=== design 1 ===
Fig. 1: design 1, routed metal, one color a layer
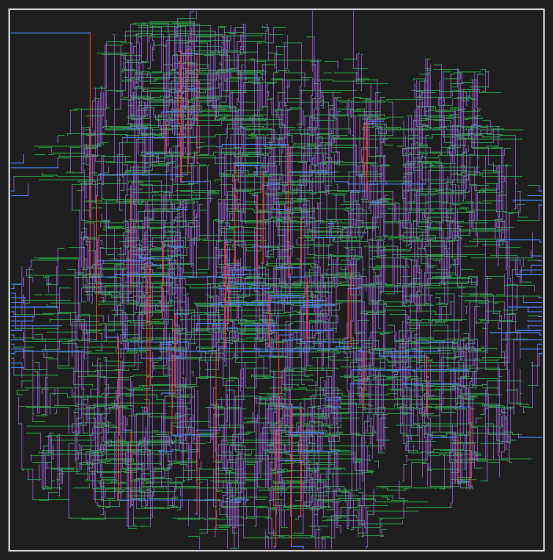

==> src/rtl/gpio_pkg.sv <==
// gpio_pkg
// Shared definitions for the GPIO input conditioner:
//   - deb_state_e : per-channel debounce FSM state encoding
//   - cnt_width() : width of the debounce counter for a given
//                   DEBOUNCE_CYCLES (never less than 1 bit)
package gpio_pkg;

  typedef enum logic [1:0] {
    STABLE_LO = 2'b00,
    WAIT_HI   = 2'b01,
    STABLE_HI = 2'b10,
    WAIT_LO   = 2'b11
  } deb_state_e;

  // clog2(cycles) bits hold the largest count value cycles-1; a
  // DEBOUNCE_CYCLES of 1 still needs a 1-bit counter to exist.
  function automatic int cnt_width(input int cycles);
    int w;
    w = $clog2(cycles);
    return (w < 1) ? 1 : w;
  endfunction

endpackage

==> src/rtl/debounce_channel.sv <==
// debounce_channel
// One GPIO input channel: two-flop synchronizer followed by a
// four-state debounce FSM with a saturating stability counter.
// Ports:
//   clk     in  : clock, all state updates on rising edge
//   reset   in  : synchronous active-high reset
//   pad_in  in  : raw asynchronous pad level
//   pin_out out : debounced level (1 in STABLE_HI / WAIT_LO)
//   rise    out : one-cycle pulse on accepted 0->1 transition
//   fall    out : one-cycle pulse on accepted 1->0 transition
module debounce_channel
  import gpio_pkg::*;
#(
  parameter int DEBOUNCE_CYCLES = 48000
) (
  input  logic clk,
  input  logic reset,
  input  logic pad_in,
  output logic pin_out,
  output logic rise,
  output logic fall
);

  localparam int              CNT_W   = cnt_width(DEBOUNCE_CYCLES);
  localparam logic [CNT_W-1:0] CNT_MAX = CNT_W'(DEBOUNCE_CYCLES - 1);
  localparam logic [CNT_W-1:0] CNT_ONE = CNT_W'(1);
  localparam logic [CNT_W-1:0] CNT_ZERO = CNT_W'(0);

  logic             sync1_q;
  logic             sync2_q;
  deb_state_e       state_q;
  deb_state_e       state_d;
  logic [CNT_W-1:0] cnt_q;
  logic [CNT_W-1:0] cnt_d;
  logic             rise_q;
  logic             rise_d;
  logic             fall_q;
  logic             fall_d;

  // Two-flop synchronizer for the asynchronous pad level.
  always_ff @(posedge clk) begin
    if (reset) begin
      sync1_q <= 1'b0;
      sync2_q <= 1'b0;
    end else begin
      sync1_q <= pad_in;
      sync2_q <= sync1_q;
    end
  end

  // Debounce next-state logic. A WAIT state is left either on a
  // glitch (back to the old stable level, no pulse) or once the
  // counter has reached DEBOUNCE_CYCLES-1, so it can never wrap.
  always_comb begin
    state_d = state_q;
    cnt_d   = cnt_q;
    rise_d  = 1'b0;
    fall_d  = 1'b0;
    case (state_q)
      STABLE_LO: begin
        if (sync2_q) begin
          state_d = WAIT_HI;
          cnt_d   = CNT_ZERO;
        end else begin
          state_d = STABLE_LO;
        end
      end
      WAIT_HI: begin
        if (!sync2_q) begin
          state_d = STABLE_LO;
          cnt_d   = CNT_ZERO;
        end else if (cnt_q == CNT_MAX) begin
          state_d = STABLE_HI;
          cnt_d   = CNT_ZERO;
          rise_d  = 1'b1;
        end else begin
          cnt_d   = cnt_q + CNT_ONE;
        end
      end
      STABLE_HI: begin
        if (!sync2_q) begin
          state_d = WAIT_LO;
          cnt_d   = CNT_ZERO;
        end else begin
          state_d = STABLE_HI;
        end
      end
      WAIT_LO: begin
        if (sync2_q) begin
          state_d = STABLE_HI;
          cnt_d   = CNT_ZERO;
        end else if (cnt_q == CNT_MAX) begin
          state_d = STABLE_LO;
          cnt_d   = CNT_ZERO;
          fall_d  = 1'b1;
        end else begin
          cnt_d   = cnt_q + CNT_ONE;
        end
      end
      default: begin
        state_d = STABLE_LO;
        cnt_d   = CNT_ZERO;
      end
    endcase
  end

  // FSM state, counter and edge-pulse registers.
  always_ff @(posedge clk) begin
    if (reset) begin
      state_q <= STABLE_LO;
      cnt_q   <= CNT_ZERO;
      rise_q  <= 1'b0;
      fall_q  <= 1'b0;
    end else begin
      state_q <= state_d;
      cnt_q   <= cnt_d;
      rise_q  <= rise_d;
      fall_q  <= fall_d;
    end
  end

  // The debounced level is a pure decode of the registered state, so
  // it changes on the same edge that raises rise/fall.
  assign pin_out = (state_q == STABLE_HI) || (state_q == WAIT_LO);
  assign rise    = rise_q;
  assign fall    = fall_q;

endmodule

==> src/rtl/gpio_in_conditioner.sv <==
// gpio_in_conditioner
// WIDTH-channel GPIO input conditioner: per-channel synchronizer and
// debouncer, edge pulses, and sticky edge-event interrupt flags.
// Ports:
//   clk         in  : clock
//   reset       in  : synchronous active-high reset
//   pad_in      in  : raw pad levels [WIDTH]
//   pin_out     out : debounced levels [WIDTH]
//   rise / fall out : one-cycle accepted-edge pulses [WIDTH]
//   rise_en     in  : latch rise events into irq_pending [WIDTH]
//   fall_en     in  : latch fall events into irq_pending [WIDTH]
//   irq_clr     in  : write-1-to-clear for irq_pending [WIDTH]
//   irq_pending out : sticky event flags [WIDTH]
//   irq         out : OR of irq_pending
module gpio_in_conditioner
  import gpio_pkg::*;
#(
  parameter int WIDTH           = 8,
  parameter int DEBOUNCE_CYCLES = 48000
) (
  input  logic             clk,
  input  logic             reset,
  input  logic [WIDTH-1:0] pad_in,
  output logic [WIDTH-1:0] pin_out,
  output logic [WIDTH-1:0] rise,
  output logic [WIDTH-1:0] fall,
  input  logic [WIDTH-1:0] rise_en,
  input  logic [WIDTH-1:0] fall_en,
  input  logic [WIDTH-1:0] irq_clr,
  output logic [WIDTH-1:0] irq_pending,
  output logic             irq
);

  logic [WIDTH-1:0] irq_pending_q;
  logic [WIDTH-1:0] irq_pending_d;
  logic [WIDTH-1:0] irq_set_s;

  for (genvar g = 0; g < WIDTH; g++) begin : g_ch
    debounce_channel #(
      .DEBOUNCE_CYCLES(DEBOUNCE_CYCLES)
    ) u_ch (
      .clk    (clk),
      .reset  (reset),
      .pad_in (pad_in[g]),
      .pin_out(pin_out[g]),
      .rise   (rise[g]),
      .fall   (fall[g])
    );
  end

  // Set is applied after clear so a coincident set keeps the bit.
  always_comb begin
    irq_set_s     = (rise & rise_en) | (fall & fall_en);
    irq_pending_d = (irq_pending_q & ~irq_clr) | irq_set_s;
  end

  // Sticky interrupt flag register.
  always_ff @(posedge clk) begin
    if (reset) begin
      irq_pending_q <= {WIDTH{1'b0}};
    end else begin
      irq_pending_q <= irq_pending_d;
    end
  end

  assign irq_pending = irq_pending_q;
  assign irq         = |irq_pending_q;

endmodule

==> config.mk <==
export PLATFORM = sky130hd
export DESIGN_NAME = gpio_in_conditioner
export DESIGN_NICKNAME = d
export VERILOG_FILES = /design/src/rtl/gpio_pkg.sv /design/src/rtl/debounce_channel.sv /design/src/rtl/gpio_in_conditioner.sv
export SDC_FILE = /design/constraint.sdc
export NUM_CORES = 1
export LEC_CHECK = 0
export ABC_CLOCK_PERIOD_IN_PS = 2800
export CAP_MARGIN = 10
export CELL_PAD_IN_SITES_DETAIL_PLACEMENT = 2
export CELL_PAD_IN_SITES_GLOBAL_PLACEMENT = 2
export CORE_AREA = 2 2 154 156
export CTS_CLUSTER_DIAMETER = 50
export DETAILED_ROUTE_END_ITERATION = 12
export DIE_AREA = 0 0 156 158
export HOLD_SLACK_MARGIN = 0.06
export PLACE_DENSITY = 0.91
export SYNTH_ARGS = -nofsm -noshare
export SYNTH_HDL_FRONTEND = slang
export SYNTH_HIERARCHICAL = 1
export SYNTH_SLANG_ARGS = --single-unit
==> constraint.sdc <==
create_clock -name clk -period 2.8 [get_ports clk]
set_input_delay 0.56 -clock clk [delete_from_list [all_inputs] [get_ports clk]]
set_output_delay 0.56 -clock clk [all_outputs]
set_load 0.005 [all_outputs]
=== design 2 ===
## src/rtl/dmem_arb_pkg.sv

```systemverilog
// Shared types and constants for the data-memory arbiter.
package dmem_arb_pkg;

  typedef enum logic [1:0] {
    IDLE = 2'd0,
    WAIT = 2'd1,
    RESP = 2'd2
  } arb_state_t;

  localparam logic REQ_CPU     = 1'b0;
  localparam logic REQ_DBG     = 1'b1;
  localparam int   MEM_LAT_MAX = 4;
  localparam int   CNT_W       = 3;

  // Requester ID to one-hot {dbg, cpu} vector.
  function automatic logic [1:0] id_to_onehot(input logic id);
    if (id == REQ_DBG) begin
      return 2'b10;
    end else begin
      return 2'b01;
    end
  endfunction

endpackage

```

## src/rtl/dmem_arbiter_if.sv

```systemverilog
// Bundle of the CPU port, debug port and memory-side signals of dmem_arbiter.
// The arbiter uses the slave modport; requesters and memory use master.
interface dmem_arbiter_if #(
  parameter int ADDR_W = 64,
  parameter int DATA_W = 64
);
  logic              cpu_req;
  logic              cpu_we;
  logic [ADDR_W-1:0] cpu_addr;
  logic [DATA_W-1:0] cpu_wdata;
  logic              cpu_gnt;
  logic              cpu_done;
  logic [DATA_W-1:0] cpu_rdata;
  logic              cpu_stall;

  logic              dbg_req;
  logic              dbg_we;
  logic [ADDR_W-1:0] dbg_addr;
  logic [DATA_W-1:0] dbg_wdata;
  logic              dbg_gnt;
  logic              dbg_done;
  logic [DATA_W-1:0] dbg_rdata;

  logic              mem_en;
  logic              mem_we;
  logic [ADDR_W-1:0] mem_addr;
  logic [DATA_W-1:0] mem_wdata;
  logic [DATA_W-1:0] mem_rdata;

  modport slave (
    input  cpu_req, cpu_we, cpu_addr, cpu_wdata,
    input  dbg_req, dbg_we, dbg_addr, dbg_wdata,
    input  mem_rdata,
    output cpu_gnt, cpu_done, cpu_rdata, cpu_stall,
    output dbg_gnt, dbg_done, dbg_rdata,
    output mem_en, mem_we, mem_addr, mem_wdata
  );

  modport master (
    output cpu_req, cpu_we, cpu_addr, cpu_wdata,
    output dbg_req, dbg_we, dbg_addr, dbg_wdata,
    output mem_rdata,
    input  cpu_gnt, cpu_done, cpu_rdata, cpu_stall,
    input  dbg_gnt, dbg_done, dbg_rdata,
    input  mem_en, mem_we, mem_addr, mem_wdata
  );
endinterface

```

## src/rtl/dmem_arb_rr2.sv

```systemverilog
// Two-way request picker returning a one-hot {dbg, cpu} grant.
// DMEM_ARB_DBG_PRIO_EN selects fixed debug priority instead of round-robin.
module dmem_arb_rr2
  import dmem_arb_pkg::*;
(
  input  logic [1:0] req,
  input  logic       ptr,
  output logic [1:0] gnt
);

  // Contention goes to the port that did not complete last.
  always_comb begin
    gnt = 2'b00;
    if (req == 2'b11) begin
`ifdef DMEM_ARB_DBG_PRIO_EN
      gnt = id_to_onehot(REQ_DBG);
`else
      gnt = id_to_onehot(~ptr);
`endif
    end else begin
      gnt = req;
    end
  end

endmodule

```

## src/rtl/dmem_arbiter.sv

```systemverilog
// Arbiter/sequencer sharing the single-port data memory between the CPU and
// debug ports. Define DMEM_ARB_DBG_PRIO_EN to give debug fixed priority.
module dmem_arbiter
  import dmem_arb_pkg::*;
#(
  parameter int ADDR_W  = 64,
  parameter int DATA_W  = 64,
  parameter int MEM_LAT = 1
) (
  input logic           clk,
  input logic           rst,
  dmem_arbiter_if.slave bus
);

  arb_state_t        state_q, state_d;
  logic [CNT_W-1:0]  cnt_q, cnt_d;
  logic              win_q, win_d;
  logic [DATA_W-1:0] resp_q, resp_d;

  logic [1:0]        req_s, pick_s, gnt_s, done_s;
  logic              pick_id_s, ptr_s;
  logic              mem_en_s, mem_we_s;
  logic [ADDR_W-1:0] mem_addr_s;
  logic [DATA_W-1:0] mem_wdata_s;

  assign req_s     = {bus.dbg_req, bus.cpu_req};
  assign pick_id_s = pick_s[1];

  dmem_arb_rr2 u_rr2 (
    .req (req_s),
    .ptr (ptr_s),
    .gnt (pick_s)
  );

`ifdef DMEM_ARB_DBG_PRIO_EN
  assign ptr_s = REQ_DBG;
`else
  logic ptr_q, ptr_d;

  assign ptr_s = ptr_q;

  // Remember which port completed last; reset favours the CPU on first tie.
  always_ff @(posedge clk or posedge rst) begin
    if (rst) begin
      ptr_q <= REQ_DBG;
    end else begin
      ptr_q <= ptr_d;
    end
  end

  always_comb begin
    ptr_d = ptr_q;
    if (state_q == RESP) begin
      ptr_d = win_q;
    end else begin
      ptr_d = ptr_q;
    end
  end
`endif

  always_ff @(posedge clk or posedge rst) begin
    if (rst) begin
      state_q <= IDLE;
      cnt_q   <= '0;
      win_q   <= REQ_CPU;
      resp_q  <= '0;
    end else begin
      state_q <= state_d;
      cnt_q   <= cnt_d;
      win_q   <= win_d;
      resp_q  <= resp_d;
    end
  end

  // Issue is combinational in IDLE so the grant costs no cycle; held off in reset.
  always_comb begin
    state_d     = state_q;
    cnt_d       = cnt_q;
    win_d       = win_q;
    resp_d      = resp_q;
    gnt_s       = 2'b00;
    done_s      = 2'b00;
    mem_en_s    = 1'b0;
    mem_we_s    = 1'b0;
    mem_addr_s  = '0;
    mem_wdata_s = '0;
    case (state_q)
      IDLE: begin
        if ((req_s != 2'b00) && !rst) begin
          gnt_s    = pick_s;
          mem_en_s = 1'b1;
          win_d    = pick_id_s;
          cnt_d    = CNT_W'(MEM_LAT - 1);
          state_d  = WAIT;
          if (pick_id_s == REQ_DBG) begin
            mem_we_s    = bus.dbg_we;
            mem_addr_s  = bus.dbg_addr;
            mem_wdata_s = bus.dbg_wdata;
          end else begin
            mem_we_s    = bus.cpu_we;
            mem_addr_s  = bus.cpu_addr;
            mem_wdata_s = bus.cpu_wdata;
          end
        end else begin
          state_d = IDLE;
        end
      end
      WAIT: begin
        if (cnt_q == CNT_W'(0)) begin
          resp_d  = bus.mem_rdata;
          state_d = RESP;
        end else begin
          cnt_d = cnt_q - CNT_W'(1);
        end
      end
      RESP: begin
        done_s  = id_to_onehot(win_q);
        state_d = IDLE;
      end
      default: begin
        state_d = IDLE;
      end
    endcase
  end

  assign bus.cpu_gnt   = gnt_s[0];
  assign bus.dbg_gnt   = gnt_s[1];
  assign bus.cpu_done  = done_s[0];
  assign bus.dbg_done  = done_s[1];
  assign bus.cpu_rdata = resp_q;
  assign bus.dbg_rdata = resp_q;
  assign bus.cpu_stall = bus.cpu_req & ~done_s[0];
  assign bus.mem_en    = mem_en_s;
  assign bus.mem_we    = mem_we_s;
  assign bus.mem_addr  = mem_addr_s;
  assign bus.mem_wdata = mem_wdata_s;

endmodule

```

## src/flat_wrapper.sv

```systemverilog
// flat-port wrapper written by rule: the top's interface ports become plain ports
module dmem_arbiter_flat import dmem_arb_pkg::*;
#(
  parameter int ADDR_W  = 64,
  parameter int DATA_W  = 64,
  parameter int MEM_LAT = 1
)
  (clk, rst, bus_cpu_req, bus_cpu_we, bus_cpu_addr, bus_cpu_wdata, bus_dbg_req, bus_dbg_we, bus_dbg_addr, bus_dbg_wdata, bus_mem_rdata, bus_cpu_gnt, bus_cpu_done, bus_cpu_rdata, bus_cpu_stall, bus_dbg_gnt, bus_dbg_done, bus_dbg_rdata, bus_mem_en, bus_mem_we, bus_mem_addr, bus_mem_wdata);
  dmem_arbiter_if #(.ADDR_W(ADDR_W), .DATA_W(DATA_W)) bus_i ();
  input logic clk;
  input logic rst;
  input wire logic [$bits(bus_i.cpu_req)-1:0] bus_cpu_req;
  input wire logic [$bits(bus_i.cpu_we)-1:0] bus_cpu_we;
  input wire logic [$bits(bus_i.cpu_addr)-1:0] bus_cpu_addr;
  input wire logic [$bits(bus_i.cpu_wdata)-1:0] bus_cpu_wdata;
  input wire logic [$bits(bus_i.dbg_req)-1:0] bus_dbg_req;
  input wire logic [$bits(bus_i.dbg_we)-1:0] bus_dbg_we;
  input wire logic [$bits(bus_i.dbg_addr)-1:0] bus_dbg_addr;
  input wire logic [$bits(bus_i.dbg_wdata)-1:0] bus_dbg_wdata;
  input wire logic [$bits(bus_i.mem_rdata)-1:0] bus_mem_rdata;
  output wire logic [$bits(bus_i.cpu_gnt)-1:0] bus_cpu_gnt;
  output wire logic [$bits(bus_i.cpu_done)-1:0] bus_cpu_done;
  output wire logic [$bits(bus_i.cpu_rdata)-1:0] bus_cpu_rdata;
  output wire logic [$bits(bus_i.cpu_stall)-1:0] bus_cpu_stall;
  output wire logic [$bits(bus_i.dbg_gnt)-1:0] bus_dbg_gnt;
  output wire logic [$bits(bus_i.dbg_done)-1:0] bus_dbg_done;
  output wire logic [$bits(bus_i.dbg_rdata)-1:0] bus_dbg_rdata;
  output wire logic [$bits(bus_i.mem_en)-1:0] bus_mem_en;
  output wire logic [$bits(bus_i.mem_we)-1:0] bus_mem_we;
  output wire logic [$bits(bus_i.mem_addr)-1:0] bus_mem_addr;
  output wire logic [$bits(bus_i.mem_wdata)-1:0] bus_mem_wdata;
  assign bus_i.cpu_req = bus_cpu_req;
  assign bus_i.cpu_we = bus_cpu_we;
  assign bus_i.cpu_addr = bus_cpu_addr;
  assign bus_i.cpu_wdata = bus_cpu_wdata;
  assign bus_i.dbg_req = bus_dbg_req;
  assign bus_i.dbg_we = bus_dbg_we;
  assign bus_i.dbg_addr = bus_dbg_addr;
  assign bus_i.dbg_wdata = bus_dbg_wdata;
  assign bus_i.mem_rdata = bus_mem_rdata;
  assign bus_cpu_gnt = bus_i.cpu_gnt;
  assign bus_cpu_done = bus_i.cpu_done;
  assign bus_cpu_rdata = bus_i.cpu_rdata;
  assign bus_cpu_stall = bus_i.cpu_stall;
  assign bus_dbg_gnt = bus_i.dbg_gnt;
  assign bus_dbg_done = bus_i.dbg_done;
  assign bus_dbg_rdata = bus_i.dbg_rdata;
  assign bus_mem_en = bus_i.mem_en;
  assign bus_mem_we = bus_i.mem_we;
  assign bus_mem_addr = bus_i.mem_addr;
  assign bus_mem_wdata = bus_i.mem_wdata;
  dmem_arbiter #(.ADDR_W(ADDR_W), .DATA_W(DATA_W), .MEM_LAT(MEM_LAT)) u_core (.clk(clk), .rst(rst), .bus(bus_i));
endmodule
```

## config.mk

```make
export PLATFORM = sky130hd
export DESIGN_NAME = dmem_arbiter_flat
export DESIGN_NICKNAME = d
export VERILOG_FILES = /design/src/rtl/dmem_arb_pkg.sv /design/src/rtl/dmem_arbiter_if.sv /design/src/rtl/dmem_arb_rr2.sv /design/src/rtl/dmem_arbiter.sv /design/src/flat_wrapper.sv
export SDC_FILE = /design/constraint.sdc
export NUM_CORES = 1
export LEC_CHECK = 0
export CAP_MARGIN = 20
export CELL_PAD_IN_SITES_DETAIL_PLACEMENT = 1
export CELL_PAD_IN_SITES_GLOBAL_PLACEMENT = 2
export CORE_AREA = 4 4 227 229
export CTS_CLUSTER_SIZE = 20
export DETAILED_ROUTE_END_ITERATION = 10
export DIE_AREA = 0 0 231 233
export GPL_ROUTABILITY_DRIVEN = 0
export PLACE_DENSITY_LB_ADDON = 0.12
export SETUP_SLACK_MARGIN = 0.05
export SLEW_MARGIN = 20
export SYNTH_ARGS = -nofsm -noshare
export SYNTH_HDL_FRONTEND = slang
export SYNTH_SLANG_ARGS = --single-unit
```

## constraint.sdc

```tcl
create_clock -name clk -period 5.2 [get_ports clk]
set_input_delay 0.52 -clock clk [delete_from_list [all_inputs] [get_ports clk]]
set_output_delay 0.52 -clock clk [all_outputs]
set_load 0.1 [all_outputs]
```

=== design 3 ===
**src/rtl/wb_pkg.sv**
```systemverilog
// Shared Wishbone interconnect types and SoC default address map.
package wb_pkg;

  typedef enum logic {
    IDLE = 1'b0,
    BUSY = 1'b1
  } wb_xbar_st_t;

  localparam int WB_AW = 32;
  localparam int WB_DW = 32;
  localparam int WB_NS = 3;

  // Slave 0 (memory) in the LSBs, then DMA registers, then keyboard.
  localparam logic [WB_NS*WB_AW-1:0] WB_SLV_BASE = {32'h0001_0100, 32'h0001_0000, 32'h0000_0000};
  localparam logic [WB_NS*WB_AW-1:0] WB_SLV_MASK = {32'hFFFF_FFF0, 32'hFFFF_FF00, 32'hFFFF_8000};

endpackage

```
**src/rtl/rr_arbiter.sv**
```systemverilog
// Combinational round-robin arbiter: first requester found searching upward from last+1.
module rr_arbiter #(
  parameter int N  = 2,
  parameter int IW = (N > 1) ? $clog2(N) : 1
) (
  input  logic [N-1:0]  req_i,
  input  logic [IW-1:0] last_i,
  output logic [N-1:0]  gnt_o,
  output logic [IW-1:0] idx_o
);

  int          j;
  logic [IW-1:0] cand;
  logic        found;

  always_comb begin
    gnt_o = '0;
    idx_o = '0;
    found = 1'b0;
    j     = 0;
    cand  = '0;
    for (int k = 1; k <= N; k++) begin
      j    = (int'(last_i) + k) % N;
      cand = IW'(j);
      if (!found && req_i[cand]) begin
        found       = 1'b1;
        gnt_o[cand] = 1'b1;
        idx_o       = cand;
      end
    end
  end

endmodule

```
**src/rtl/wb_rr_xbar.sv**
```systemverilog
// Wishbone-classic shared bus: NM masters, NS slaves, round-robin arbitration,
// base/mask decode, and decode-miss / timeout error reporting on m_err.
module wb_rr_xbar
  import wb_pkg::*;
#(
  parameter int                 NM       = 2,
  parameter int                 NS       = 3,
  parameter int                 AW       = WB_AW,
  parameter int                 DW       = WB_DW,
  parameter logic [NS*AW-1:0]   SLV_BASE = WB_SLV_BASE,
  parameter logic [NS*AW-1:0]   SLV_MASK = WB_SLV_MASK,
  parameter int                 TIMEOUT  = 255
) (
  input  logic                 clk,
  input  logic                 rst,
  input  logic [NM-1:0]        m_cyc,
  input  logic [NM-1:0]        m_we,
  input  logic [NM*(DW/8)-1:0] m_strb,
  input  logic [NM*AW-1:0]     m_addr,
  input  logic [NM*DW-1:0]     m_data_i,
  output logic [NM-1:0]        m_ack,
  output logic [NM-1:0]        m_err,
  output logic [NM*DW-1:0]     m_data_o,
  output logic [NS-1:0]        s_cyc,
  output logic                 s_we,
  output logic [DW/8-1:0]      s_strb,
  output logic [AW-1:0]        s_addr,
  output logic [DW-1:0]        s_data_o,
  input  logic [NS-1:0]        s_ack,
  input  logic [NS*DW-1:0]     s_data_i
);

  localparam int GW = (NM > 1) ? $clog2(NM) : 1;
  localparam int BW = DW / 8;
  localparam int CW = $clog2(TIMEOUT + 1);
  localparam logic [CW-1:0] TO_MAX = CW'(TIMEOUT);

  wb_xbar_st_t   state_q, state_d;
  logic [GW-1:0] gnt_q, gnt_d;
  logic [GW-1:0] last_q, last_d;
  logic [CW-1:0] cnt_q, cnt_d;

  logic [NM-1:0] arb_oh;
  logic [GW-1:0] arb_idx;

  logic [NM-1:0] g_oh;
  logic          g_cyc;
  logic          g_we;
  logic [BW-1:0] g_strb;
  logic [AW-1:0] g_addr;
  logic [DW-1:0] g_wdata;

  logic [NS-1:0] sel_oh;
  logic          hit;
  logic          sel_ack;
  logic [DW-1:0] sel_rdata;
  logic [DW-1:0] rdata;

  rr_arbiter #(.N(NM), .IW(GW)) u_arb (
    .req_i  (m_cyc),
    .last_i (last_q),
    .gnt_o  (arb_oh),
    .idx_o  (arb_idx)
  );

  always_comb begin
    g_oh    = '0;
    g_cyc   = 1'b0;
    g_we    = 1'b0;
    g_strb  = '0;
    g_addr  = '0;
    g_wdata = '0;
    for (int m = 0; m < NM; m++) begin
      if (GW'(m) == gnt_q) begin
        g_oh[m] = 1'b1;
        g_cyc   = m_cyc[m];
        g_we    = m_we[m];
        g_strb  = m_strb[m*BW +: BW];
        g_addr  = m_addr[m*AW +: AW];
        g_wdata = m_data_i[m*DW +: DW];
      end
    end
  end

  // Descending scan so the lowest-indexed matching slave wins overlaps.
  always_comb begin
    sel_oh    = '0;
    hit       = 1'b0;
    for (int s = NS - 1; s >= 0; s--) begin
      if ((g_addr & SLV_MASK[s*AW +: AW]) == SLV_BASE[s*AW +: AW]) begin
        sel_oh    = '0;
        sel_oh[s] = 1'b1;
        hit       = 1'b1;
      end
    end
    sel_ack   = 1'b0;
    sel_rdata = '0;
    for (int s = 0; s < NS; s++) begin
      if (sel_oh[s]) begin
        sel_ack   = s_ack[s];
        sel_rdata = s_data_i[s*DW +: DW];
      end
    end
  end

  always_comb begin
    state_d  = state_q;
    gnt_d    = gnt_q;
    last_d   = last_q;
    cnt_d    = cnt_q;
    s_cyc    = '0;
    s_we     = 1'b0;
    s_strb   = '0;
    s_addr   = '0;
    s_data_o = '0;
    m_ack    = '0;
    m_err    = '0;
    rdata    = '0;
    unique case (state_q)
      IDLE: begin
        if (|arb_oh) begin
          state_d = BUSY;
          gnt_d   = arb_idx;
          last_d  = arb_idx;
          cnt_d   = '0;
        end
      end
      BUSY: begin
        s_we     = g_we;
        s_strb   = g_strb;
        s_addr   = g_addr;
        s_data_o = g_wdata;
        if (hit) rdata = sel_rdata;
        // Priority: master abort, decode miss, timeout, then normal ack.
        if (!g_cyc) begin
          state_d = IDLE;
        end else if (!hit) begin
          m_err   = g_oh;
          state_d = IDLE;
        end else if (cnt_q >= TO_MAX) begin
          m_err   = g_oh;
          state_d = IDLE;
        end else begin
          s_cyc = sel_oh;
          if (sel_ack) begin
            m_ack   = g_oh;
            state_d = IDLE;
          end else begin
            cnt_d = cnt_q + CW'(1);
          end
        end
      end
      default: state_d = IDLE;
    endcase
  end

  always_ff @(posedge clk or posedge rst) begin
    if (rst) begin
      state_q <= IDLE;
      gnt_q   <= '0;
      last_q  <= GW'(NM - 1);
      cnt_q   <= '0;
    end else begin
      state_q <= state_d;
      gnt_q   <= gnt_d;
      last_q  <= last_d;
      cnt_q   <= cnt_d;
    end
  end

  assign m_data_o = {NM{rdata}};

endmodule
```
**config.mk**
```make
export PLATFORM = sky130hd
export DESIGN_NAME = wb_rr_xbar
export DESIGN_NICKNAME = d
export VERILOG_FILES = /design/src/rtl/wb_pkg.sv /design/src/rtl/rr_arbiter.sv /design/src/rtl/wb_rr_xbar.sv
export SDC_FILE = /design/constraint.sdc
export NUM_CORES = 1
export LEC_CHECK = 0
export CAP_MARGIN = 20
export CORE_AREA = 2 2 148 150
export CTS_CLUSTER_DIAMETER = 100
export DETAILED_ROUTE_END_ITERATION = 12
export DIE_AREA = 0 0 150 152
export GPL_ROUTABILITY_DRIVEN = 0
export SKIP_CTS_REPAIR_TIMING = 1
export SYNTH_ARGS = -nofsm -noshare
export SYNTH_HDL_FRONTEND = slang
export SYNTH_SLANG_ARGS = --single-unit
export TNS_END_PERCENT = 20
```
**constraint.sdc**
```tcl
create_clock -name clk -period 11.96 [get_ports clk]
set_input_delay 3.588 -clock clk [delete_from_list [all_inputs] [get_ports clk]]
set_output_delay 3.588 -clock clk [all_outputs]
set_load 0.05 [all_outputs]
```
=== design 4 ===
File: src/rtl/instr_issue_arbiter.sv
// Round-robin arbiter that packs one requester's encoder fields into a 21-bit
// instruction and writes it to instruction memory at an auto-incrementing address.
module instr_issue_arbiter #(
    parameter  int NREQ      = 4,
    parameter  int MEM_DEPTH = 256,
    localparam int ADDR_W    = $clog2(MEM_DEPTH)
) (
    input  logic                 clk,
    input  logic                 rst,
    input  logic                 clear,
    input  logic [NREQ-1:0]      req_valid,
    output logic [NREQ-1:0]      req_ready,
    input  logic [5*NREQ-1:0]    req_opcode,
    input  logic [4*NREQ-1:0]    req_rsd,
    input  logic [4*NREQ-1:0]    req_rsn,
    input  logic [8*NREQ-1:0]    req_imm,
    output logic                 mem_we,
    output logic [ADDR_W-1:0]    mem_addr,
    output logic [20:0]          mem_wdata,
    input  logic                 mem_ready,
    output logic [ADDR_W:0]      instr_count,
    output logic                 full
);

    localparam int PTR_W = (NREQ > 1) ? $clog2(NREQ) : 1;

    typedef enum logic [1:0] {
        ST_IDLE  = 2'b00,
        ST_WRITE = 2'b01,
        ST_FULL  = 2'b10
    } state_t;

    state_t              r_state;
    logic [PTR_W-1:0]    r_rr_ptr;
    logic [PTR_W-1:0]    r_grant_idx;
    logic                r_mem_we;
    logic [ADDR_W-1:0]   r_mem_addr;
    logic [20:0]         r_mem_wdata;
    logic [ADDR_W:0]     r_instr_count;
    logic                r_full;

    logic                w_any_valid;
    logic [PTR_W-1:0]    w_grant_idx;
    logic [PTR_W-1:0]    w_scan_idx;
    logic [NREQ-1:0]     w_ready;
    logic [20:0]         w_word;
    logic                w_xfer;

    // Pointer increment that wraps at NREQ even when NREQ is not a power of two.
    function automatic logic [PTR_W-1:0] wrap_inc(input logic [PTR_W-1:0] p);
        if (p == PTR_W'(NREQ - 1)) begin
            return '0;
        end else begin
            return p + PTR_W'(1);
        end
    endfunction

    // Round-robin search: first valid requester starting at r_rr_ptr.
    always_comb begin
        w_any_valid = 1'b0;
        w_grant_idx = '0;
        w_scan_idx  = r_rr_ptr;
        for (int k = 0; k < NREQ; k++) begin
            if (!w_any_valid && req_valid[w_scan_idx]) begin
                w_any_valid = 1'b1;
                w_grant_idx = w_scan_idx;
            end else begin
                w_any_valid = w_any_valid;
            end
            w_scan_idx = wrap_inc(w_scan_idx);
        end
    end

    // One-hot accept and field mux for the granted requester.
    always_comb begin
        w_ready = '0;
        w_word  = '0;
        for (int k = 0; k < NREQ; k++) begin
            if (w_grant_idx == PTR_W'(k)) begin
                w_word     = {req_opcode[5*k +: 5], req_rsd[4*k +: 4],
                              req_rsn[4*k +: 4], req_imm[8*k +: 8]};
                w_ready[k] = (r_state == ST_IDLE) && w_any_valid && !rst && !clear;
            end else begin
                w_ready[k] = 1'b0;
            end
        end
    end

    assign w_xfer    = |(req_valid & w_ready);
    assign req_ready = w_ready;

    // Main FSM: rst dominates clear; clear drops any pending write but keeps
    // the round-robin pointer and last packed word.
    always_ff @(posedge clk) begin
        if (rst) begin
            r_state       <= ST_IDLE;
            r_rr_ptr      <= '0;
            r_grant_idx   <= '0;
            r_mem_we      <= 1'b0;
            r_mem_addr    <= '0;
            r_mem_wdata   <= '0;
            r_instr_count <= '0;
            r_full        <= 1'b0;
        end else if (clear) begin
            r_state       <= ST_IDLE;
            r_mem_we      <= 1'b0;
            r_mem_addr    <= '0;
            r_instr_count <= '0;
            r_full        <= 1'b0;
        end else begin
            case (r_state)
                ST_IDLE: begin
                    if (w_xfer) begin
                        r_mem_wdata <= w_word;
                        r_grant_idx <= w_grant_idx;
                        r_mem_we    <= 1'b1;
                        r_state     <= ST_WRITE;
                    end else begin
                        r_state     <= ST_IDLE;
                    end
                end
                ST_WRITE: begin
                    if (mem_ready) begin
                        r_instr_count <= r_instr_count + (ADDR_W+1)'(1);
                        r_rr_ptr      <= wrap_inc(r_grant_idx);
                        r_mem_we      <= 1'b0;
                        if (r_mem_addr == ADDR_W'(MEM_DEPTH - 1)) begin
                            r_mem_addr <= '0;
                            r_full     <= 1'b1;
                            r_state    <= ST_FULL;
                        end else begin
                            r_mem_addr <= r_mem_addr + ADDR_W'(1);
                            r_state    <= ST_IDLE;
                        end
                    end else begin
                        r_state <= ST_WRITE;
                    end
                end
                ST_FULL: begin
                    r_mem_we <= 1'b0;
                    r_state  <= ST_FULL;
                end
                default: begin
                    r_mem_we <= 1'b0;
                    r_state  <= ST_IDLE;
                end
            endcase
        end
    end

    assign mem_we      = r_mem_we;
    assign mem_addr    = r_mem_addr;
    assign mem_wdata   = r_mem_wdata;
    assign instr_count = r_instr_count;
    assign full        = r_full;

endmodule
File: config.mk
export PLATFORM = sky130hd
export DESIGN_NAME = instr_issue_arbiter
export DESIGN_NICKNAME = d
export VERILOG_FILES = /design/src/rtl/instr_issue_arbiter.sv
export SDC_FILE = /design/constraint.sdc
export NUM_CORES = 1
export LEC_CHECK = 0
export CORE_ASPECT_RATIO = 0.9
export CORE_MARGIN = 2
export CORE_UTILIZATION = 25
export CTS_BUF_LIST = sky130_fd_sc_hd__clkbuf_2 sky130_fd_sc_hd__clkbuf_4 sky130_fd_sc_hd__clkbuf_8
export DETAILED_ROUTE_END_ITERATION = 6
export GPL_TIMING_DRIVEN = 0
export PLACE_DENSITY_LB_ADDON = 0.3
export SLEW_MARGIN = 40
export SYNTH_ARGS = -nofsm -noshare
export SYNTH_HDL_FRONTEND = slang
export SYNTH_SLANG_ARGS = --single-unit
export TNS_END_PERCENT = 5
File: constraint.sdc
create_clock -name clk -period 8.8 [get_ports clk]
set_input_delay 2.64 -clock clk [delete_from_list [all_inputs] [get_ports clk]]
set_output_delay 2.64 -clock clk [all_outputs]
set_load 0.1 [all_outputs]

==> gallery <==
M1 wires.
Supply wires on this layer in gray.
Plate I
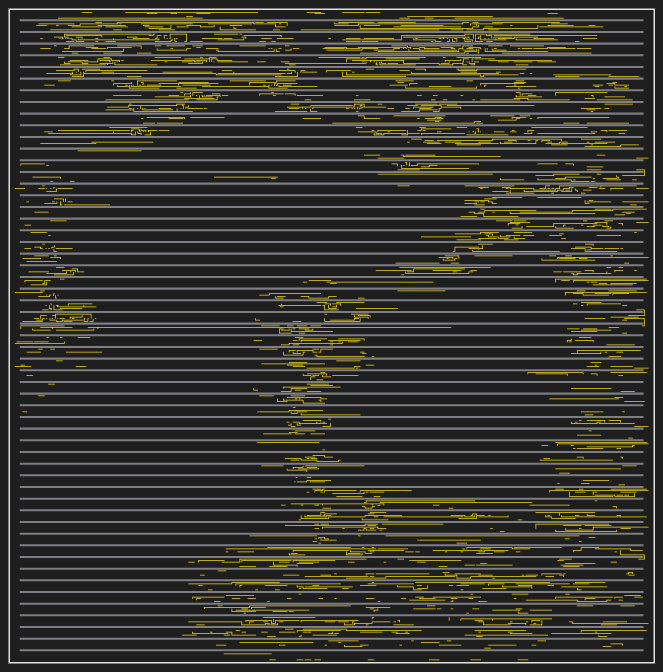
Plate II
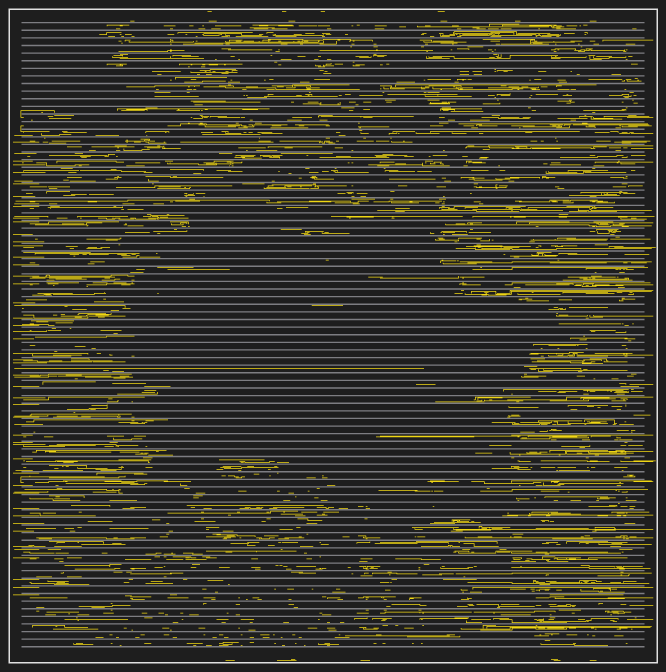
Plate III
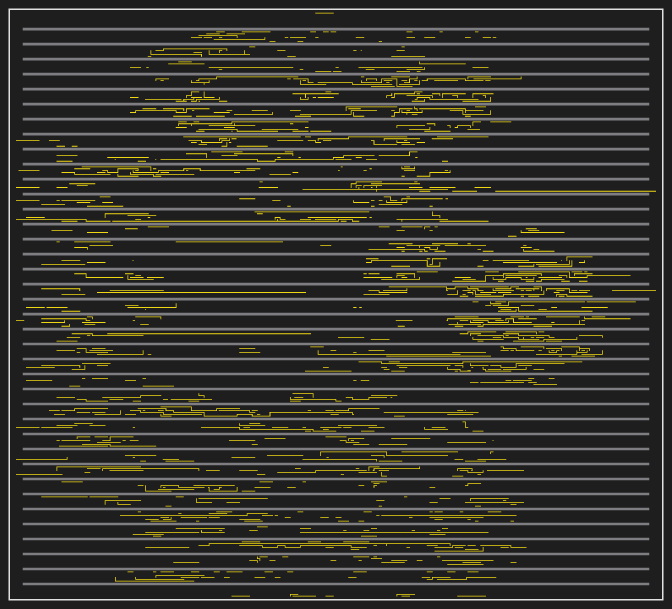
Plate IV
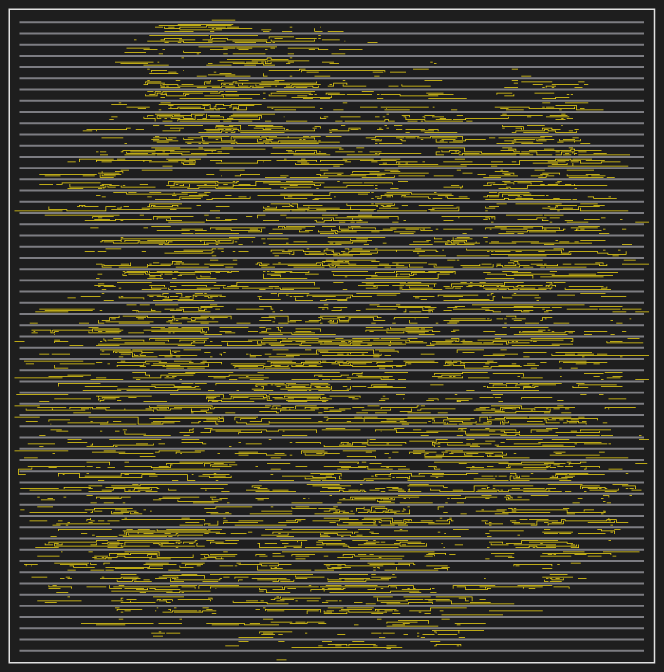
- Plate III = design 4
- Plate I = design 3
- Plate IV = design 1
- Plate II = design 2

Fig. 2: design 4, routed metal, one color a layer
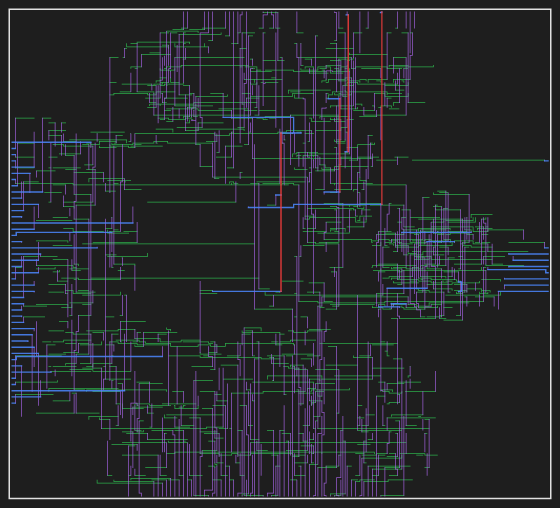
| layer | color | wire length |
|---|---|---|
| M1 | green | 3530 µm |
| M3 | blue | 453 µm |
| M2 | purple | 4150 µm |
| M4 | red | 127 µm |

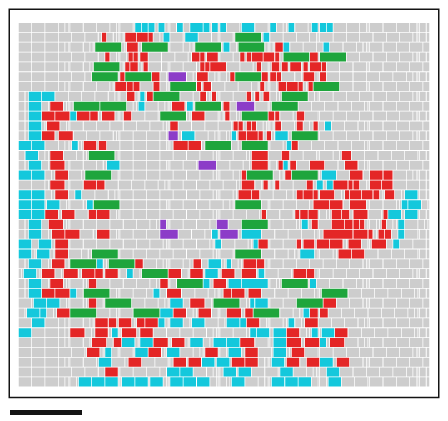
Fig. 3. Cell classes on the final placement (design 4).
The bar under the picture is 20 µm long. Fill, decap, tap and diode cells in gray.
| class | color | cells | share of their area |
|---|---|---|---|
| clock drivers and dummy loads | purple | 8 | 2.2% |
| registers | green | 46 | 22% |
| remaining buffers and delay cells | cyan | 153 | 30% |
| remaining logic cells | red | 245 | 46% |
final core utilization: 38.1%
number of placement rows: 37

==> reports/qor.yml, design 4 <==
final_timing:
  rsz0062_at_grt: "false"
  hold_ws_ns: 0.447
  fin_setup_tns_ns: 0
route:
  drt_iter0_markers: 72
  viasPerCell: 4.46
logic_synthesis:
  common_cells: "74 x mux2i_1, 46 x dfxtp_1, 26 x nor2_1, 24 x nand2b_1, 22 x mux2_2"
  async_reset_ff_share_pct: 0
  yosysUniqueCellTypes: 43
global_routing:
  grt_pass1_vias: 2802
  grt_pass1_wl_um: 13400
  antenna_found_initial: 0
  globalRouteOverflowTotal: 0
cells_and_area:
  seq_cells: 46
  register_area_um2: 921
placed_design:
  portBuffers: 135
run_status:
  outcome: "completed"
clock_network:
  clk_path_buf_depth: 2
worst_setup_path:
  reg2reg_slack_ns: 5.49
==> design 4: cell families (layout without fill, tap and decap cells) <==
family                     Yosys count  in the layout
AOI/OAI and AO/OA                   30             30
xor gates and xnor gates            12             12
adders and majority gates            4              4
buffers and inverters               24            167
DFF                                 46             46
muxes                               99             99
and+or+nand+nor                     94             94
==> design 4: worst max-delay path, delay by kind of cell <==
kind,cells,cell delay (ns)
muxes,3,0.86
buffers and inverters,3,1.38
and+or+nand+nor,2,0.25
AOI/OAI and AO/OA,1,0.36
==> design 4: flip-flops by register name (all words and copies together) (netlist names) <==
name / flops
mem_wdata: 21
instr_count: 9
mem_addr: 8
r_grant_idx: 2
r_rr_ptr: 2
r_state: 2
full: 1
mem_we: 1
==> design 4: layer usage <==
metal / GRT usage [%] / part of all wire [%]
met1: 14.7 / 43
met2: 24.2 / 50
met3: 2.93 / 5.5
met4: 3.53 / 1.5
met5: 0 / 0
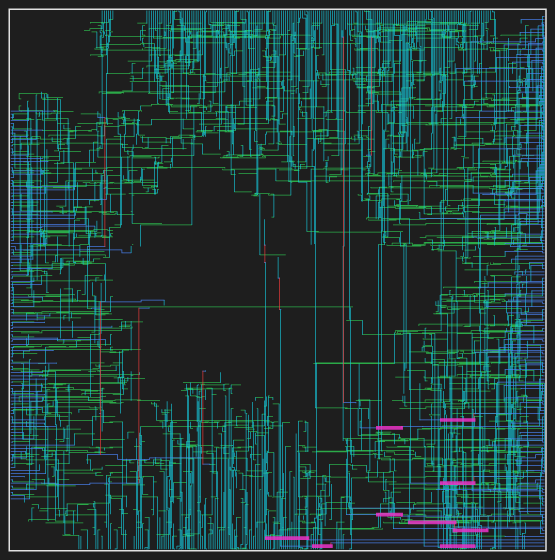
Fig. 4. Routed metal, one color a layer (design 2).
| layer | color | wire length |
|---|---|---|
| M5 | magenta | 120 µm |
| M2 | cyan | 21.0 mm |
| M3 | blue | 3680 µm |
| M1 | green | 14000 µm |
| M4 | red | 479 µm |

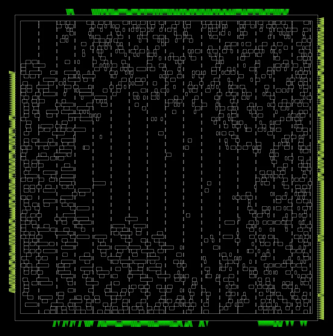
Fig. 5. Placement view (design 2).
n_taps: 672
final cell count without fillers: 1847
Seq area share: 15.5%
flip-flop and latch count: 71

==> reports/qor.yml, design 2 <==
run_status:
  outcome: "completed"
worst_setup_path:
  endpoint: "bus_mem_addr[30]"
  reg2reg_from: "u_core.cnt_q[0]"
  path_max_fanout: 78
  cp.arrival_ns: 3.09
  end_kind: "output port"
  startpoint: "bus_cpu_req"
power:
  internal-power_uw: 2170
  p_sw_share_pct: 64.4
  power_frac_clock_pct: 10.8
clock_network:
  clk_path_buf_depth: 2
  clk_pin_slew_ns: 0.06
run:
  maxCapViolations: 0
  warning_count: 26
cells_and_area:
  fin_nets: 1493
  layout_top_cell: "clkdlybuf4s50_1"
  n_fill_cell: 5914
final_timing:
  fin_setup_tns_ns: 0
  fmax_mhz: 277
logic_synthesis:
  ff_type: "dfrtp_1"
  top_area_share_pct: 32.4
  top_cells_by_area: "dfrtp_1 32%, nand2_1 18%, mux2_2 13%"
  async_reset_ff_share_pct: 100
placed_design:
  dp_hpwl_um: 32100
die:
  dieArea_mm2: 0.0538
  row_count: 82
  fp_util_pct: 10.9
  die_w_um: 231
route:
  drc: 0
global_routing:
  gr-usage-met2_pct: 26.1
## design 2: final cells by class
| class | count | area, µm² | area share [%] |
|---|---|---|---|
| inverter | 8 | 30.0 | 0.262 |
| clock inverter | 4 | 51.3 | 0.448 |
| tap | 672 | 841 | 7.34 |
| sequential | 71 | 1780 | 15.5 |
| clock buffer | 12 | 267 | 2.33 |
| antenna | 5 | 12.5 | 0.109 |
| multi-input combinational | 476 | 2820 | 24.6 |
| timing repair buffer | 599 | 5660 | 49.4 |
## design 2: state kept, by name, indices dropped and copies added (netlist names)
signal and flops:
u_core.state_q 2, u_core.win_q 1, u_core.cnt_q 3, u_core.ptr_q 1, u_core.bus.cpu_rdata 64
## design 2: metrics by stage
stage | setup WS, ns | cell area, µm² | hold slack, ns | power, µW | util (%)
after floorplan | 1.87 | 5400 | 0.503 | 4460 | -
after global placement | 1.58 | 11100 | 0.515 | 5480 | 22.4
after detailed placement | 1.57 | 11100 | 0.526 | 5470 | 22.4
after CTS | 1.54 | 11400 | 0.540 | 6180 | 23.0
after global routing | 1.47 | 11400 | 0.569 | 6300 | 23.1
final | 1.59 | 11500 | 0.535 | 6080 | 23.1
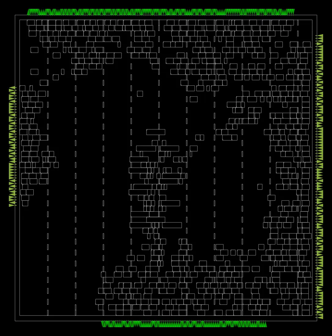
Fig. 6. Placement view (design 3).
Filler cells: 2265
number of placement rows: 54
n_taps: 280
final cell count without fillers: 992
Seq area share: 4.19%

==> reports/qor.yml, design 3 <==
run_status:
  outcome: "completed"
placed_design:
  post_dp_cell_area_mm2: 0.00663
  pre_cts_slack_ns: 1.23
cells_and_area:
  n_all_buffers: 386
  comb_share_pct: 33.1
  fin_nets: 954
  fin_area_mm2: 0.00671
worst_setup_path:
  critPathKind: "in -> out"
  reg2reg_slack_ns: 8.09
  reg2reg_depth: 8
  cp_top_family: "buffers and inverters"
  cp.buffers_inverters: 3
  required_ns: 8.37
  startpoint: "m_addr[20]"
power:
  pwr-share-seq_pct: 11.1
  power_frac_clock_pct: 12.3
  combPwrFrac_pct: 76.6
route:
  first_pass_iters: 8
  antenna_left: 0
final_timing:
  skew_ns: 0.000683
  worst_slack_ns: 1.24
  period_minus_slack_ns: 10.72
  hold_ws_ns: 0.492
logic_synthesis:
  syn_area_per_cell_um2: 7.51
  ys_cells: 385
global_routing:
  grt_pass1_wl_um: 24600
  grtUsageTotal_pct: 13.6
run:
  maxCapViolations: 0
clock_network:
  clk_pin_slew_ns: 0.04
  cts_sinks: 11
## design 3: layer usage
layer	routed length [µm]	vias to the layer above
li1	-	2050
met1	6730	1909
met2	8340	232
met3	1540	23
met4	324	0
met5	0	-
## design 3: power by group through the flow
stage | registers (µW) | logic (µW) | clock network, µW
global placement | 55.1 | 380 | 0
finish | 54.6 | 378 | 60.7
detailed placement | 55.4 | 381 | 0
CTS | 55.1 | 382 | 62.8
global route | 55.8 | 397 | 63.2
floorplan | 42.1 | 228 | 0
## design 3: registers in the layout, indices dropped and copies added, names as in the netlist
register / flops
cnt_q: 8
gnt_q: 1
last_q: 1
state_q: 1
## design 3: placed cells by master (no fill, tap or decap), types with 3 or more instances in the layout
cell             instances
nor4_1                   7
clkbuf_16                3
o21ai_0                  6
nand2_1                 13
a211o_1                  3
or3_1                    6
a21o_1                   5
nand3_1                  5
and3_1                   3
nand2b_1                 4
nor2_1                  40
clkdlybuf4s50_1        344
nor2b_1                 73
nor3_1                   4
inv_1                    5
a222oi_1                32
mux2i_1                 69
dfrtp_1                  8
a21oi_1                  8
buf_4                   42
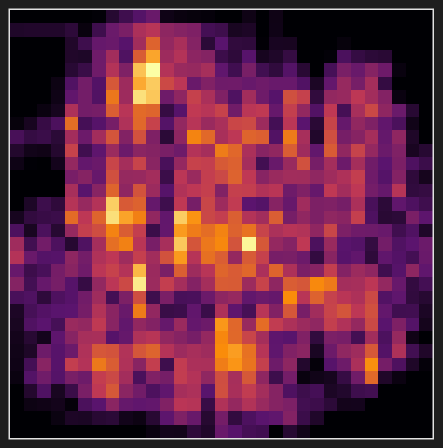
Fig. 7. Wiring heat map (design 1).
The die is cut into 31 by 32 equal tiles; black is low, pale yellow is high, scaled to the fullest tile. Values are wire area over tile area, all layers added.
tiles over half the peak: 18%
emptiest ninth of the die: north-east
nearly empty tiles: 14%
fullest tile: 0.66

About Fig. 1:
| layer | color | wire length |
|---|---|---|
| M1 | green | 12900 µm |
| M4 | red | 1070 µm |
| M2 | purple | 16200 µm |
| M3 | blue | 1140 µm |

==> reports/qor.yml, design 1 <==
route:
  antenna_left: 0
  wl_met3_um: 1140
clock_network:
  clock-root-buffer: "clkbuf_16"
  clk_pin_slew_ns: 0.08
  cts_buffers: 17
die:
  io_pins: 67
worst_setup_path:
  max_stage_delay_ns: 0.65
  required_ns: 3.15
  cp_top_family: "AND-OR/OR-AND gates"
  end_kind: "flop"
  reg2reg_slack_ns: 0.28
  cp.buffers_inverters: 1
  reg2reg_depth: 6
cells_and_area:
  area_share_clock_buf_inv_pct: 5.64
  comb_share_pct: 45.9
  drive_gt1_share_pct: 6.58
  n_all_buffers: 80
  finish.utilization_pct: 44.0
  register_area_mm2: 0.00368
global_routing:
  antenna_found_initial: 0
  grt_pass1_vias: 9187
  globalRouteOverflowTotal: 0
logic_synthesis:
  syn_inst: 1017
  synth_flops: 184
  synth_warnings: 6
  syn_area_per_cell_um2: 8.46
placed_design:
  portBuffers: 66
  gp_congestion: 0.853
  dp_hpwl_um: 19300
run_status:
  outcome: "completed"
final_timing:
  slew_headroom_pct: 42.9
  drv_slew: 0
  fmax_mhz: 397
  hold_violations: 0
min_path:
  min_to: "g_ch[3].u_ch/sync2_q"
==> design 1: power by group <==
group	internal [µW]	leakage [µW]	switching (µW)
registers	2630	0.00149	14.5
clock network	1250	0.000268	1180
logic	81.2	0.00149	124
==> design 1: cell families (layout without fill, tap and decap cells) <==
group	Yosys count	in the layout	synth area share, %
muxes	7	7	0.814
xor gates and xnor gates	44	44	4.56
DFF	184	184	42.8
adders and majority gates	8	8	1.16
buffers and inverters	60	137	3.36
and+or+nand+nor	490	490	31.5
AOI/OAI and AO/OA	224	224	15.8
==> design 1: synth_stat cells, types with 22 or more instances <==
cell type,number,area (µm²)
nand4_1,40,250
a21oi_1,61,305
a31oi_1,26,163
dfxtp_1,184,3680
inv_1,24,90.1
or3_1,25,156
o21ai_0,74,370
nand2_1,83,312
nor2_1,95,357
nor3_1,29,145
xnor2_1,22,193
nand3_1,80,400
==> design 1: state kept, by name, summed over array words and instances, names as in the netlist, named ones only <==
signal             cells
g_ch.u_ch/cnt_q      128
irq_pending            8
g_ch.u_ch/rise         8
g_ch.u_ch/state_q      8
g_ch.u_ch/fall         8
g_ch.u_ch/sync2_q      8
g_ch.u_ch/sync1_q      8

=== design 5 ===
Fig. 8: design 5, routed metal, one color a layer
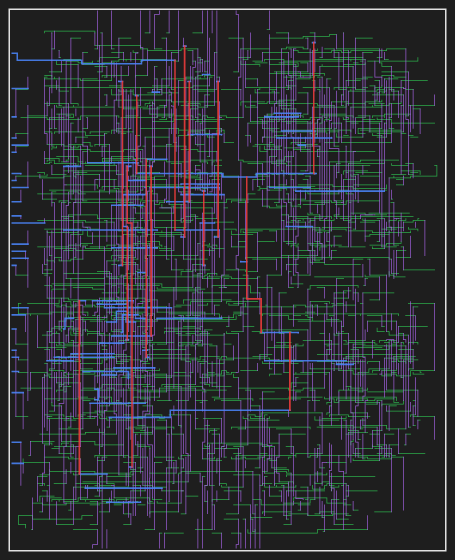

$ cat config.mk
export PLATFORM = sky130hd
export DESIGN_NAME = display_scan_ctrl_flat
export DESIGN_NICKNAME = d
export VERILOG_FILES = /design/src/rtl/display_scan_ctrl_pkg.sv /design/src/rtl/display_scan_ctrl_if.sv /design/src/rtl/display_scan_ctrl_tick_divider.sv /design/src/rtl/display_scan_ctrl.sv /design/src/flat_wrapper.sv
export SDC_FILE = /design/constraint.sdc
export NUM_CORES = 1
export LEC_CHECK = 0
export CORE_ASPECT_RATIO = 1.25
export CORE_MARGIN = 1.5
export CORE_UTILIZATION = 60
export CTS_CLUSTER_DIAMETER = 200
export DETAILED_ROUTE_END_ITERATION = 7
export PLACE_DENSITY_LB_ADDON = 0.12
export SYNTH_ARGS = -nofsm -noshare
export SYNTH_HDL_FRONTEND = slang
export SYNTH_HIERARCHICAL = 1
export SYNTH_SLANG_ARGS = --single-unit
$ cat constraint.sdc
create_clock -name clk -period 5.45 [get_ports clk]
set_input_delay 0.545 -clock clk [delete_from_list [all_inputs] [get_ports clk]]
set_output_delay 0.545 -clock clk [all_outputs]
set_load 0.01 [all_outputs]
$ cat src/rtl/display_scan_ctrl_pkg.sv
// Shared types and constant helpers for the multiplexed seven-segment scan controller.
// Slot and blink timing are derived from the clock rate here so every user agrees on them.
package display_pkg;

    // Decoder code that lights no segments.
    localparam logic [3:0] BLANK_CODE = 4'hF;

    typedef enum logic {
        S_BLANK = 1'b0,
        S_DRIVE = 1'b1
    } scan_state_t;

    // Cycles per scan slot.
    function automatic int calc_div(input int clk_hz, input int scan_hz);
        return clk_hz / scan_hz;
    endfunction

    // Cycles per blink half-period.
    function automatic int calc_blink_half(input int clk_hz, input int blink_hz);
        return clk_hz / (2 * blink_hz);
    endfunction

    // Codes above 9 are not BCD and are shown blank.
    function automatic logic [3:0] blank_invalid(input logic [3:0] v);
        return (v > 4'd9) ? BLANK_CODE : v;
    endfunction

endpackage

$ cat src/rtl/display_scan_ctrl_if.sv
// Signal bundle between the clock core (master) and the display scan controller (slave).
// No valid/ready handshake: inputs are level signals the slave samples only at frame starts.
interface display_scan_ctrl_if #(
    parameter int N_DIGITS = 6
);
    logic [4*N_DIGITS-1:0] digits;
    logic [N_DIGITS-1:0]   dp_in;
    logic [N_DIGITS-1:0]   blink_mask;
    logic                  lz_en;
    logic [3:0]            bcd_out;
    logic [N_DIGITS-1:0]   an;
    logic                  dp_out;
    logic                  frame_start;

    modport master (
        output digits, dp_in, blink_mask, lz_en,
        input  bcd_out, an, dp_out, frame_start
    );

    modport slave (
        input  digits, dp_in, blink_mask, lz_en,
        output bcd_out, an, dp_out, frame_start
    );
endinterface

$ cat src/rtl/display_scan_ctrl_tick_divider.sv
// Modulus-MOD counter that emits a one-cycle tick on its last count while enabled.
// Used for both the scan-slot timer and the blink half-period timer.
module tick_divider #(
    parameter int MOD = 10
) (
    input  logic clk,
    input  logic rst_n,
    input  logic en,
    output logic tick
);
    localparam int CW = (MOD > 1) ? $clog2(MOD) : 1;
    localparam logic [CW-1:0] LAST = CW'(MOD - 1);

    logic [CW-1:0] cnt;

    assign tick = en && (cnt == LAST);

    always_ff @(posedge clk) begin
        if (!rst_n) begin
            cnt <= '0;
        end else if (en) begin
            cnt <= tick ? '0 : cnt + CW'(1);
        end
    end
endmodule

$ cat src/rtl/display_scan_ctrl.sv
// Time-multiplexed scan controller: one decoder shared by N_DIGITS digits, with frame
// snapshots, anti-ghosting blanking, blink masking and leading-zero suppression.
module display_scan_ctrl
    import display_pkg::*;
#(
    parameter int   N_DIGITS     = 6,
    parameter int   CLK_HZ       = 50_000_000,
    parameter int   SCAN_HZ      = 1000,
    parameter int   BLANK_CYCLES = 500,
    parameter int   BLINK_HZ     = 2,
    parameter logic AN_ACTIVE    = 1'b0,
    parameter logic DP_ACTIVE    = 1'b0
) (
    input  logic                clk,
    input  logic                rst_n,
    display_scan_ctrl_if.slave  bus,
    output scan_state_t         dbg_state
);
    localparam int DIV        = calc_div(CLK_HZ, SCAN_HZ);
    localparam int BLINK_HALF = calc_blink_half(CLK_HZ, BLINK_HZ);
    localparam int IDX_W      = (N_DIGITS > 1) ? $clog2(N_DIGITS) : 1;
    localparam int BLANK_W    = (BLANK_CYCLES > 1) ? $clog2(BLANK_CYCLES) : 1;
    localparam int BLANK_LAST = (BLANK_CYCLES > 0) ? BLANK_CYCLES - 1 : 0;
    localparam logic [IDX_W-1:0] IDX_LAST = IDX_W'(N_DIGITS - 1);

    // run is low only on the first edge out of reset, which forces a slot-0 boundary.
    logic                  run;
    logic                  slot_tick;
    logic                  blink_tick;
    logic                  boundary;
    logic                  frame_edge;
    logic [IDX_W-1:0]      idx;
    logic [IDX_W-1:0]      idx_nxt;
    scan_state_t           state;
    scan_state_t           state_nxt;
    logic [BLANK_W-1:0]    blank_cnt;
    logic [BLANK_W-1:0]    blank_cnt_nxt;
    logic                  blink_phase;
    logic                  blink_hold;
    logic [4*N_DIGITS-1:0] snap_digits;
    logic [N_DIGITS-1:0]   snap_dp;
    logic [N_DIGITS-1:0]   snap_mask;
    logic                  snap_lz;
    logic [4*N_DIGITS-1:0] src_digits;
    logic [N_DIGITS-1:0]   src_dp;
    logic [N_DIGITS-1:0]   src_mask;
    logic                  src_lz;
    logic [N_DIGITS-1:0]   upper_zero;
    logic [3:0]            sel_digit;
    logic [3:0]            bcd_nxt;
    logic [3:0]            bcd_q;
    logic                  dp_q;
    logic                  fs_q;
    logic [N_DIGITS-1:0]   an_c;

    tick_divider #(.MOD(DIV)) u_slot_timer (
        .clk   (clk),
        .rst_n (rst_n),
        .en    (run),
        .tick  (slot_tick)
    );

    tick_divider #(.MOD(BLINK_HALF)) u_blink_timer (
        .clk   (clk),
        .rst_n (rst_n),
        .en    (1'b1),
        .tick  (blink_tick)
    );

    assign boundary   = !run || slot_tick;
    assign idx_nxt    = (!run || idx == IDX_LAST) ? '0 : idx + IDX_W'(1);
    assign frame_edge = boundary && (idx_nxt == '0);

    // At a frame boundary the slot-0 outputs must come from the values being captured now.
    assign src_digits = frame_edge ? bus.digits     : snap_digits;
    assign src_dp     = frame_edge ? bus.dp_in      : snap_dp;
    assign src_mask   = frame_edge ? bus.blink_mask : snap_mask;
    assign src_lz     = frame_edge ? bus.lz_en      : snap_lz;

    always_comb begin
        logic z;
        z          = 1'b1;
        upper_zero = '0;
        for (int i = N_DIGITS - 1; i >= 0; i--) begin
            z             = z && (src_digits[4*i +: 4] == 4'd0);
            upper_zero[i] = z;
        end
    end

    always_comb begin
        sel_digit = src_digits[4*int'(idx_nxt) +: 4];
        bcd_nxt   = blank_invalid(sel_digit);
        if (src_lz && (idx_nxt != '0) && upper_zero[idx_nxt]) begin
            bcd_nxt = BLANK_CODE;
        end
    end

    always_comb begin
        state_nxt     = state;
        blank_cnt_nxt = blank_cnt;
        if (boundary) begin
            blank_cnt_nxt = '0;
            state_nxt     = (BLANK_CYCLES == 0) ? S_DRIVE : S_BLANK;
        end else if (state == S_BLANK) begin
            if (blank_cnt == BLANK_W'(BLANK_LAST)) begin
                state_nxt = S_DRIVE;
            end else begin
                blank_cnt_nxt = blank_cnt + BLANK_W'(1);
            end
        end
    end

    always_ff @(posedge clk) begin
        if (!rst_n) begin
            state     <= S_BLANK;
            blank_cnt <= '0;
        end else begin
            state     <= state_nxt;
            blank_cnt <= blank_cnt_nxt;
        end
    end

    always_ff @(posedge clk) begin
        if (!rst_n) begin
            run         <= 1'b0;
            idx         <= '0;
            blink_phase <= 1'b0;
            blink_hold  <= 1'b0;
            snap_digits <= '0;
            snap_dp     <= '0;
            snap_mask   <= '0;
            snap_lz     <= 1'b0;
            bcd_q       <= BLANK_CODE;
            dp_q        <= ~DP_ACTIVE;
            fs_q        <= 1'b0;
        end else begin
            run  <= 1'b1;
            fs_q <= frame_edge;
            if (blink_tick) begin
                blink_phase <= ~blink_phase;
            end
            // Blink suppression is decided once per slot so a digit is dark for a whole slot.
            if (boundary) begin
                idx        <= idx_nxt;
                bcd_q      <= bcd_nxt;
                dp_q       <= src_dp[idx_nxt] ? DP_ACTIVE : ~DP_ACTIVE;
                blink_hold <= blink_phase && src_mask[idx_nxt];
            end
            if (frame_edge) begin
                snap_digits <= bus.digits;
                snap_dp     <= bus.dp_in;
                snap_mask   <= bus.blink_mask;
                snap_lz     <= bus.lz_en;
            end
        end
    end

    always_comb begin
        an_c = {N_DIGITS{~AN_ACTIVE}};
        if (state == S_DRIVE && !blink_hold) begin
            an_c[idx] = AN_ACTIVE;
        end
    end

    assign bus.an          = an_c;
    assign bus.bcd_out     = bcd_q;
    assign bus.dp_out      = dp_q;
    assign bus.frame_start = fs_q;
    assign dbg_state       = state;
endmodule

$ cat src/flat_wrapper.sv
// flat-port wrapper written by rule: the top's interface ports become plain ports
module display_scan_ctrl_flat import display_pkg::*;
#(
    parameter int   N_DIGITS     = 6,
    parameter int   CLK_HZ       = 50_000_000,
    parameter int   SCAN_HZ      = 1000,
    parameter int   BLANK_CYCLES = 500,
    parameter int   BLINK_HZ     = 2,
    parameter logic AN_ACTIVE    = 1'b0,
    parameter logic DP_ACTIVE    = 1'b0
)
  (clk, rst_n, dbg_state, bus_digits, bus_dp_in, bus_blink_mask, bus_lz_en, bus_bcd_out, bus_an, bus_dp_out, bus_frame_start);
  display_scan_ctrl_if #(.N_DIGITS(N_DIGITS)) bus_i ();
  input  logic clk;
  input  logic rst_n;
  output scan_state_t dbg_state;
  input wire logic [$bits(bus_i.digits)-1:0] bus_digits;
  input wire logic [$bits(bus_i.dp_in)-1:0] bus_dp_in;
  input wire logic [$bits(bus_i.blink_mask)-1:0] bus_blink_mask;
  input wire logic [$bits(bus_i.lz_en)-1:0] bus_lz_en;
  output wire logic [$bits(bus_i.bcd_out)-1:0] bus_bcd_out;
  output wire logic [$bits(bus_i.an)-1:0] bus_an;
  output wire logic [$bits(bus_i.dp_out)-1:0] bus_dp_out;
  output wire logic [$bits(bus_i.frame_start)-1:0] bus_frame_start;
  assign bus_i.digits = bus_digits;
  assign bus_i.dp_in = bus_dp_in;
  assign bus_i.blink_mask = bus_blink_mask;
  assign bus_i.lz_en = bus_lz_en;
  assign bus_bcd_out = bus_i.bcd_out;
  assign bus_an = bus_i.an;
  assign bus_dp_out = bus_i.dp_out;
  assign bus_frame_start = bus_i.frame_start;
  display_scan_ctrl #(.N_DIGITS(N_DIGITS), .CLK_HZ(CLK_HZ), .SCAN_HZ(SCAN_HZ), .BLANK_CYCLES(BLANK_CYCLES), .BLINK_HZ(BLINK_HZ), .AN_ACTIVE(AN_ACTIVE), .DP_ACTIVE(DP_ACTIVE)) u_core (.clk(clk), .rst_n(rst_n), .bus(bus_i), .dbg_state(dbg_state));
endmodule
=== design 6 ===
--- src/rtl/fp_divider_if.sv ---
// ---------------------------------------------------------------------------
// fp_divider_if
// Operand/result bundle for fp_divider.
//
// Handshake rules (both sides): a transfer happens on a rising clk edge where
// valid and ready are both high. A producer holding valid high keeps its data
// stable until the transfer. A consumer may drive ready freely; ready does not
// depend on valid.
//
// Signals
//   in_valid  operands x/y valid              (master -> slave)
//   in_ready  divider can take operands       (slave  -> master)
//   x, y      dividend / divisor, IEEE single (master -> slave)
//   out_valid result valid, held until taken  (slave  -> master)
//   out_ready consumer takes result           (master -> slave)
//   result    quotient, IEEE single           (slave  -> master)
//   flags     {invalid, div_by_zero, overflow, underflow}
// ---------------------------------------------------------------------------
interface fp_divider_if;
  logic        in_valid;
  logic        in_ready;
  logic [31:0] x;
  logic [31:0] y;
  logic        out_valid;
  logic        out_ready;
  logic [31:0] result;
  logic [3:0]  flags;

  modport master (
    output in_valid, x, y, out_ready,
    input  in_ready, out_valid, result, flags
  );

  modport slave (
    input  in_valid, x, y, out_ready,
    output in_ready, out_valid, result, flags
  );
endinterface

--- src/rtl/fp_divider.sv ---
// ---------------------------------------------------------------------------
// fp_divider
// Sequential IEEE-754 single-precision divider, result = x / y.
// Restoring radix-2 mantissa division (one quotient bit per clock) followed by
// round-to-nearest-even. Subnormal operands are flushed to zero.
//
// Ports
//   clk        rising-edge clock
//   reset      synchronous, active-high
//   bus        fp_divider_if.slave: in_valid/in_ready/x/y on the operand side,
//              out_valid/out_ready/result/flags on the result side
//   dbg_state  current FSM state (0 IDLE, 1 DIV, 2 ROUND, 3 DONE)
//
// Timing: a normal operation raises out_valid on the 28th edge counting the
// accepting edge as the first; special operands raise it on the accepting
// edge itself.
// ---------------------------------------------------------------------------
module fp_divider (
  input  logic         clk,
  input  logic         reset,
  fp_divider_if.slave  bus,
  output logic [1:0]   dbg_state
);

  // 24 mantissa bits + guard + one bit for the quotient being in [0.5, 2)
  localparam int QBITS = 26;

  typedef enum logic [1:0] {
    IDLE  = 2'd0,
    DIV   = 2'd1,
    ROUND = 2'd2,
    DONE  = 2'd3
  } state_t;

  state_t state;
  state_t state_next;

  logic              sign_r;
  logic signed [9:0] exp_r;
  logic [23:0]       mb_r;
  logic [24:0]       rem_r;
  logic [QBITS-1:0]  q_r;
  logic [4:0]        cnt_r;
  logic [31:0]       result_r;
  logic [3:0]        flags_r;

  // ---------------- operand classification (sampled in IDLE) ----------------
  logic x_zero, x_max, x_nan, x_inf;
  logic y_zero, y_max, y_nan, y_inf;
  logic in_sign;
  logic special_hit;
  logic [31:0] special_res;
  logic [3:0]  special_flags;

  always_comb begin
    x_zero  = (bus.x[30:23] == 8'd0);
    x_max   = (bus.x[30:23] == 8'hFF);
    x_nan   = x_max & (|bus.x[22:0]);
    x_inf   = x_max & ~(|bus.x[22:0]);
    y_zero  = (bus.y[30:23] == 8'd0);
    y_max   = (bus.y[30:23] == 8'hFF);
    y_nan   = y_max & (|bus.y[22:0]);
    y_inf   = y_max & ~(|bus.y[22:0]);
    in_sign = bus.x[31] ^ bus.y[31];

    // Any zero/inf/NaN operand bypasses the mantissa divider.
    special_hit   = x_zero | x_max | y_zero | y_max;
    special_res   = {in_sign, 31'd0};
    special_flags = 4'b0000;
    if (x_nan | y_nan | (x_zero & y_zero) | (x_inf & y_inf)) begin
      special_res   = 32'h7FC0_0000;
      special_flags = 4'b1000;
    end else if (y_zero & ~x_inf) begin
      // x is finite and non-zero here: 0/0 was caught above
      special_res   = {in_sign, 31'h7F80_0000};
      special_flags = 4'b0100;
    end else if (x_inf) begin
      special_res   = {in_sign, 31'h7F80_0000};
    end
    // remaining cases (finite/inf, 0/nonzero) keep the signed zero default
  end

  // ---------------- one restoring division step ----------------
  logic        rem_ge;
  logic [24:0] rem_diff;
  logic [24:0] rem_keep;
  logic [24:0] rem_next;

  always_comb begin
    rem_ge   = (rem_r >= {1'b0, mb_r});
    rem_diff = rem_r - {1'b0, mb_r};
    rem_keep = rem_ge ? rem_diff : rem_r;
    // rem_keep < mb < 2^24, so the shift never loses a set bit
    rem_next = rem_keep << 1;
  end

  // ---------------- normalise + round-to-nearest-even ----------------
  logic [22:0]        man_t;
  logic               g_bit;
  logic               s_bit;
  logic               inc;
  logic [23:0]        man_inc;
  logic signed [10:0] e_base;
  logic signed [10:0] e_fin;
  logic [31:0]        round_res;
  logic [3:0]         round_flags;

  always_comb begin
    // q_r[25] carries weight 2^0; the quotient of two [1,2) mantissas is in (0.5, 2)
    if (q_r[25]) begin
      man_t  = q_r[24:2];
      g_bit  = q_r[1];
      s_bit  = q_r[0] | (|rem_r);
      e_base = {exp_r[9], exp_r} + 11'sd127;
    end else begin
      man_t  = q_r[23:1];
      g_bit  = q_r[0];
      s_bit  = |rem_r;
      e_base = {exp_r[9], exp_r} + 11'sd126;
    end
    inc     = g_bit & (s_bit | man_t[0]);
    man_inc = {1'b0, man_t} + {23'd0, inc};
    // carry out of the fraction: mantissa wraps to zero, exponent bumps
    e_fin   = man_inc[23] ? (e_base + 11'sd1) : e_base;

    round_flags = 4'b0000;
    round_res   = {sign_r, e_fin[7:0], man_inc[22:0]};
    if (e_fin >= 11'sd255) begin
      round_res   = {sign_r, 31'h7F80_0000};
      round_flags = 4'b0010;
    end else if (e_fin <= 11'sd0) begin
      round_res   = {sign_r, 31'd0};
      round_flags = 4'b0001;
    end
  end

  // ---------------- FSM ----------------
  always_ff @(posedge clk) begin
    if (reset) state <= IDLE;
    else       state <= state_next;
  end

  always_comb begin
    state_next = state;
    case (state)
      IDLE:  if (bus.in_valid) state_next = special_hit ? DONE : DIV;
      DIV:   if (cnt_r == 5'(QBITS - 1)) state_next = ROUND;
      ROUND: state_next = DONE;
      DONE:  if (bus.out_ready) state_next = IDLE;
      default: state_next = IDLE;
    endcase
  end

  // ---------------- datapath registers ----------------
  always_ff @(posedge clk) begin
    if (reset) begin
      sign_r   <= 1'b0;
      exp_r    <= '0;
      mb_r     <= '0;
      rem_r    <= '0;
      q_r      <= '0;
      cnt_r    <= '0;
      result_r <= '0;
      flags_r  <= '0;
    end else begin
      case (state)
        IDLE: begin
          if (bus.in_valid) begin
            sign_r <= in_sign;
            exp_r  <= $signed({2'b00, bus.x[30:23]}) - $signed({2'b00, bus.y[30:23]});
            mb_r   <= {1'b1, bus.y[22:0]};
            rem_r  <= {2'b01, bus.x[22:0]};
            q_r    <= '0;
            cnt_r  <= '0;
            if (special_hit) begin
              result_r <= special_res;
              flags_r  <= special_flags;
            end
          end
        end
        DIV: begin
          rem_r <= rem_next;
          q_r   <= {q_r[QBITS-2:0], rem_ge};
          cnt_r <= cnt_r + 5'd1;
        end
        ROUND: begin
          result_r <= round_res;
          flags_r  <= round_flags;
        end
        default: ;
      endcase
    end
  end

  assign bus.in_ready  = (state == IDLE);
  assign bus.out_valid = (state == DONE);
  assign bus.result    = result_r;
  assign bus.flags     = flags_r;
  assign dbg_state     = state;

endmodule
--- src/flat_wrapper.sv ---
// flat-port wrapper written by rule: the top's interface ports become plain ports
module fp_divider_flat 
  (clk, reset, dbg_state, bus_in_valid, bus_x, bus_y, bus_out_ready, bus_in_ready, bus_out_valid, bus_result, bus_flags);
  fp_divider_if bus_i ();
  input  logic clk;
  input  logic reset;
  output logic [1:0] dbg_state;
  input wire logic [$bits(bus_i.in_valid)-1:0] bus_in_valid;
  input wire logic [$bits(bus_i.x)-1:0] bus_x;
  input wire logic [$bits(bus_i.y)-1:0] bus_y;
  input wire logic [$bits(bus_i.out_ready)-1:0] bus_out_ready;
  output wire logic [$bits(bus_i.in_ready)-1:0] bus_in_ready;
  output wire logic [$bits(bus_i.out_valid)-1:0] bus_out_valid;
  output wire logic [$bits(bus_i.result)-1:0] bus_result;
  output wire logic [$bits(bus_i.flags)-1:0] bus_flags;
  assign bus_i.in_valid = bus_in_valid;
  assign bus_i.x = bus_x;
  assign bus_i.y = bus_y;
  assign bus_i.out_ready = bus_out_ready;
  assign bus_in_ready = bus_i.in_ready;
  assign bus_out_valid = bus_i.out_valid;
  assign bus_result = bus_i.result;
  assign bus_flags = bus_i.flags;
  fp_divider u_core (.clk(clk), .reset(reset), .bus(bus_i), .dbg_state(dbg_state));
endmodule
--- config.mk ---
export PLATFORM = sky130hd
export DESIGN_NAME = fp_divider_flat
export DESIGN_NICKNAME = d
export VERILOG_FILES = /design/src/rtl/fp_divider_if.sv /design/src/rtl/fp_divider.sv /design/src/flat_wrapper.sv
export SDC_FILE = /design/constraint.sdc
export NUM_CORES = 1
export LEC_CHECK = 0
export CORE_MARGIN = 1
export CORE_UTILIZATION = 45
export CTS_CLUSTER_SIZE = 25
export DETAILED_ROUTE_END_ITERATION = 8
export GPL_TIMING_DRIVEN = 1
export PLACE_DENSITY = 0.67
export RECOVER_POWER = 25
export SETUP_SLACK_MARGIN = 0.2
export SKIP_LAST_GASP = 1
export SLEW_MARGIN = 20
export SYNTH_ARGS = -nofsm -noshare
export SYNTH_HDL_FRONTEND = slang
export SYNTH_SLANG_ARGS = --single-unit
--- constraint.sdc ---
create_clock -name clk -period 5.1 [get_ports clk]
set_input_delay 0.765 -clock clk [delete_from_list [all_inputs] [get_ports clk]]
set_output_delay 0.765 -clock clk [all_outputs]
set_load 0.01 [all_outputs]
=== design 7 ===
==> src/rtl/pump_pwm_if.sv <==
// Command/status bundle between the filter control FSM and the two-channel pump PWM block.
// The controller drives enable and duty commands; the PWM block returns drives and status.
interface pump_pwm_if;
    logic       enable;
    logic [7:0] pwm_duty_a;
    logic [7:0] pwm_duty_b;
    logic       pwm_out_a;
    logic       pwm_out_b;
    logic       period_start;
    logic [7:0] duty_active_a;
    logic [7:0] duty_active_b;

    modport master (
        output enable, pwm_duty_a, pwm_duty_b,
        input  pwm_out_a, pwm_out_b, period_start, duty_active_a, duty_active_b
    );

    modport slave (
        input  enable, pwm_duty_a, pwm_duty_b,
        output pwm_out_a, pwm_out_b, period_start, duty_active_a, duty_active_b
    );
endinterface

==> src/rtl/pump_pwm.sv <==
// Two-channel, phase-aligned pump PWM with duty double-buffered at period boundaries.
// Define PUMP_PWM_RAMP_EN to slew-limit the applied duty by RAMP_STEP per period.
module pump_pwm #(
    parameter int unsigned PRESCALE  = 8,
    parameter int unsigned RAMP_STEP = 4
) (
    input  logic        clk,
    input  logic        reset,
    pump_pwm_if.slave   bus
);
    localparam int unsigned PWM_STEPS = 255;
    localparam logic [7:0]  CNT_MAX   = 8'(PWM_STEPS - 1);
    localparam logic [15:0] PRE_MAX   = 16'(PRESCALE - 1);

    if (PRESCALE < 1 || PRESCALE > 65535) begin : g_bad_prescale
        $error("pump_pwm: PRESCALE out of range 1..65535");
    end
    if (RAMP_STEP < 1 || RAMP_STEP > 255) begin : g_bad_ramp_step
        $error("pump_pwm: RAMP_STEP out of range 1..255");
    end

    logic [15:0] pre_cnt;
    logic [7:0]  cnt;
    logic        enable_q;
    logic [7:0]  duty_a_q;
    logic [7:0]  duty_b_q;
    logic        out_a_q;
    logic        out_b_q;
    logic        start_q;
    logic        tick;

    assign tick = (pre_cnt == PRE_MAX);

    // New applied duty at a boundary; with ramping it creeps toward the target.
    function automatic logic [7:0] next_duty(input logic [7:0] active, input logic [7:0] target);
`ifdef PUMP_PWM_RAMP_EN
        logic [8:0] a9;
        logic [8:0] t9;
        logic [8:0] s9;
        logic [8:0] d9;
        logic [8:0] r9;
        a9 = {1'b0, active};
        t9 = {1'b0, target};
        s9 = 9'(RAMP_STEP);
        d9 = 9'd0;
        r9 = a9;
        if (t9 > a9) begin
            d9 = t9 - a9;
            r9 = a9 + ((d9 < s9) ? d9 : s9);
        end else if (t9 < a9) begin
            d9 = a9 - t9;
            r9 = a9 - ((d9 < s9) ? d9 : s9);
        end
        return 8'(r9);
`else
        logic [7:0] unused_active;
        unused_active = active;
        return target;
`endif
    endfunction

    // NOTE: sequential state uses non-blocking assignments so every register sees pre-edge values.
    always_ff @(posedge clk or negedge reset) begin
        if (!reset) begin
            pre_cnt  <= '0;
            cnt      <= '0;
            enable_q <= 1'b0;
            duty_a_q <= '0;
            duty_b_q <= '0;
            out_a_q  <= 1'b0;
            out_b_q  <= 1'b0;
            start_q  <= 1'b0;
        end else if (!bus.enable) begin
            pre_cnt  <= '0;
            cnt      <= '0;
            enable_q <= 1'b0;
            duty_a_q <= '0;
            duty_b_q <= '0;
            out_a_q  <= 1'b0;
            out_b_q  <= 1'b0;
            start_q  <= 1'b0;
        end else begin
            enable_q <= 1'b1;
            out_a_q  <= (cnt < duty_a_q);
            out_b_q  <= (cnt < duty_b_q);
            start_q  <= 1'b0;
            if (!enable_q) begin
                // Re-enable edge is a period start, ramping from the zeroed duty.
                pre_cnt  <= '0;
                cnt      <= '0;
                duty_a_q <= next_duty(duty_a_q, bus.pwm_duty_a);
                duty_b_q <= next_duty(duty_b_q, bus.pwm_duty_b);
                start_q  <= 1'b1;
            end else if (tick) begin
                pre_cnt <= '0;
                if (cnt == CNT_MAX) begin
                    cnt      <= '0;
                    duty_a_q <= next_duty(duty_a_q, bus.pwm_duty_a);
                    duty_b_q <= next_duty(duty_b_q, bus.pwm_duty_b);
                    start_q  <= 1'b1;
                end else begin
                    cnt <= cnt + 8'd1;
                end
            end else begin
                pre_cnt <= pre_cnt + 16'd1;
            end
        end
    end

    assign bus.pwm_out_a     = out_a_q;
    assign bus.pwm_out_b     = out_b_q;
    assign bus.period_start  = start_q;
    assign bus.duty_active_a = duty_a_q;
    assign bus.duty_active_b = duty_b_q;
endmodule

==> src/flat_wrapper.sv <==
// flat-port wrapper written by rule: the top's interface ports become plain ports
module pump_pwm_flat 
#(
    parameter int unsigned PRESCALE  = 8,
    parameter int unsigned RAMP_STEP = 4
)
  (clk, reset, bus_enable, bus_pwm_duty_a, bus_pwm_duty_b, bus_pwm_out_a, bus_pwm_out_b, bus_period_start, bus_duty_active_a, bus_duty_active_b);
  pump_pwm_if bus_i ();
  input  logic clk;
  input  logic reset;
  input wire logic [$bits(bus_i.enable)-1:0] bus_enable;
  input wire logic [$bits(bus_i.pwm_duty_a)-1:0] bus_pwm_duty_a;
  input wire logic [$bits(bus_i.pwm_duty_b)-1:0] bus_pwm_duty_b;
  output wire logic [$bits(bus_i.pwm_out_a)-1:0] bus_pwm_out_a;
  output wire logic [$bits(bus_i.pwm_out_b)-1:0] bus_pwm_out_b;
  output wire logic [$bits(bus_i.period_start)-1:0] bus_period_start;
  output wire logic [$bits(bus_i.duty_active_a)-1:0] bus_duty_active_a;
  output wire logic [$bits(bus_i.duty_active_b)-1:0] bus_duty_active_b;
  assign bus_i.enable = bus_enable;
  assign bus_i.pwm_duty_a = bus_pwm_duty_a;
  assign bus_i.pwm_duty_b = bus_pwm_duty_b;
  assign bus_pwm_out_a = bus_i.pwm_out_a;
  assign bus_pwm_out_b = bus_i.pwm_out_b;
  assign bus_period_start = bus_i.period_start;
  assign bus_duty_active_a = bus_i.duty_active_a;
  assign bus_duty_active_b = bus_i.duty_active_b;
  pump_pwm #(.PRESCALE(PRESCALE), .RAMP_STEP(RAMP_STEP)) u_core (.clk(clk), .reset(reset), .bus(bus_i));
endmodule
==> config.mk <==
export PLATFORM = sky130hd
export DESIGN_NAME = pump_pwm_flat
export DESIGN_NICKNAME = d
export VERILOG_FILES = /design/src/rtl/pump_pwm_if.sv /design/src/rtl/pump_pwm.sv /design/src/flat_wrapper.sv
export SDC_FILE = /design/constraint.sdc
export NUM_CORES = 1
export LEC_CHECK = 0
export ABC_AREA = 1
export CORE_AREA = 2 2 73 75
export CTS_BUF_LIST = sky130_fd_sc_hd__clkbuf_16
export DETAILED_ROUTE_END_ITERATION = 10
export DIE_AREA = 0 0 75 77
export GPL_TIMING_DRIVEN = 0
export HOLD_SLACK_MARGIN = 0.06
export PLACE_DENSITY_LB_ADDON = 0.08
export SETUP_SLACK_MARGIN = 0.02
export SLEW_MARGIN = 20
export SYNTH_ARGS = -nofsm -noshare
export SYNTH_HDL_FRONTEND = slang
export SYNTH_SLANG_ARGS = --single-unit
==> constraint.sdc <==
create_clock -name clk -period 2 [get_ports clk]
set_input_delay 0.3 -clock clk [delete_from_list [all_inputs] [get_ports clk]]
set_output_delay 0.3 -clock clk [all_outputs]
set_load 0.005 [all_outputs]
=== design 8 ===
### src/rtl/sine_dac_spi.sv
// rtl/sine_dac_spi.sv - sine word to offset-binary code, serialised as a 16-bit SPI DAC frame
// Optional feature macro: SINE_DAC_LDAC_EN (pulses dac_ldac_n low in the gap after each frame)
module sine_dac_spi #(
   parameter int         DAC_BITS      = 12,
   parameter logic [3:0] CMD           = 4'b0011,
   parameter int         SCLK_DIV      = 4,
   parameter int         SAMPLE_PERIOD = 1000,
   parameter int         CS_GAP        = 2
) (
   input  logic                clock,
   input  logic                reset_n,
   input  logic [31:0]         sin_in,
   output logic                dac_cs_n,
   output logic                dac_sclk,
   output logic                dac_mosi,
   output logic                dac_ldac_n,
   output logic                busy,
   output logic                overrun,
   output logic [DAC_BITS-1:0] last_code
);

`ifdef SINE_DAC_LDAC_EN
   localparam int GAP_LEN = (CS_GAP > 2*SCLK_DIV+1) ? CS_GAP : 2*SCLK_DIV+1;
   localparam logic [15:0] LDAC_LEN = 16'(2*SCLK_DIV);
`else
   localparam int GAP_LEN = CS_GAP;
`endif
   localparam logic [19:0] TICK_AT = 20'(SAMPLE_PERIOD-1);
   localparam logic [15:0] DIV_END = 16'(SCLK_DIV-1);
   localparam logic [15:0] GAP_END = 16'(GAP_LEN-1);

   typedef enum logic [1:0] {IDLE, LOAD, SHIFT, GAP} state_t;

   state_t      state;
   state_t      state_next;
   logic [19:0] timer;
   logic        tick;
   logic [15:0] div_cnt;
   logic [4:0]  half_cnt;
   logic [15:0] gap_cnt;
   logic [15:0] shreg;
   logic [11:0] scaled;
   logic [11:0] code;
   logic        div_done;
   logic        last_half;
   logic        gap_done;
   logic        unused_bits;

   // Fractional bits below the 12-bit DAC resolution are deliberately dropped.
   assign unused_bits = ^sin_in[13:0];

   // Free-running sample timer; tick on its terminal count.
   always_ff @(posedge clock) begin
      if (!reset_n) begin
         timer <= '0;
      end else if (timer == TICK_AT) begin
         timer <= '0;
      end else begin
         timer <= timer + 20'd1;
      end
   end

   assign tick = (timer == TICK_AT);

   // Sign-magnitude to offset-binary, magnitude clamped to 2047 (|x| >= 1.0 saturates).
   always_comb begin
      scaled = {1'b0, sin_in[24:14]};
      if (|sin_in[30:25]) begin
         scaled = 12'd2047;
      end
      code = sin_in[31] ? (12'd2048 - scaled) : (12'd2048 + scaled);
   end

   // State register.
   always_ff @(posedge clock) begin
      if (!reset_n) begin
         state <= IDLE;
      end else begin
         state <= state_next;
      end
   end

   // Next-state logic and per-state terminal conditions.
   always_comb begin
      state_next = state;
      div_done   = (div_cnt == DIV_END);
      last_half  = (half_cnt == 5'd31);
      gap_done   = (gap_cnt == GAP_END);
      case (state)
         IDLE:    if (tick) state_next = LOAD;
         LOAD:    state_next = SHIFT;
         SHIFT:   if (div_done && last_half) state_next = GAP;
         GAP:     if (gap_done) state_next = IDLE;
         default: state_next = IDLE;
      endcase
   end

   // Capture, SPI serialisation, gap timing and status flags.
   always_ff @(posedge clock) begin
      if (!reset_n) begin
         dac_cs_n   <= 1'b1;
         dac_sclk   <= 1'b0;
         dac_mosi   <= 1'b0;
         dac_ldac_n <= 1'b1;
         busy       <= 1'b0;
         overrun    <= 1'b0;
         last_code  <= 12'h800;
         shreg      <= '0;
         div_cnt    <= '0;
         half_cnt   <= '0;
         gap_cnt    <= '0;
      end else begin
         // A tick while a frame is in flight (including its last gap cycle) is dropped.
         if (tick && state != IDLE) begin
            overrun <= 1'b1;
         end
         case (state)
            IDLE: begin
               if (tick) begin
                  shreg     <= {CMD, code};
                  last_code <= code;
                  busy      <= 1'b1;
               end
            end
            LOAD: begin
               dac_cs_n <= 1'b0;
               dac_mosi <= shreg[15];
               dac_sclk <= 1'b0;
               div_cnt  <= '0;
               half_cnt <= '0;
               gap_cnt  <= '0;
            end
            SHIFT: begin
               if (div_done) begin
                  div_cnt <= '0;
                  if (last_half) begin
                     // Trailing half-period after the 16th rising edge ends the frame.
                     dac_sclk <= 1'b0;
                     dac_cs_n <= 1'b1;
                     dac_mosi <= 1'b0;
                     gap_cnt  <= '0;
                  end else begin
                     half_cnt <= half_cnt + 5'd1;
                     dac_sclk <= ~dac_sclk;
                     if (dac_sclk) begin
                        shreg    <= {shreg[14:0], 1'b0};
                        dac_mosi <= shreg[14];
                     end
                  end
               end else begin
                  div_cnt <= div_cnt + 16'd1;
               end
            end
            GAP: begin
               if (gap_done) begin
                  busy <= 1'b0;
               end else begin
                  gap_cnt <= gap_cnt + 16'd1;
               end
            end
            default: ;
         endcase
`ifdef SINE_DAC_LDAC_EN
         dac_ldac_n <= !((state == GAP) && (gap_cnt < LDAC_LEN));
`else
         dac_ldac_n <= 1'b1;
`endif
      end
   end

endmodule

### config.mk
export PLATFORM = sky130hd
export DESIGN_NAME = sine_dac_spi
export DESIGN_NICKNAME = d
export VERILOG_FILES = /design/src/rtl/sine_dac_spi.sv
export SDC_FILE = /design/constraint.sdc
export NUM_CORES = 1
export LEC_CHECK = 0
export CAP_MARGIN = 0
export CORE_ASPECT_RATIO = 1.1
export CORE_MARGIN = 3
export CORE_UTILIZATION = 58
export CTS_BUF_LIST = sky130_fd_sc_hd__clkbuf_4 sky130_fd_sc_hd__clkbuf_8
export DETAILED_ROUTE_END_ITERATION = 12
export PLACE_DENSITY_LB_ADDON = 0.05
export SETUP_SLACK_MARGIN = 0.2
export SYNTH_ARGS = -nofsm -noshare
export SYNTH_HDL_FRONTEND = slang
export SYNTH_SLANG_ARGS = --single-unit
### constraint.sdc
create_clock -name clock -period 3 [get_ports clock]
set_clock_uncertainty 0.15 [all_clocks]
set_input_delay 0.6 -clock clock [delete_from_list [all_inputs] [get_ports clock]]
set_output_delay 0.6 -clock clock [all_outputs]
set_load 0.01 [all_outputs]
Fig. 9: design 6, M1 wires
Supply wires on this layer in gray.
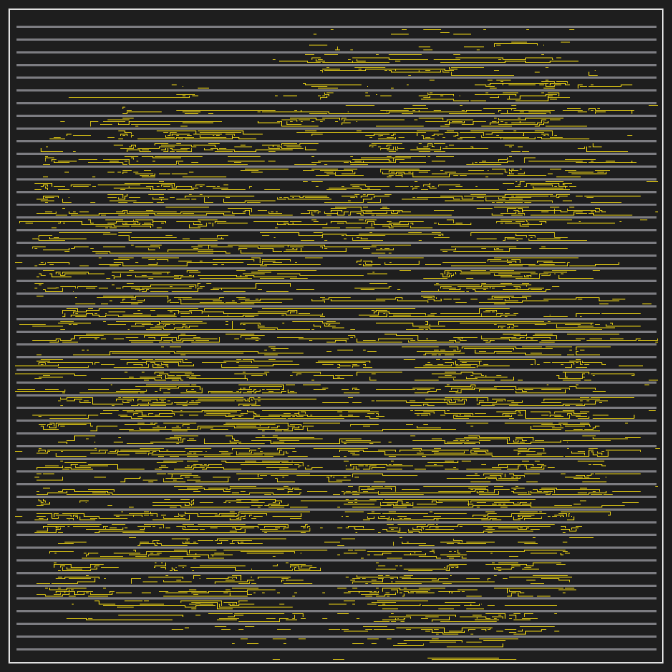
main direction: horizontal
nets with wire on the layer: 1166
longest straight run: 36.8 µm
share of all routed wire: 47%
wire length on this layer: 10400 µm
vias post-DR: 8087
WL final: 22400 µm
GRT met1 Usage: 30.9%

==> reports/qor.yml, design 6 <==
run_status:
  outcome: "finished with violations"
  violations: "max-capacitance violations, max-slew violations"
cells_and_area:
  fin_area_mm2: 0.0103
  layout_top_cells: "127 x dfxtp_1, 109 x nand2_1, 95 x nor2_1, 94 x a21oi_1, 68 x clkdlybuf4s50_1"
  diodes: 0
  comb_area_mm2: 0.00546
  n_fill_cell: 1726
  finish.utilization_pct: 56.5
logic_synthesis:
  yosys_area_mm2: 0.00852
  ys_cells: 1080
  syn-cell-area_mm2: 0.00852
  edf_count: 0
die:
  io_pins: 108
  row_count: 49
final_timing:
  worstMarginPinSlew_ns: 1.52
  drv_slew: 33
  skew_ns: 0.00969
  hold_violations: 0
clock_network:
  cts_sinks: 128
  holdBufCountCts: 0
  ctsResizeCount: 0
global_routing:
  globalRouteOverflowTotal: 0
run:
  maxCapViolations: 1
worst_setup_path:
  start_kind: "flop"
min_path:
  hold_depth: 2
placed_design:
  dp_hpwl_um: 16400
[design 6: where the power goes]
| group | internal, µW | leakage [µW] | switching, µW |
|---|---|---|---|
| logic | 1300 | 0.00262 | 1810 |
| registers | 1160 | 0.00104 | 177 |
| clock network | 887 | 0.000316 | 450 |
[design 6: layout make-up]
class,instances,share of cell area [%]
clock buffer,20,4.43
clock inverter,11,1.81
inverter,62,2.26
multi-input combinational,822,52.9
sequential,128,24.9
tap,229,2.78
timing repair buffer,116,11.0
[design 6: metal layers]
layer | share of wire (%) | vias up | global-route usage, %
met4 | 1.9 | 0 | 6.94
met5 | 0 | - | 0
met3 | 5.0 | 39 | 4.71
met1 | 47 | 3739 | 30.9
met2 | 46 | 233 | 38.8
li1 | - | 4076 | -
[design 6: logic make-up (layout without fill, tap and decap cells)]
kind of cell    after synthesis  in the layout
simple gates                384            384
compound gates              319            319
xor+xnor                     46             46
buf+inv                     130            209
flops                       128            128
mux                          28             28
fa+ha+maj                    45             45
[design 6: sequential cells by signal, summed over array words and instances (netlist names), 2 cells and up]
signal	cells
u_core.bus.result	32
u_core.q_r	26
u_core.rem_r	25
u_core.mb_r	24
u_core.exp_r	9
u_core.cnt_r	5
u_core.bus.flags	4
u_core.dbg_state	2
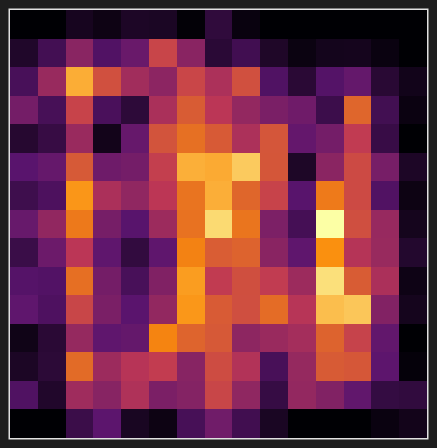
Fig. 10. Wiring heat map (design 7).
The die is cut into 15 by 15 equal tiles; black is low, pale yellow is high, scaled to the fullest tile. Values are wire area over tile area, all layers added.
tiles over half the peak: 28%
fullest tile: 0.47
nearly empty tiles: 8.0%
mean over tiles: 0.16
densest ninth of the die: center
gr usage total: 23.2%
vias post-DR: 2300

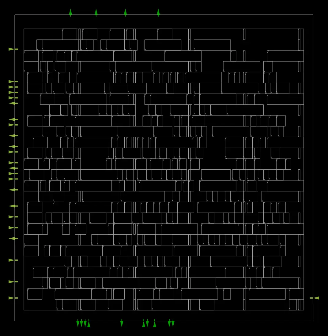
Fig. 11. Placement view (design 7).
n_taps: 70
final cell count without fillers: 446
number of placement rows: 26
flip-flop and latch count: 44
Seq area share: 33.3%

==> reports/qor.yml, design 7 <==
power:
  powerDensity_mw_per_mm2: 635
  combPwrFrac_pct: 11.9
  power.total_uw: 2100
  leakage_uw: 0.00157
logic_synthesis:
  ys_sh_xor_pct: 1.32
  top_cells_by_area: "dfrtp_1 41%, nand2_1 11%, ha_1 8.0%"
placed_design:
  portBuffers: 37
clock_network:
  h-tree-depth: 2
  cts_sinks: 44
worst_setup_path:
  critPathKind: "reg -> reg"
  path_common_cell: "nand2_1"
  path_max_fanout: 10
  reg2reg_from: "u_core.cnt[0]"
  end_kind: "flop"
cells_and_area:
  finish.utilization_pct: 66.4
final_timing:
  setup_viol: 0
  hold_ws_ns: 0.453
min_path:
  min_path_type: "reg -> reg"
run_status:
  outcome: "completed"
route:
  highest_layer: "met4"
  drt_iter0_markers: 109
run:
  maxCapViolations: 0
[design 7: area by class of cell]
cell class	count	area share, %
Multi-Input combinational cell	235	40.3
Sequential cell	44	33.3
Timing Repair Buffer	39	12.0
Inverter	42	4.77
Clock buffer	5	3.79
Tap cell	70	2.65
Buffer	8	2.12
Clock inverter	3	1.14
[design 7: power groups by stage]
stage          Sequential (µW)  Clock (µW)  Combinational (µW)
2_1_floorplan              960           0                 107
3_3_place_gp               960           0                 242
3_5_place_dp               961           0                 250
4_1_cts                    945         922                 253
5_1_grt                    949         959                 284
6_report                   945         903                 249
[design 7: timing repair]
item	CTS	global route
hold buffers	1	0
endpoints found under the setup margin	0	0
endpoints found under the hold margin	19	0
gates resized	0	0
buffers inserted	0	0
[design 7: layout by cell type, fill, tap and decap left out, types with 10 or more instances in the layout]
cell              n
ha_1             17
nand3b_1         16
nor3_1           10
nand3_1          34
o21ai_0          12
nor2_1           27
clkdlybuf4s50_1  36
nand2_1          75
a21oi_1          11
dfrtp_1          44
inv_1            40
[design 7: critical path: cells and delay by family, from the launching register on]
family / cells / cell delay [ns]
simple gates: 6 / 0.63
flops: 1 / 0.37
buf+inv: 2 / 0.37
fa+ha+maj: 1 / 0.19
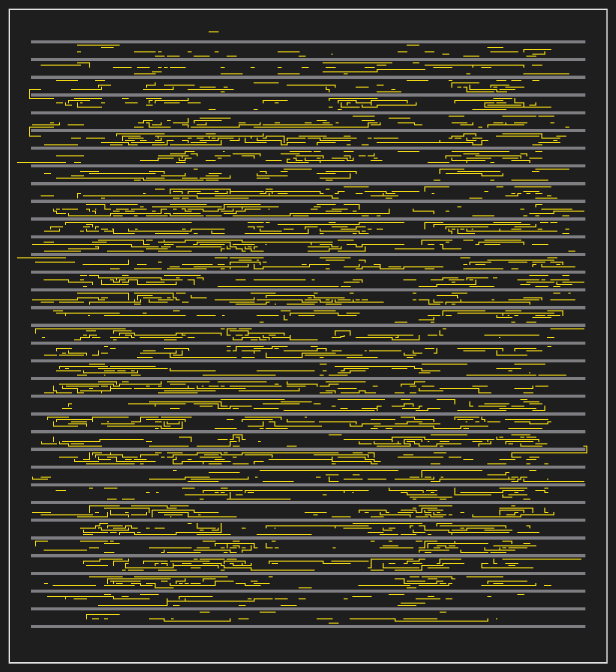
Fig. 12. M1 wires (design 8).
Supply wires on this layer in gray.
main direction: horizontal
wire length on this layer: 4400 µm
longest straight run: 21.2 µm
share of all routed wire: 46%
nets with wire on the layer: 588

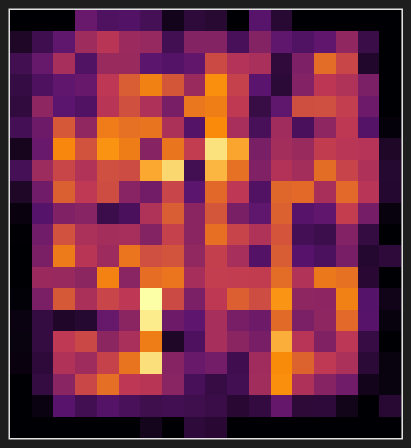
Fig. 13. Wiring heat map (design 8).
The die is cut into 18 by 20 equal tiles; black is low, pale yellow is high, scaled to the fullest tile. Values are wire area over tile area, all layers added.
densest ninth of the die: center
mean over tiles: 0.16
nearly empty tiles: 11%
tiles over half the peak: 28%
fullest tile: 0.46
vias post-DR: 4018
gr usage total: 21.6%
WL final: 9530 µm
WL/cell: 13.4 µm

==> reports/qor.yml, design 8 <==
power:
  pwr-share-seq_pct: 57.8
  p_seq_uw: 1230
cells_and_area:
  largest_register_ff_count: 20
  nonClockInverterCount: 19
  seq_share_pct: 34.3
logic_synthesis:
  yosys_area_mm2: 0.00467
  common_cells: "92 x dfxtp_1, 90 x nor2_1, 39 x nand2_1"
  syn_nets: 608
worst_setup_path:
  cp.arrival_ns: 2.70
  path_max_fanout: 3
  cp_top_family: "simple AND/OR/NAND/NOR gates"
run_status:
  outcome: "completed"
route:
  viasPerCell: 5.67
  drt_iter0_markers: 119
final_timing:
  worstMarginPinSlew_ns: 0.682
clock_network:
  cts_sinks: 92
[design 8: what timing repair did]
| action | 4_1_cts | 5_1_grt |
|---|---|---|
| hold buffers | 0 | 0 |
| endpoints found under the setup margin | 0 | 3 |
| resized | 0 | 2 |
[design 8: stage by stage]
| step | total power [µW] | setup slack (ns) | utilization (%) | cells |
|---|---|---|---|---|
| after floorplan | 1310 | 0.252 | - | 562 |
| after global placement | 1360 | -0.00867 | 67.6 | 693 |
| after detailed placement | 1360 | -0.0310 | 67.6 | 693 |
| after CTS | 2150 | 0.326 | 70.1 | 709 |
| after global routing | 2210 | 0.231 | 70.2 | 709 |
| final | 2120 | 0.369 | 70.2 | 709 |
[design 8: layer usage]
layer	GRT usage (%)	vias to the layer above	part of all wire, %
li1	-	2038	-
met1	26.9	1921	46
met2	38.2	48	50
met3	3.82	11	2.2
met4	6.61	0	1.2
met5	0	-	0
[design 8: cells by family after synthesis]
group                    Yosys count  share of synthesized area, %
AND/OR/NAND/NOR                  251                          27.6
AND-OR/OR-AND                     98                          13.3
flip-flops                        92                          39.5
buffers and inverters             46                          4.18
XOR/XNOR                          44                          8.26
multiplexers                      18                          3.97
adder cells (fa/ha/maj)           12                          3.22
other                              1                        0.0803
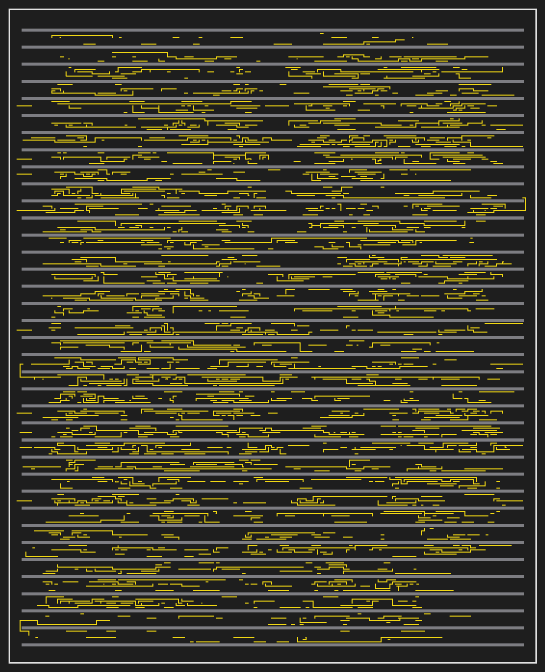
Fig. 14. M1 wires (design 5).
Supply wires on this layer in gray.
main direction: horizontal
longest straight run: 27.6 µm
share of all routed wire: 41%
wire length on this layer: 4660 µm
nets with wire on the layer: 642
WL final: 11400 µm
vias post-DR: 4496
GRT met1 Usage: 30.0%

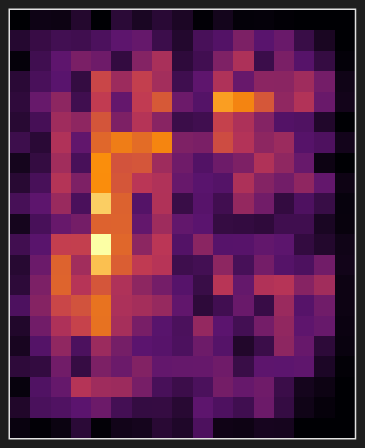
Fig. 15. Wiring heat map (design 5).
The die is cut into 17 by 21 equal tiles; black is low, pale yellow is high, scaled to the fullest tile. Values are wire area over tile area, all layers added.
emptiest ninth of the die: south-east
fullest tile: 0.78
mean over tiles: 0.21
gr usage total: 26.2%
WL/cell: 15.2 µm

## Picture notes: Fig. 8
| layer | color | wire length |
|---|---|---|
| M1 | green | 4660 µm |
| M3 | blue | 520 µm |
| M2 | purple | 5790 µm |
| M4 | red | 444 µm |

==> reports/qor.yml, design 5 <==
logic_synthesis:
  yosysTopAreaCell: "dfxtp_1"
  yosys.area_share.simple_pct: 32.0
  ys_seq_share_pct: 40.6
  top_area_share_pct: 40.6
  yosys_area_mm2: 0.00488
  ys_sh_xor_pct: 5.74
  ff_type: "dfxtp_1"
  edf_count: 0
  syn-cell-area_mm2: 0.00488
placed_design:
  pre_cts_slack_ns: 2.08
  dp_hpwl_um: 8130
  post_dp_cell_area_mm2: 0.00544
clock_network:
  holdBufCountCts: 0
worst_setup_path:
  crit_chain: "ha_1 > and4_1 > nand4_1 > inv_1 > or2b_1 > o31ai_4 > buf_4 > mux4_2 > a221o_1 > a211oi_1 > nor2_1"
  reg2reg_slack_ns: 2.07
  reg2reg_depth: 11
  cp.arrival_ns: 3.63
  start_kind: "flop"
power:
  power_frac_clock_pct: 34.4
  power.total_uw: 1370
  internal-power_uw: 1030
  leakage_uw: 0.00195
  combPwrFrac_pct: 10.0
final_timing:
  fin_setup_tns_ns: 0
  rsz0062_at_grt: "false"
  hold_violations: 0
  setup_viol: 0
  worstMarginPinSlew_ns: 1.16
run:
  warning_count: 27
run_status:
  outcome: "completed"
global_routing:
  antenna_found_initial: 0
  grt_pass1_vias: 4193
cells_and_area:
  fin_cells: 751
  layout_top_cell: "nand2_1"
min_path:
  min_path_type: "reg -> reg"
-- design 5: how the worst max path moves through the flow --
stage                                          start                    end  slack (ns)  cells past startpoint
after floorplan           u_core/u_slot_timer/cnt[0]  u_core/bus.bcd_out[1]        2.71                     10
after global placement    u_core/u_slot_timer/cnt[0]  u_core/bus.bcd_out[2]        2.19                     11
after detailed placement  u_core/u_slot_timer/cnt[0]  u_core/bus.bcd_out[2]        2.08                     11
after CTS                 u_core/u_slot_timer/cnt[0]  u_core/bus.bcd_out[2]        2.06                     11
after global routing      u_core/u_slot_timer/cnt[0]  u_core/bus.bcd_out[2]        1.89                     11
final                     u_core/u_slot_timer/cnt[0]  u_core/bus.bcd_out[2]        2.07                     11
-- design 5: cell type report --
class / count / area (µm²) / share of cell area [%]
Tap cell: 95 / 119 / 2.11
Sequential cell: 99 / 1980 / 35.2
Clock inverter: 4 / 48.8 / 0.866
Multi-Input combinational cell: 476 / 2760 / 49.0
Timing Repair Buffer: 56 / 548 / 9.72
Clock buffer: 12 / 145 / 2.58
Inverter: 9 / 33.8 / 0.599
-- design 5: routing by layer --
metal	share of wire, %	vias up
met5	0	-
met4	3.9	0
met3	4.5	32
met2	51	151
met1	41	2077
li1	-	2236

=== design 9 ===
Fig. 16: design 9, wiring heat map
The die is cut into 24 by 29 equal tiles; black is low, pale yellow is high, scaled to the fullest tile. Values are wire area over tile area, all layers added.
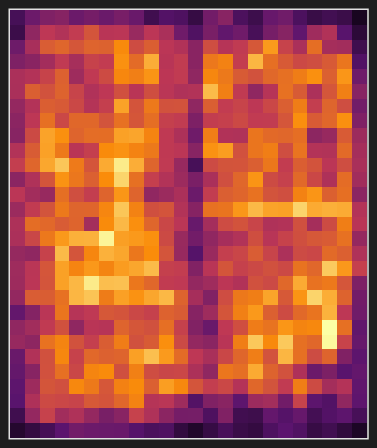
Fig. 17: design 9, routed metal, one color a layer
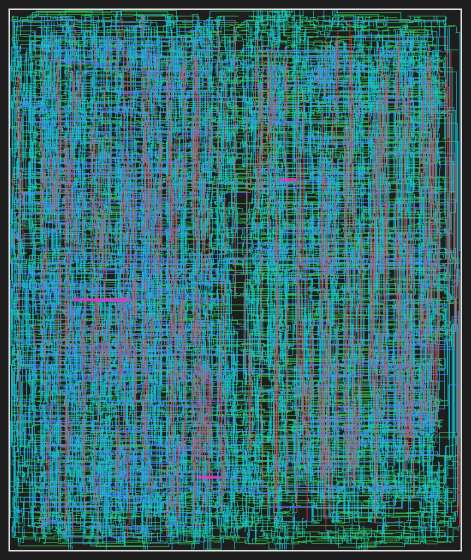
[src/rtl/pipelined_controller_param_if.sv]
// pipelined_controller_param_if
//   Bundles the instruction handshake and the result/flags outputs of
//   pipelined_controller_param.
//
// Handshake: an instruction transfers on a sys_clk rising edge where
// instr_valid and instr_ready are both high. The source holds instr_valid
// and the instruction fields stable until that edge. instr_ready never
// depends combinationally on instr_valid.
//
// Signals:
//   instr_valid  source -> ctrl  instruction fields valid this cycle
//   instr_ready  ctrl -> source  controller can accept this cycle
//   opcode_in    source -> ctrl  operation
//   s1_in/s2_in  source -> ctrl  source register addresses
//   dest_in      source -> ctrl  destination register address
//   ime_data_in  source -> ctrl  immediate
//   result_out   ctrl -> sink    Execute-stage result
//   result_valid ctrl -> sink    one pulse per register-writing instruction
//   flags_out    ctrl -> sink    {negative, carry, zero}, held between updates
//   illegal_op   ctrl -> sink    pulse when an unknown opcode leaves Execute
//
// Modports: master = instruction source / result sink, slave = controller.
interface pipelined_controller_param_if #(
  parameter int DATA_W     = 32,
  parameter int REG_ADDR_W = 4,
  parameter int OPCODE_W   = 5
);
  logic                  instr_valid;
  logic                  instr_ready;
  logic [OPCODE_W-1:0]   opcode_in;
  logic [REG_ADDR_W-1:0] s1_in;
  logic [REG_ADDR_W-1:0] s2_in;
  logic [REG_ADDR_W-1:0] dest_in;
  logic [DATA_W-1:0]     ime_data_in;
  logic [DATA_W-1:0]     result_out;
  logic                  result_valid;
  logic [2:0]            flags_out;
  logic                  illegal_op;

  modport master (
    output instr_valid, opcode_in, s1_in, s2_in, dest_in, ime_data_in,
    input  instr_ready, result_out, result_valid, flags_out, illegal_op
  );

  modport slave (
    input  instr_valid, opcode_in, s1_in, s2_in, dest_in, ime_data_in,
    output instr_ready, result_out, result_valid, flags_out, illegal_op
  );
endinterface

[src/rtl/pipelined_controller_param.sv]
// pipelined_controller_param
//   Four-stage pipelined controller: Fetch -> Decode/operand-read ->
//   Execute -> Writeback, with an internal register file and ALU.
//   An instruction transferred at edge k produces result_valid for the
//   cycle after edge k+2 and is written to the register file at edge k+3.
//
// Ports:
//   sys_clk  sole clock, rising edge
//   reset    synchronous, active-high; flushes the pipeline and clears
//            the register file
//   bus      pipelined_controller_param_if.slave (handshake + results)
//
// Build option:
//   FORWARDING_EN defined   -> operands are forwarded from the ID-stage ALU
//                              output and the EX register; never stalls.
//   FORWARDING_EN undefined -> read-after-write hazards stall Fetch until
//                              the producer has been written back.
module pipelined_controller_param #(
  parameter int DATA_W     = 32,
  parameter int REG_ADDR_W = 4,
  parameter int OPCODE_W   = 5
) (
  input logic                         sys_clk,
  input logic                         reset,
  pipelined_controller_param_if.slave bus
);

  localparam int NREGS = 2 ** REG_ADDR_W;
  localparam int SH_W  = $clog2(DATA_W);

  localparam logic [OPCODE_W-1:0] OP_ADD  = OPCODE_W'(0);
  localparam logic [OPCODE_W-1:0] OP_SUB  = OPCODE_W'(1);
  localparam logic [OPCODE_W-1:0] OP_AND  = OPCODE_W'(2);
  localparam logic [OPCODE_W-1:0] OP_OR   = OPCODE_W'(3);
  localparam logic [OPCODE_W-1:0] OP_XOR  = OPCODE_W'(4);
  localparam logic [OPCODE_W-1:0] OP_NOT  = OPCODE_W'(5);
  localparam logic [OPCODE_W-1:0] OP_SHL  = OPCODE_W'(6);
  localparam logic [OPCODE_W-1:0] OP_SHR  = OPCODE_W'(7);
  localparam logic [OPCODE_W-1:0] OP_LDI  = OPCODE_W'(8);
  localparam logic [OPCODE_W-1:0] OP_ADDI = OPCODE_W'(9);
  localparam logic [OPCODE_W-1:0] OP_MOV  = OPCODE_W'(10);
  localparam logic [OPCODE_W-1:0] OP_CMP  = OPCODE_W'(11);
  localparam logic [OPCODE_W-1:0] OP_NOP  = '1;

  // Opcodes 0..10 write a register; 0..11 update flags.
  function automatic logic op_writes(input logic [OPCODE_W-1:0] op);
    return op <= OP_MOV;
  endfunction

  function automatic logic op_flags(input logic [OPCODE_W-1:0] op);
    return op <= OP_CMP;
  endfunction

  function automatic logic op_illegal(input logic [OPCODE_W-1:0] op);
    return !(op <= OP_CMP) && (op != OP_NOP);
  endfunction

  // Register file
  logic [DATA_W-1:0] regs [NREGS];

  // F stage
  logic                  f_valid;
  logic [OPCODE_W-1:0]   f_op;
  logic [REG_ADDR_W-1:0] f_s1, f_s2, f_dest;
  logic [DATA_W-1:0]     f_imm;

  // ID stage
  logic                  id_valid;
  logic [OPCODE_W-1:0]   id_op;
  logic [REG_ADDR_W-1:0] id_dest;
  logic [DATA_W-1:0]     id_imm, id_a, id_b;
  logic                  id_wr;

  // EX stage (ex_wr doubles as result_valid)
  logic                  ex_wr;
  logic [REG_ADDR_W-1:0] ex_dest;
  logic [DATA_W-1:0]     ex_result;
  logic [2:0]            flags_q;
  logic                  illegal_q;

  logic                  stall;
  logic                  take;
  logic [DATA_W-1:0]     op_a, op_b;

  assign id_wr           = id_valid && op_writes(id_op);
  assign bus.instr_ready = !reset && !stall;
  assign take            = bus.instr_valid && bus.instr_ready;

  // ALU on the ID register
  logic [DATA_W:0]   sum_w, diff_w;
  logic [DATA_W-1:0] alu_res;
  logic              alu_c;
  logic [2:0]        alu_flags;

  assign sum_w  = {1'b0, id_a} + {1'b0, (id_op == OP_ADDI) ? id_imm : id_b};
  // Top bit of the widened difference is the borrow (s1 < s2 unsigned).
  assign diff_w = {1'b0, id_a} - {1'b0, id_b};

  always_comb begin
    alu_res = '0;
    alu_c   = 1'b0;
    case (id_op)
      OP_ADD, OP_ADDI: {alu_c, alu_res} = sum_w;
      OP_SUB, OP_CMP:  {alu_c, alu_res} = diff_w;
      OP_AND:          alu_res = id_a & id_b;
      OP_OR:           alu_res = id_a | id_b;
      OP_XOR:          alu_res = id_a ^ id_b;
      OP_NOT:          alu_res = ~id_a;
      OP_SHL:          alu_res = id_a << id_b[SH_W-1:0];
      OP_SHR:          alu_res = id_a >> id_b[SH_W-1:0];
      OP_LDI:          alu_res = id_imm;
      OP_MOV:          alu_res = id_a;
      default:         alu_res = '0;
    endcase
  end

  assign alu_flags = {alu_res[DATA_W-1], alu_c, (alu_res == '0)};

`ifdef FORWARDING_EN
  // Youngest producer wins: ID-stage ALU output, then EX register, then RF.
  // The EX register is written to the RF on the same edge it is forwarded.
  always_comb begin
    stall = 1'b0;
    if (id_wr && id_dest == f_s1)      op_a = alu_res;
    else if (ex_wr && ex_dest == f_s1) op_a = ex_result;
    else                               op_a = regs[f_s1];
    if (id_wr && id_dest == f_s2)      op_b = alu_res;
    else if (ex_wr && ex_dest == f_s2) op_b = ex_result;
    else                               op_b = regs[f_s2];
  end
`else
  // Only sources an opcode actually reads may cause a stall.
  function automatic logic uses_s1(input logic [OPCODE_W-1:0] op);
    return (op <= OP_CMP) && (op != OP_LDI);
  endfunction

  function automatic logic uses_s2(input logic [OPCODE_W-1:0] op);
    return (op <= OP_XOR) || (op == OP_SHL) || (op == OP_SHR) || (op == OP_CMP);
  endfunction

  logic hit_s1, hit_s2;

  // A producer in EX is written at the same edge F would read, so F waits
  // until the RF holds the value: 2 cycles behind ID, 1 behind EX.
  always_comb begin
    op_a   = regs[f_s1];
    op_b   = regs[f_s2];
    hit_s1 = (id_wr && id_dest == f_s1) || (ex_wr && ex_dest == f_s1);
    hit_s2 = (id_wr && id_dest == f_s2) || (ex_wr && ex_dest == f_s2);
    stall  = f_valid && ((uses_s1(f_op) && hit_s1) || (uses_s2(f_op) && hit_s2));
  end
`endif

  always_ff @(posedge sys_clk) begin
    if (reset) begin
      f_valid   <= 1'b0;
      f_op      <= '0;
      f_s1      <= '0;
      f_s2      <= '0;
      f_dest    <= '0;
      f_imm     <= '0;
      id_valid  <= 1'b0;
      id_op     <= '0;
      id_dest   <= '0;
      id_imm    <= '0;
      id_a      <= '0;
      id_b      <= '0;
      ex_wr     <= 1'b0;
      ex_dest   <= '0;
      ex_result <= '0;
      flags_q   <= '0;
      illegal_q <= 1'b0;
      for (int i = 0; i < NREGS; i++) regs[i] <= '0;
    end else begin
      // WB
      if (ex_wr) regs[ex_dest] <= ex_result;

      // F: hold while stalled, otherwise refill (or empty) every cycle
      if (!stall) begin
        f_valid <= take;
        if (take) begin
          f_op   <= bus.opcode_in;
          f_s1   <= bus.s1_in;
          f_s2   <= bus.s2_in;
          f_dest <= bus.dest_in;
          f_imm  <= bus.ime_data_in;
        end
      end

      // ID: a stall inserts a bubble
      id_valid <= f_valid && !stall;
      if (f_valid && !stall) begin
        id_op   <= f_op;
        id_dest <= f_dest;
        id_imm  <= f_imm;
        id_a    <= op_a;
        id_b    <= op_b;
      end

      // EX
      ex_wr <= id_wr;
      if (id_wr) begin
        ex_result <= alu_res;
        ex_dest   <= id_dest;
      end
      if (id_valid && op_flags(id_op)) flags_q <= alu_flags;
      illegal_q <= id_valid && op_illegal(id_op);
    end
  end

  assign bus.result_out   = ex_result;
  assign bus.result_valid = ex_wr;
  assign bus.flags_out    = flags_q;
  assign bus.illegal_op   = illegal_q;

endmodule
[src/flat_wrapper.sv]
// flat-port wrapper written by rule: the top's interface ports become plain ports
module pipelined_controller_param_flat 
#(
  parameter int DATA_W     = 32,
  parameter int REG_ADDR_W = 4,
  parameter int OPCODE_W   = 5
)
  (sys_clk, reset, bus_instr_valid, bus_opcode_in, bus_s1_in, bus_s2_in, bus_dest_in, bus_ime_data_in, bus_instr_ready, bus_result_out, bus_result_valid, bus_flags_out, bus_illegal_op);
  pipelined_controller_param_if #(.DATA_W(DATA_W), .REG_ADDR_W(REG_ADDR_W), .OPCODE_W(OPCODE_W)) bus_i ();
  input logic sys_clk;
  input logic reset;
  input wire logic [$bits(bus_i.instr_valid)-1:0] bus_instr_valid;
  input wire logic [$bits(bus_i.opcode_in)-1:0] bus_opcode_in;
  input wire logic [$bits(bus_i.s1_in)-1:0] bus_s1_in;
  input wire logic [$bits(bus_i.s2_in)-1:0] bus_s2_in;
  input wire logic [$bits(bus_i.dest_in)-1:0] bus_dest_in;
  input wire logic [$bits(bus_i.ime_data_in)-1:0] bus_ime_data_in;
  output wire logic [$bits(bus_i.instr_ready)-1:0] bus_instr_ready;
  output wire logic [$bits(bus_i.result_out)-1:0] bus_result_out;
  output wire logic [$bits(bus_i.result_valid)-1:0] bus_result_valid;
  output wire logic [$bits(bus_i.flags_out)-1:0] bus_flags_out;
  output wire logic [$bits(bus_i.illegal_op)-1:0] bus_illegal_op;
  assign bus_i.instr_valid = bus_instr_valid;
  assign bus_i.opcode_in = bus_opcode_in;
  assign bus_i.s1_in = bus_s1_in;
  assign bus_i.s2_in = bus_s2_in;
  assign bus_i.dest_in = bus_dest_in;
  assign bus_i.ime_data_in = bus_ime_data_in;
  assign bus_instr_ready = bus_i.instr_ready;
  assign bus_result_out = bus_i.result_out;
  assign bus_result_valid = bus_i.result_valid;
  assign bus_flags_out = bus_i.flags_out;
  assign bus_illegal_op = bus_i.illegal_op;
  pipelined_controller_param #(.DATA_W(DATA_W), .REG_ADDR_W(REG_ADDR_W), .OPCODE_W(OPCODE_W)) u_core (.sys_clk(sys_clk), .reset(reset), .bus(bus_i));
endmodule
[config.mk]
export PLATFORM = sky130hd
export DESIGN_NAME = pipelined_controller_param_flat
export DESIGN_NICKNAME = d
export VERILOG_FILES = /design/src/rtl/pipelined_controller_param_if.sv /design/src/rtl/pipelined_controller_param.sv /design/src/flat_wrapper.sv
export SDC_FILE = /design/constraint.sdc
export NUM_CORES = 2
export LEC_CHECK = 0
export CAP_MARGIN = 5
export CORE_ASPECT_RATIO = 1.2
export CORE_UTILIZATION = 65
export CTS_CLUSTER_DIAMETER = 200
export DETAILED_ROUTE_END_ITERATION = 8
export DONT_BUFFER_PORTS = 1
export PLACE_DENSITY = 0.81
export SKIP_CTS_REPAIR_TIMING = 1
export SLEW_MARGIN = 20
export SYNTH_ARGS = -nofsm -noshare
export SYNTH_HDL_FRONTEND = slang
export SYNTH_SLANG_ARGS = --single-unit
[constraint.sdc]
create_clock -name sys_clk -period 5.05 [get_ports sys_clk]
set_clock_uncertainty 0.15 [all_clocks]
set_input_delay 1.515 -clock sys_clk [delete_from_list [all_inputs] [get_ports sys_clk]]
set_output_delay 1.515 -clock sys_clk [all_outputs]
set_load 0.05 [all_outputs]
==> reports/qor.yml <==
cells_and_area:
  fin_nets: 4101
  register_area_mm2: 0.0194
  n_all_buffers: 217
  seq_share_pct: 39.5
  nonClockInverterCount: 103
power:
  switching_power_uw: 4670
  irDropWorstVdd_mv: 0.319
  powerClk_uw: 5560
  internal-power_uw: 10800
logic_synthesis:
  topCombFamilyByArea: "multiplexers"
  yosysUniqueCellTypes: 92
  common_cells: "521 x and2_1, 512 x edfxtp_1, 425 x nand2_1, 354 x mux4_2, 271 x clkbuf_1"
  async_reset_ff_share_pct: 0
  ys_sh_xor_pct: 1.13
  synth_flops: 709
  yosys_area_mm2: 0.0450
  yosys.area_share.simple_pct: 16.6
  syn-cell-area_mm2: 0.0450
global_routing:
  grt_pass1_vias: 36939
  antenna_found_initial: 10
  globalRouteOverflowTotal: 0
final_timing:
  worst_slack_ns: 0.0737
  period_used_pct: 98.5
  worstMarginPinSlew_ns: 1.35
  period_minus_slack_ns: 4.98
  setup_viol: 0
run:
  warning_count: 110
clock_network:
  clk_pin_slew_ns: 0.06
  cts_sinks: 709
  clk_path_buf_depth: 3
die:
  tapCellCount: 909
  fp_util_pct: 65.7
  dieArea_mm2: 0.0702
worst_setup_path:
  reg2reg_depth: 17
  reg2reg_from: "u_core.id_op[0]"
route:
  viasPerCell: 7.61
  first_pass_iters: 6
  vias: 37144
  wire_per_inst_um: 36.1
placed_design:
  pre_cts_slack_ns: 0.0192
min_path:
  min_from: "u_core.f_imm[22]"
run_status:
  outcome: "completed"
Notes on Fig. 16 above:
mean over tiles: 0.46
fullest tile: 0.86
densest ninth of the die: west

Notes on Fig. 17 above:
| layer | color | wire length |
|---|---|---|
| M3 | blue | 23.9 mm |
| M1 | green | 54.9 mm |
| M5 | magenta | 47.6 µm |
| M2 | cyan | 79.3 mm |
| M4 | red | 17900 µm |

-- per-layer routing --
layer	vias to the layer above	global-route usage [%]	routed length [µm]
li1	14656	-	-
met4	6	41.8	17900
met5	-	0	47
met3	1070	14.1	23900
met1	17726	58.5	54900
met2	3686	76.5	79300
-- registers in the layout (all words and copies together), names as in the netlist --
signal	flops
u_core.bus.result_out	32
u_core.f_s1	4
u_core.bus.illegal_op	1
u_core.id_valid	1
u_core.regs	512
u_core.id_dest	4
u_core.bus.result_valid	1
u_core.id_op	5
u_core.id_a	32
u_core.id_imm	32
u_core.bus.flags_out	3
u_core.f_s2	4
u_core.ex_dest	4
u_core.f_valid	1
u_core.id_b	32
u_core.f_dest	4
u_core.f_op	5
u_core.f_imm	32
-- layout by cell type (no fill, tap or decap), drive strengths merged, types with 30 or more instances in the layout --
master,n
nor3,50
clkbuf,91
mux2i,84
nand2b,64
ha,136
inv,108
mux4,357
a211oi,47
dfxtp,197
a21oi,216
nand3,42
mux2,60
nand2,425
o211ai,45
edfxtp,512
o21ai,129
a221oi,30
nor2,189
buf,217
xnor2,44
and2,522


==> gallery <==
Routed metal, one color a layer.
panel A
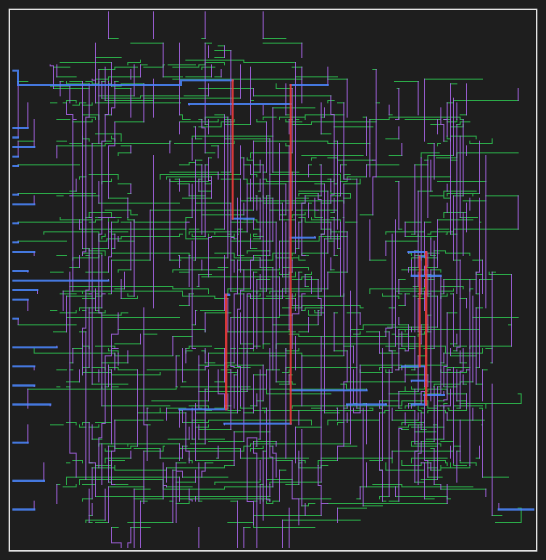
panel B
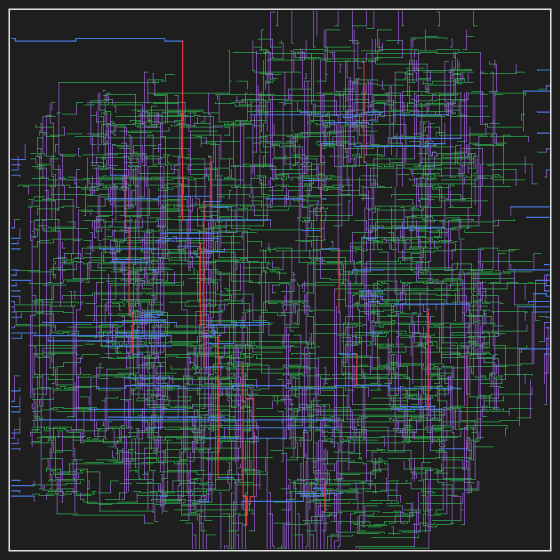
panel C
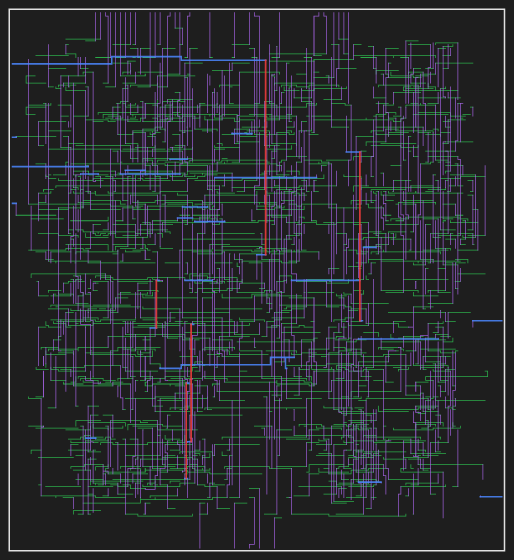
panel D
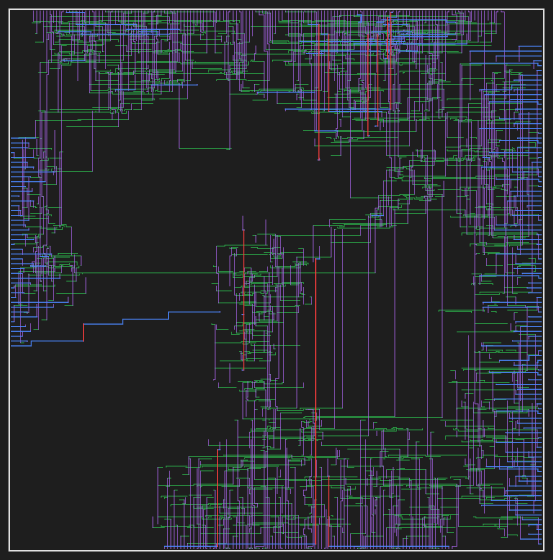
Of these, most wire: panel B
Of these, least wire: panel A
Design 7 is panel A.
Design 8 is panel C.
Design 3 is panel D.
Design 6 is panel B.

Key to panel D:
| layer | color | wire length |
|---|---|---|
| M2 | purple | 8340 µm |
| M3 | blue | 1540 µm |
| M1 | green | 6730 µm |
| M4 | red | 324 µm |


## Gallery

Wiring heat map.
shot_01.png
The die is cut into 23 by 23 equal tiles; black is low, pale yellow is high, scaled to the fullest tile. Values are wire area over tile area, all layers added.
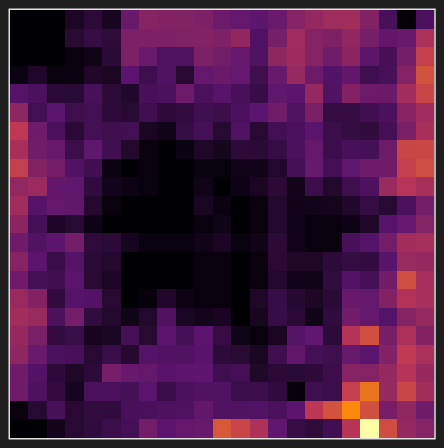
shot_02.png
The die is cut into 30 by 30 equal tiles; black is low, pale yellow is high, scaled to the fullest tile. Values are wire area over tile area, all layers added.
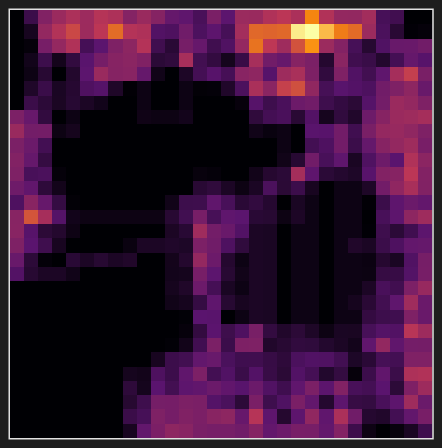
shot_03.png
The die is cut into 28 by 28 equal tiles; black is low, pale yellow is high, scaled to the fullest tile. Values are wire area over tile area, all layers added.
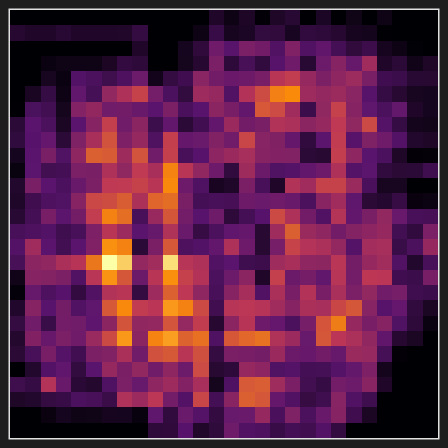
shot_04.png
The die is cut into 24 by 21 equal tiles; black is low, pale yellow is high, scaled to the fullest tile. Values are wire area over tile area, all layers added.
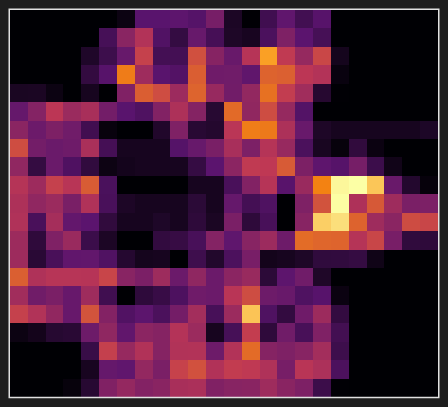
shot_03.png -> design 6
shot_04.png -> design 4
shot_01.png -> design 2
shot_02.png -> design 3

Key to shot_01.png:
densest ninth of the die: south-east
nearly empty tiles: 8.7%
emptiest ninth of the die: center
mean over tiles: 0.12
tiles over half the peak: 4.2%

Power and IR drop assume default switching activity.
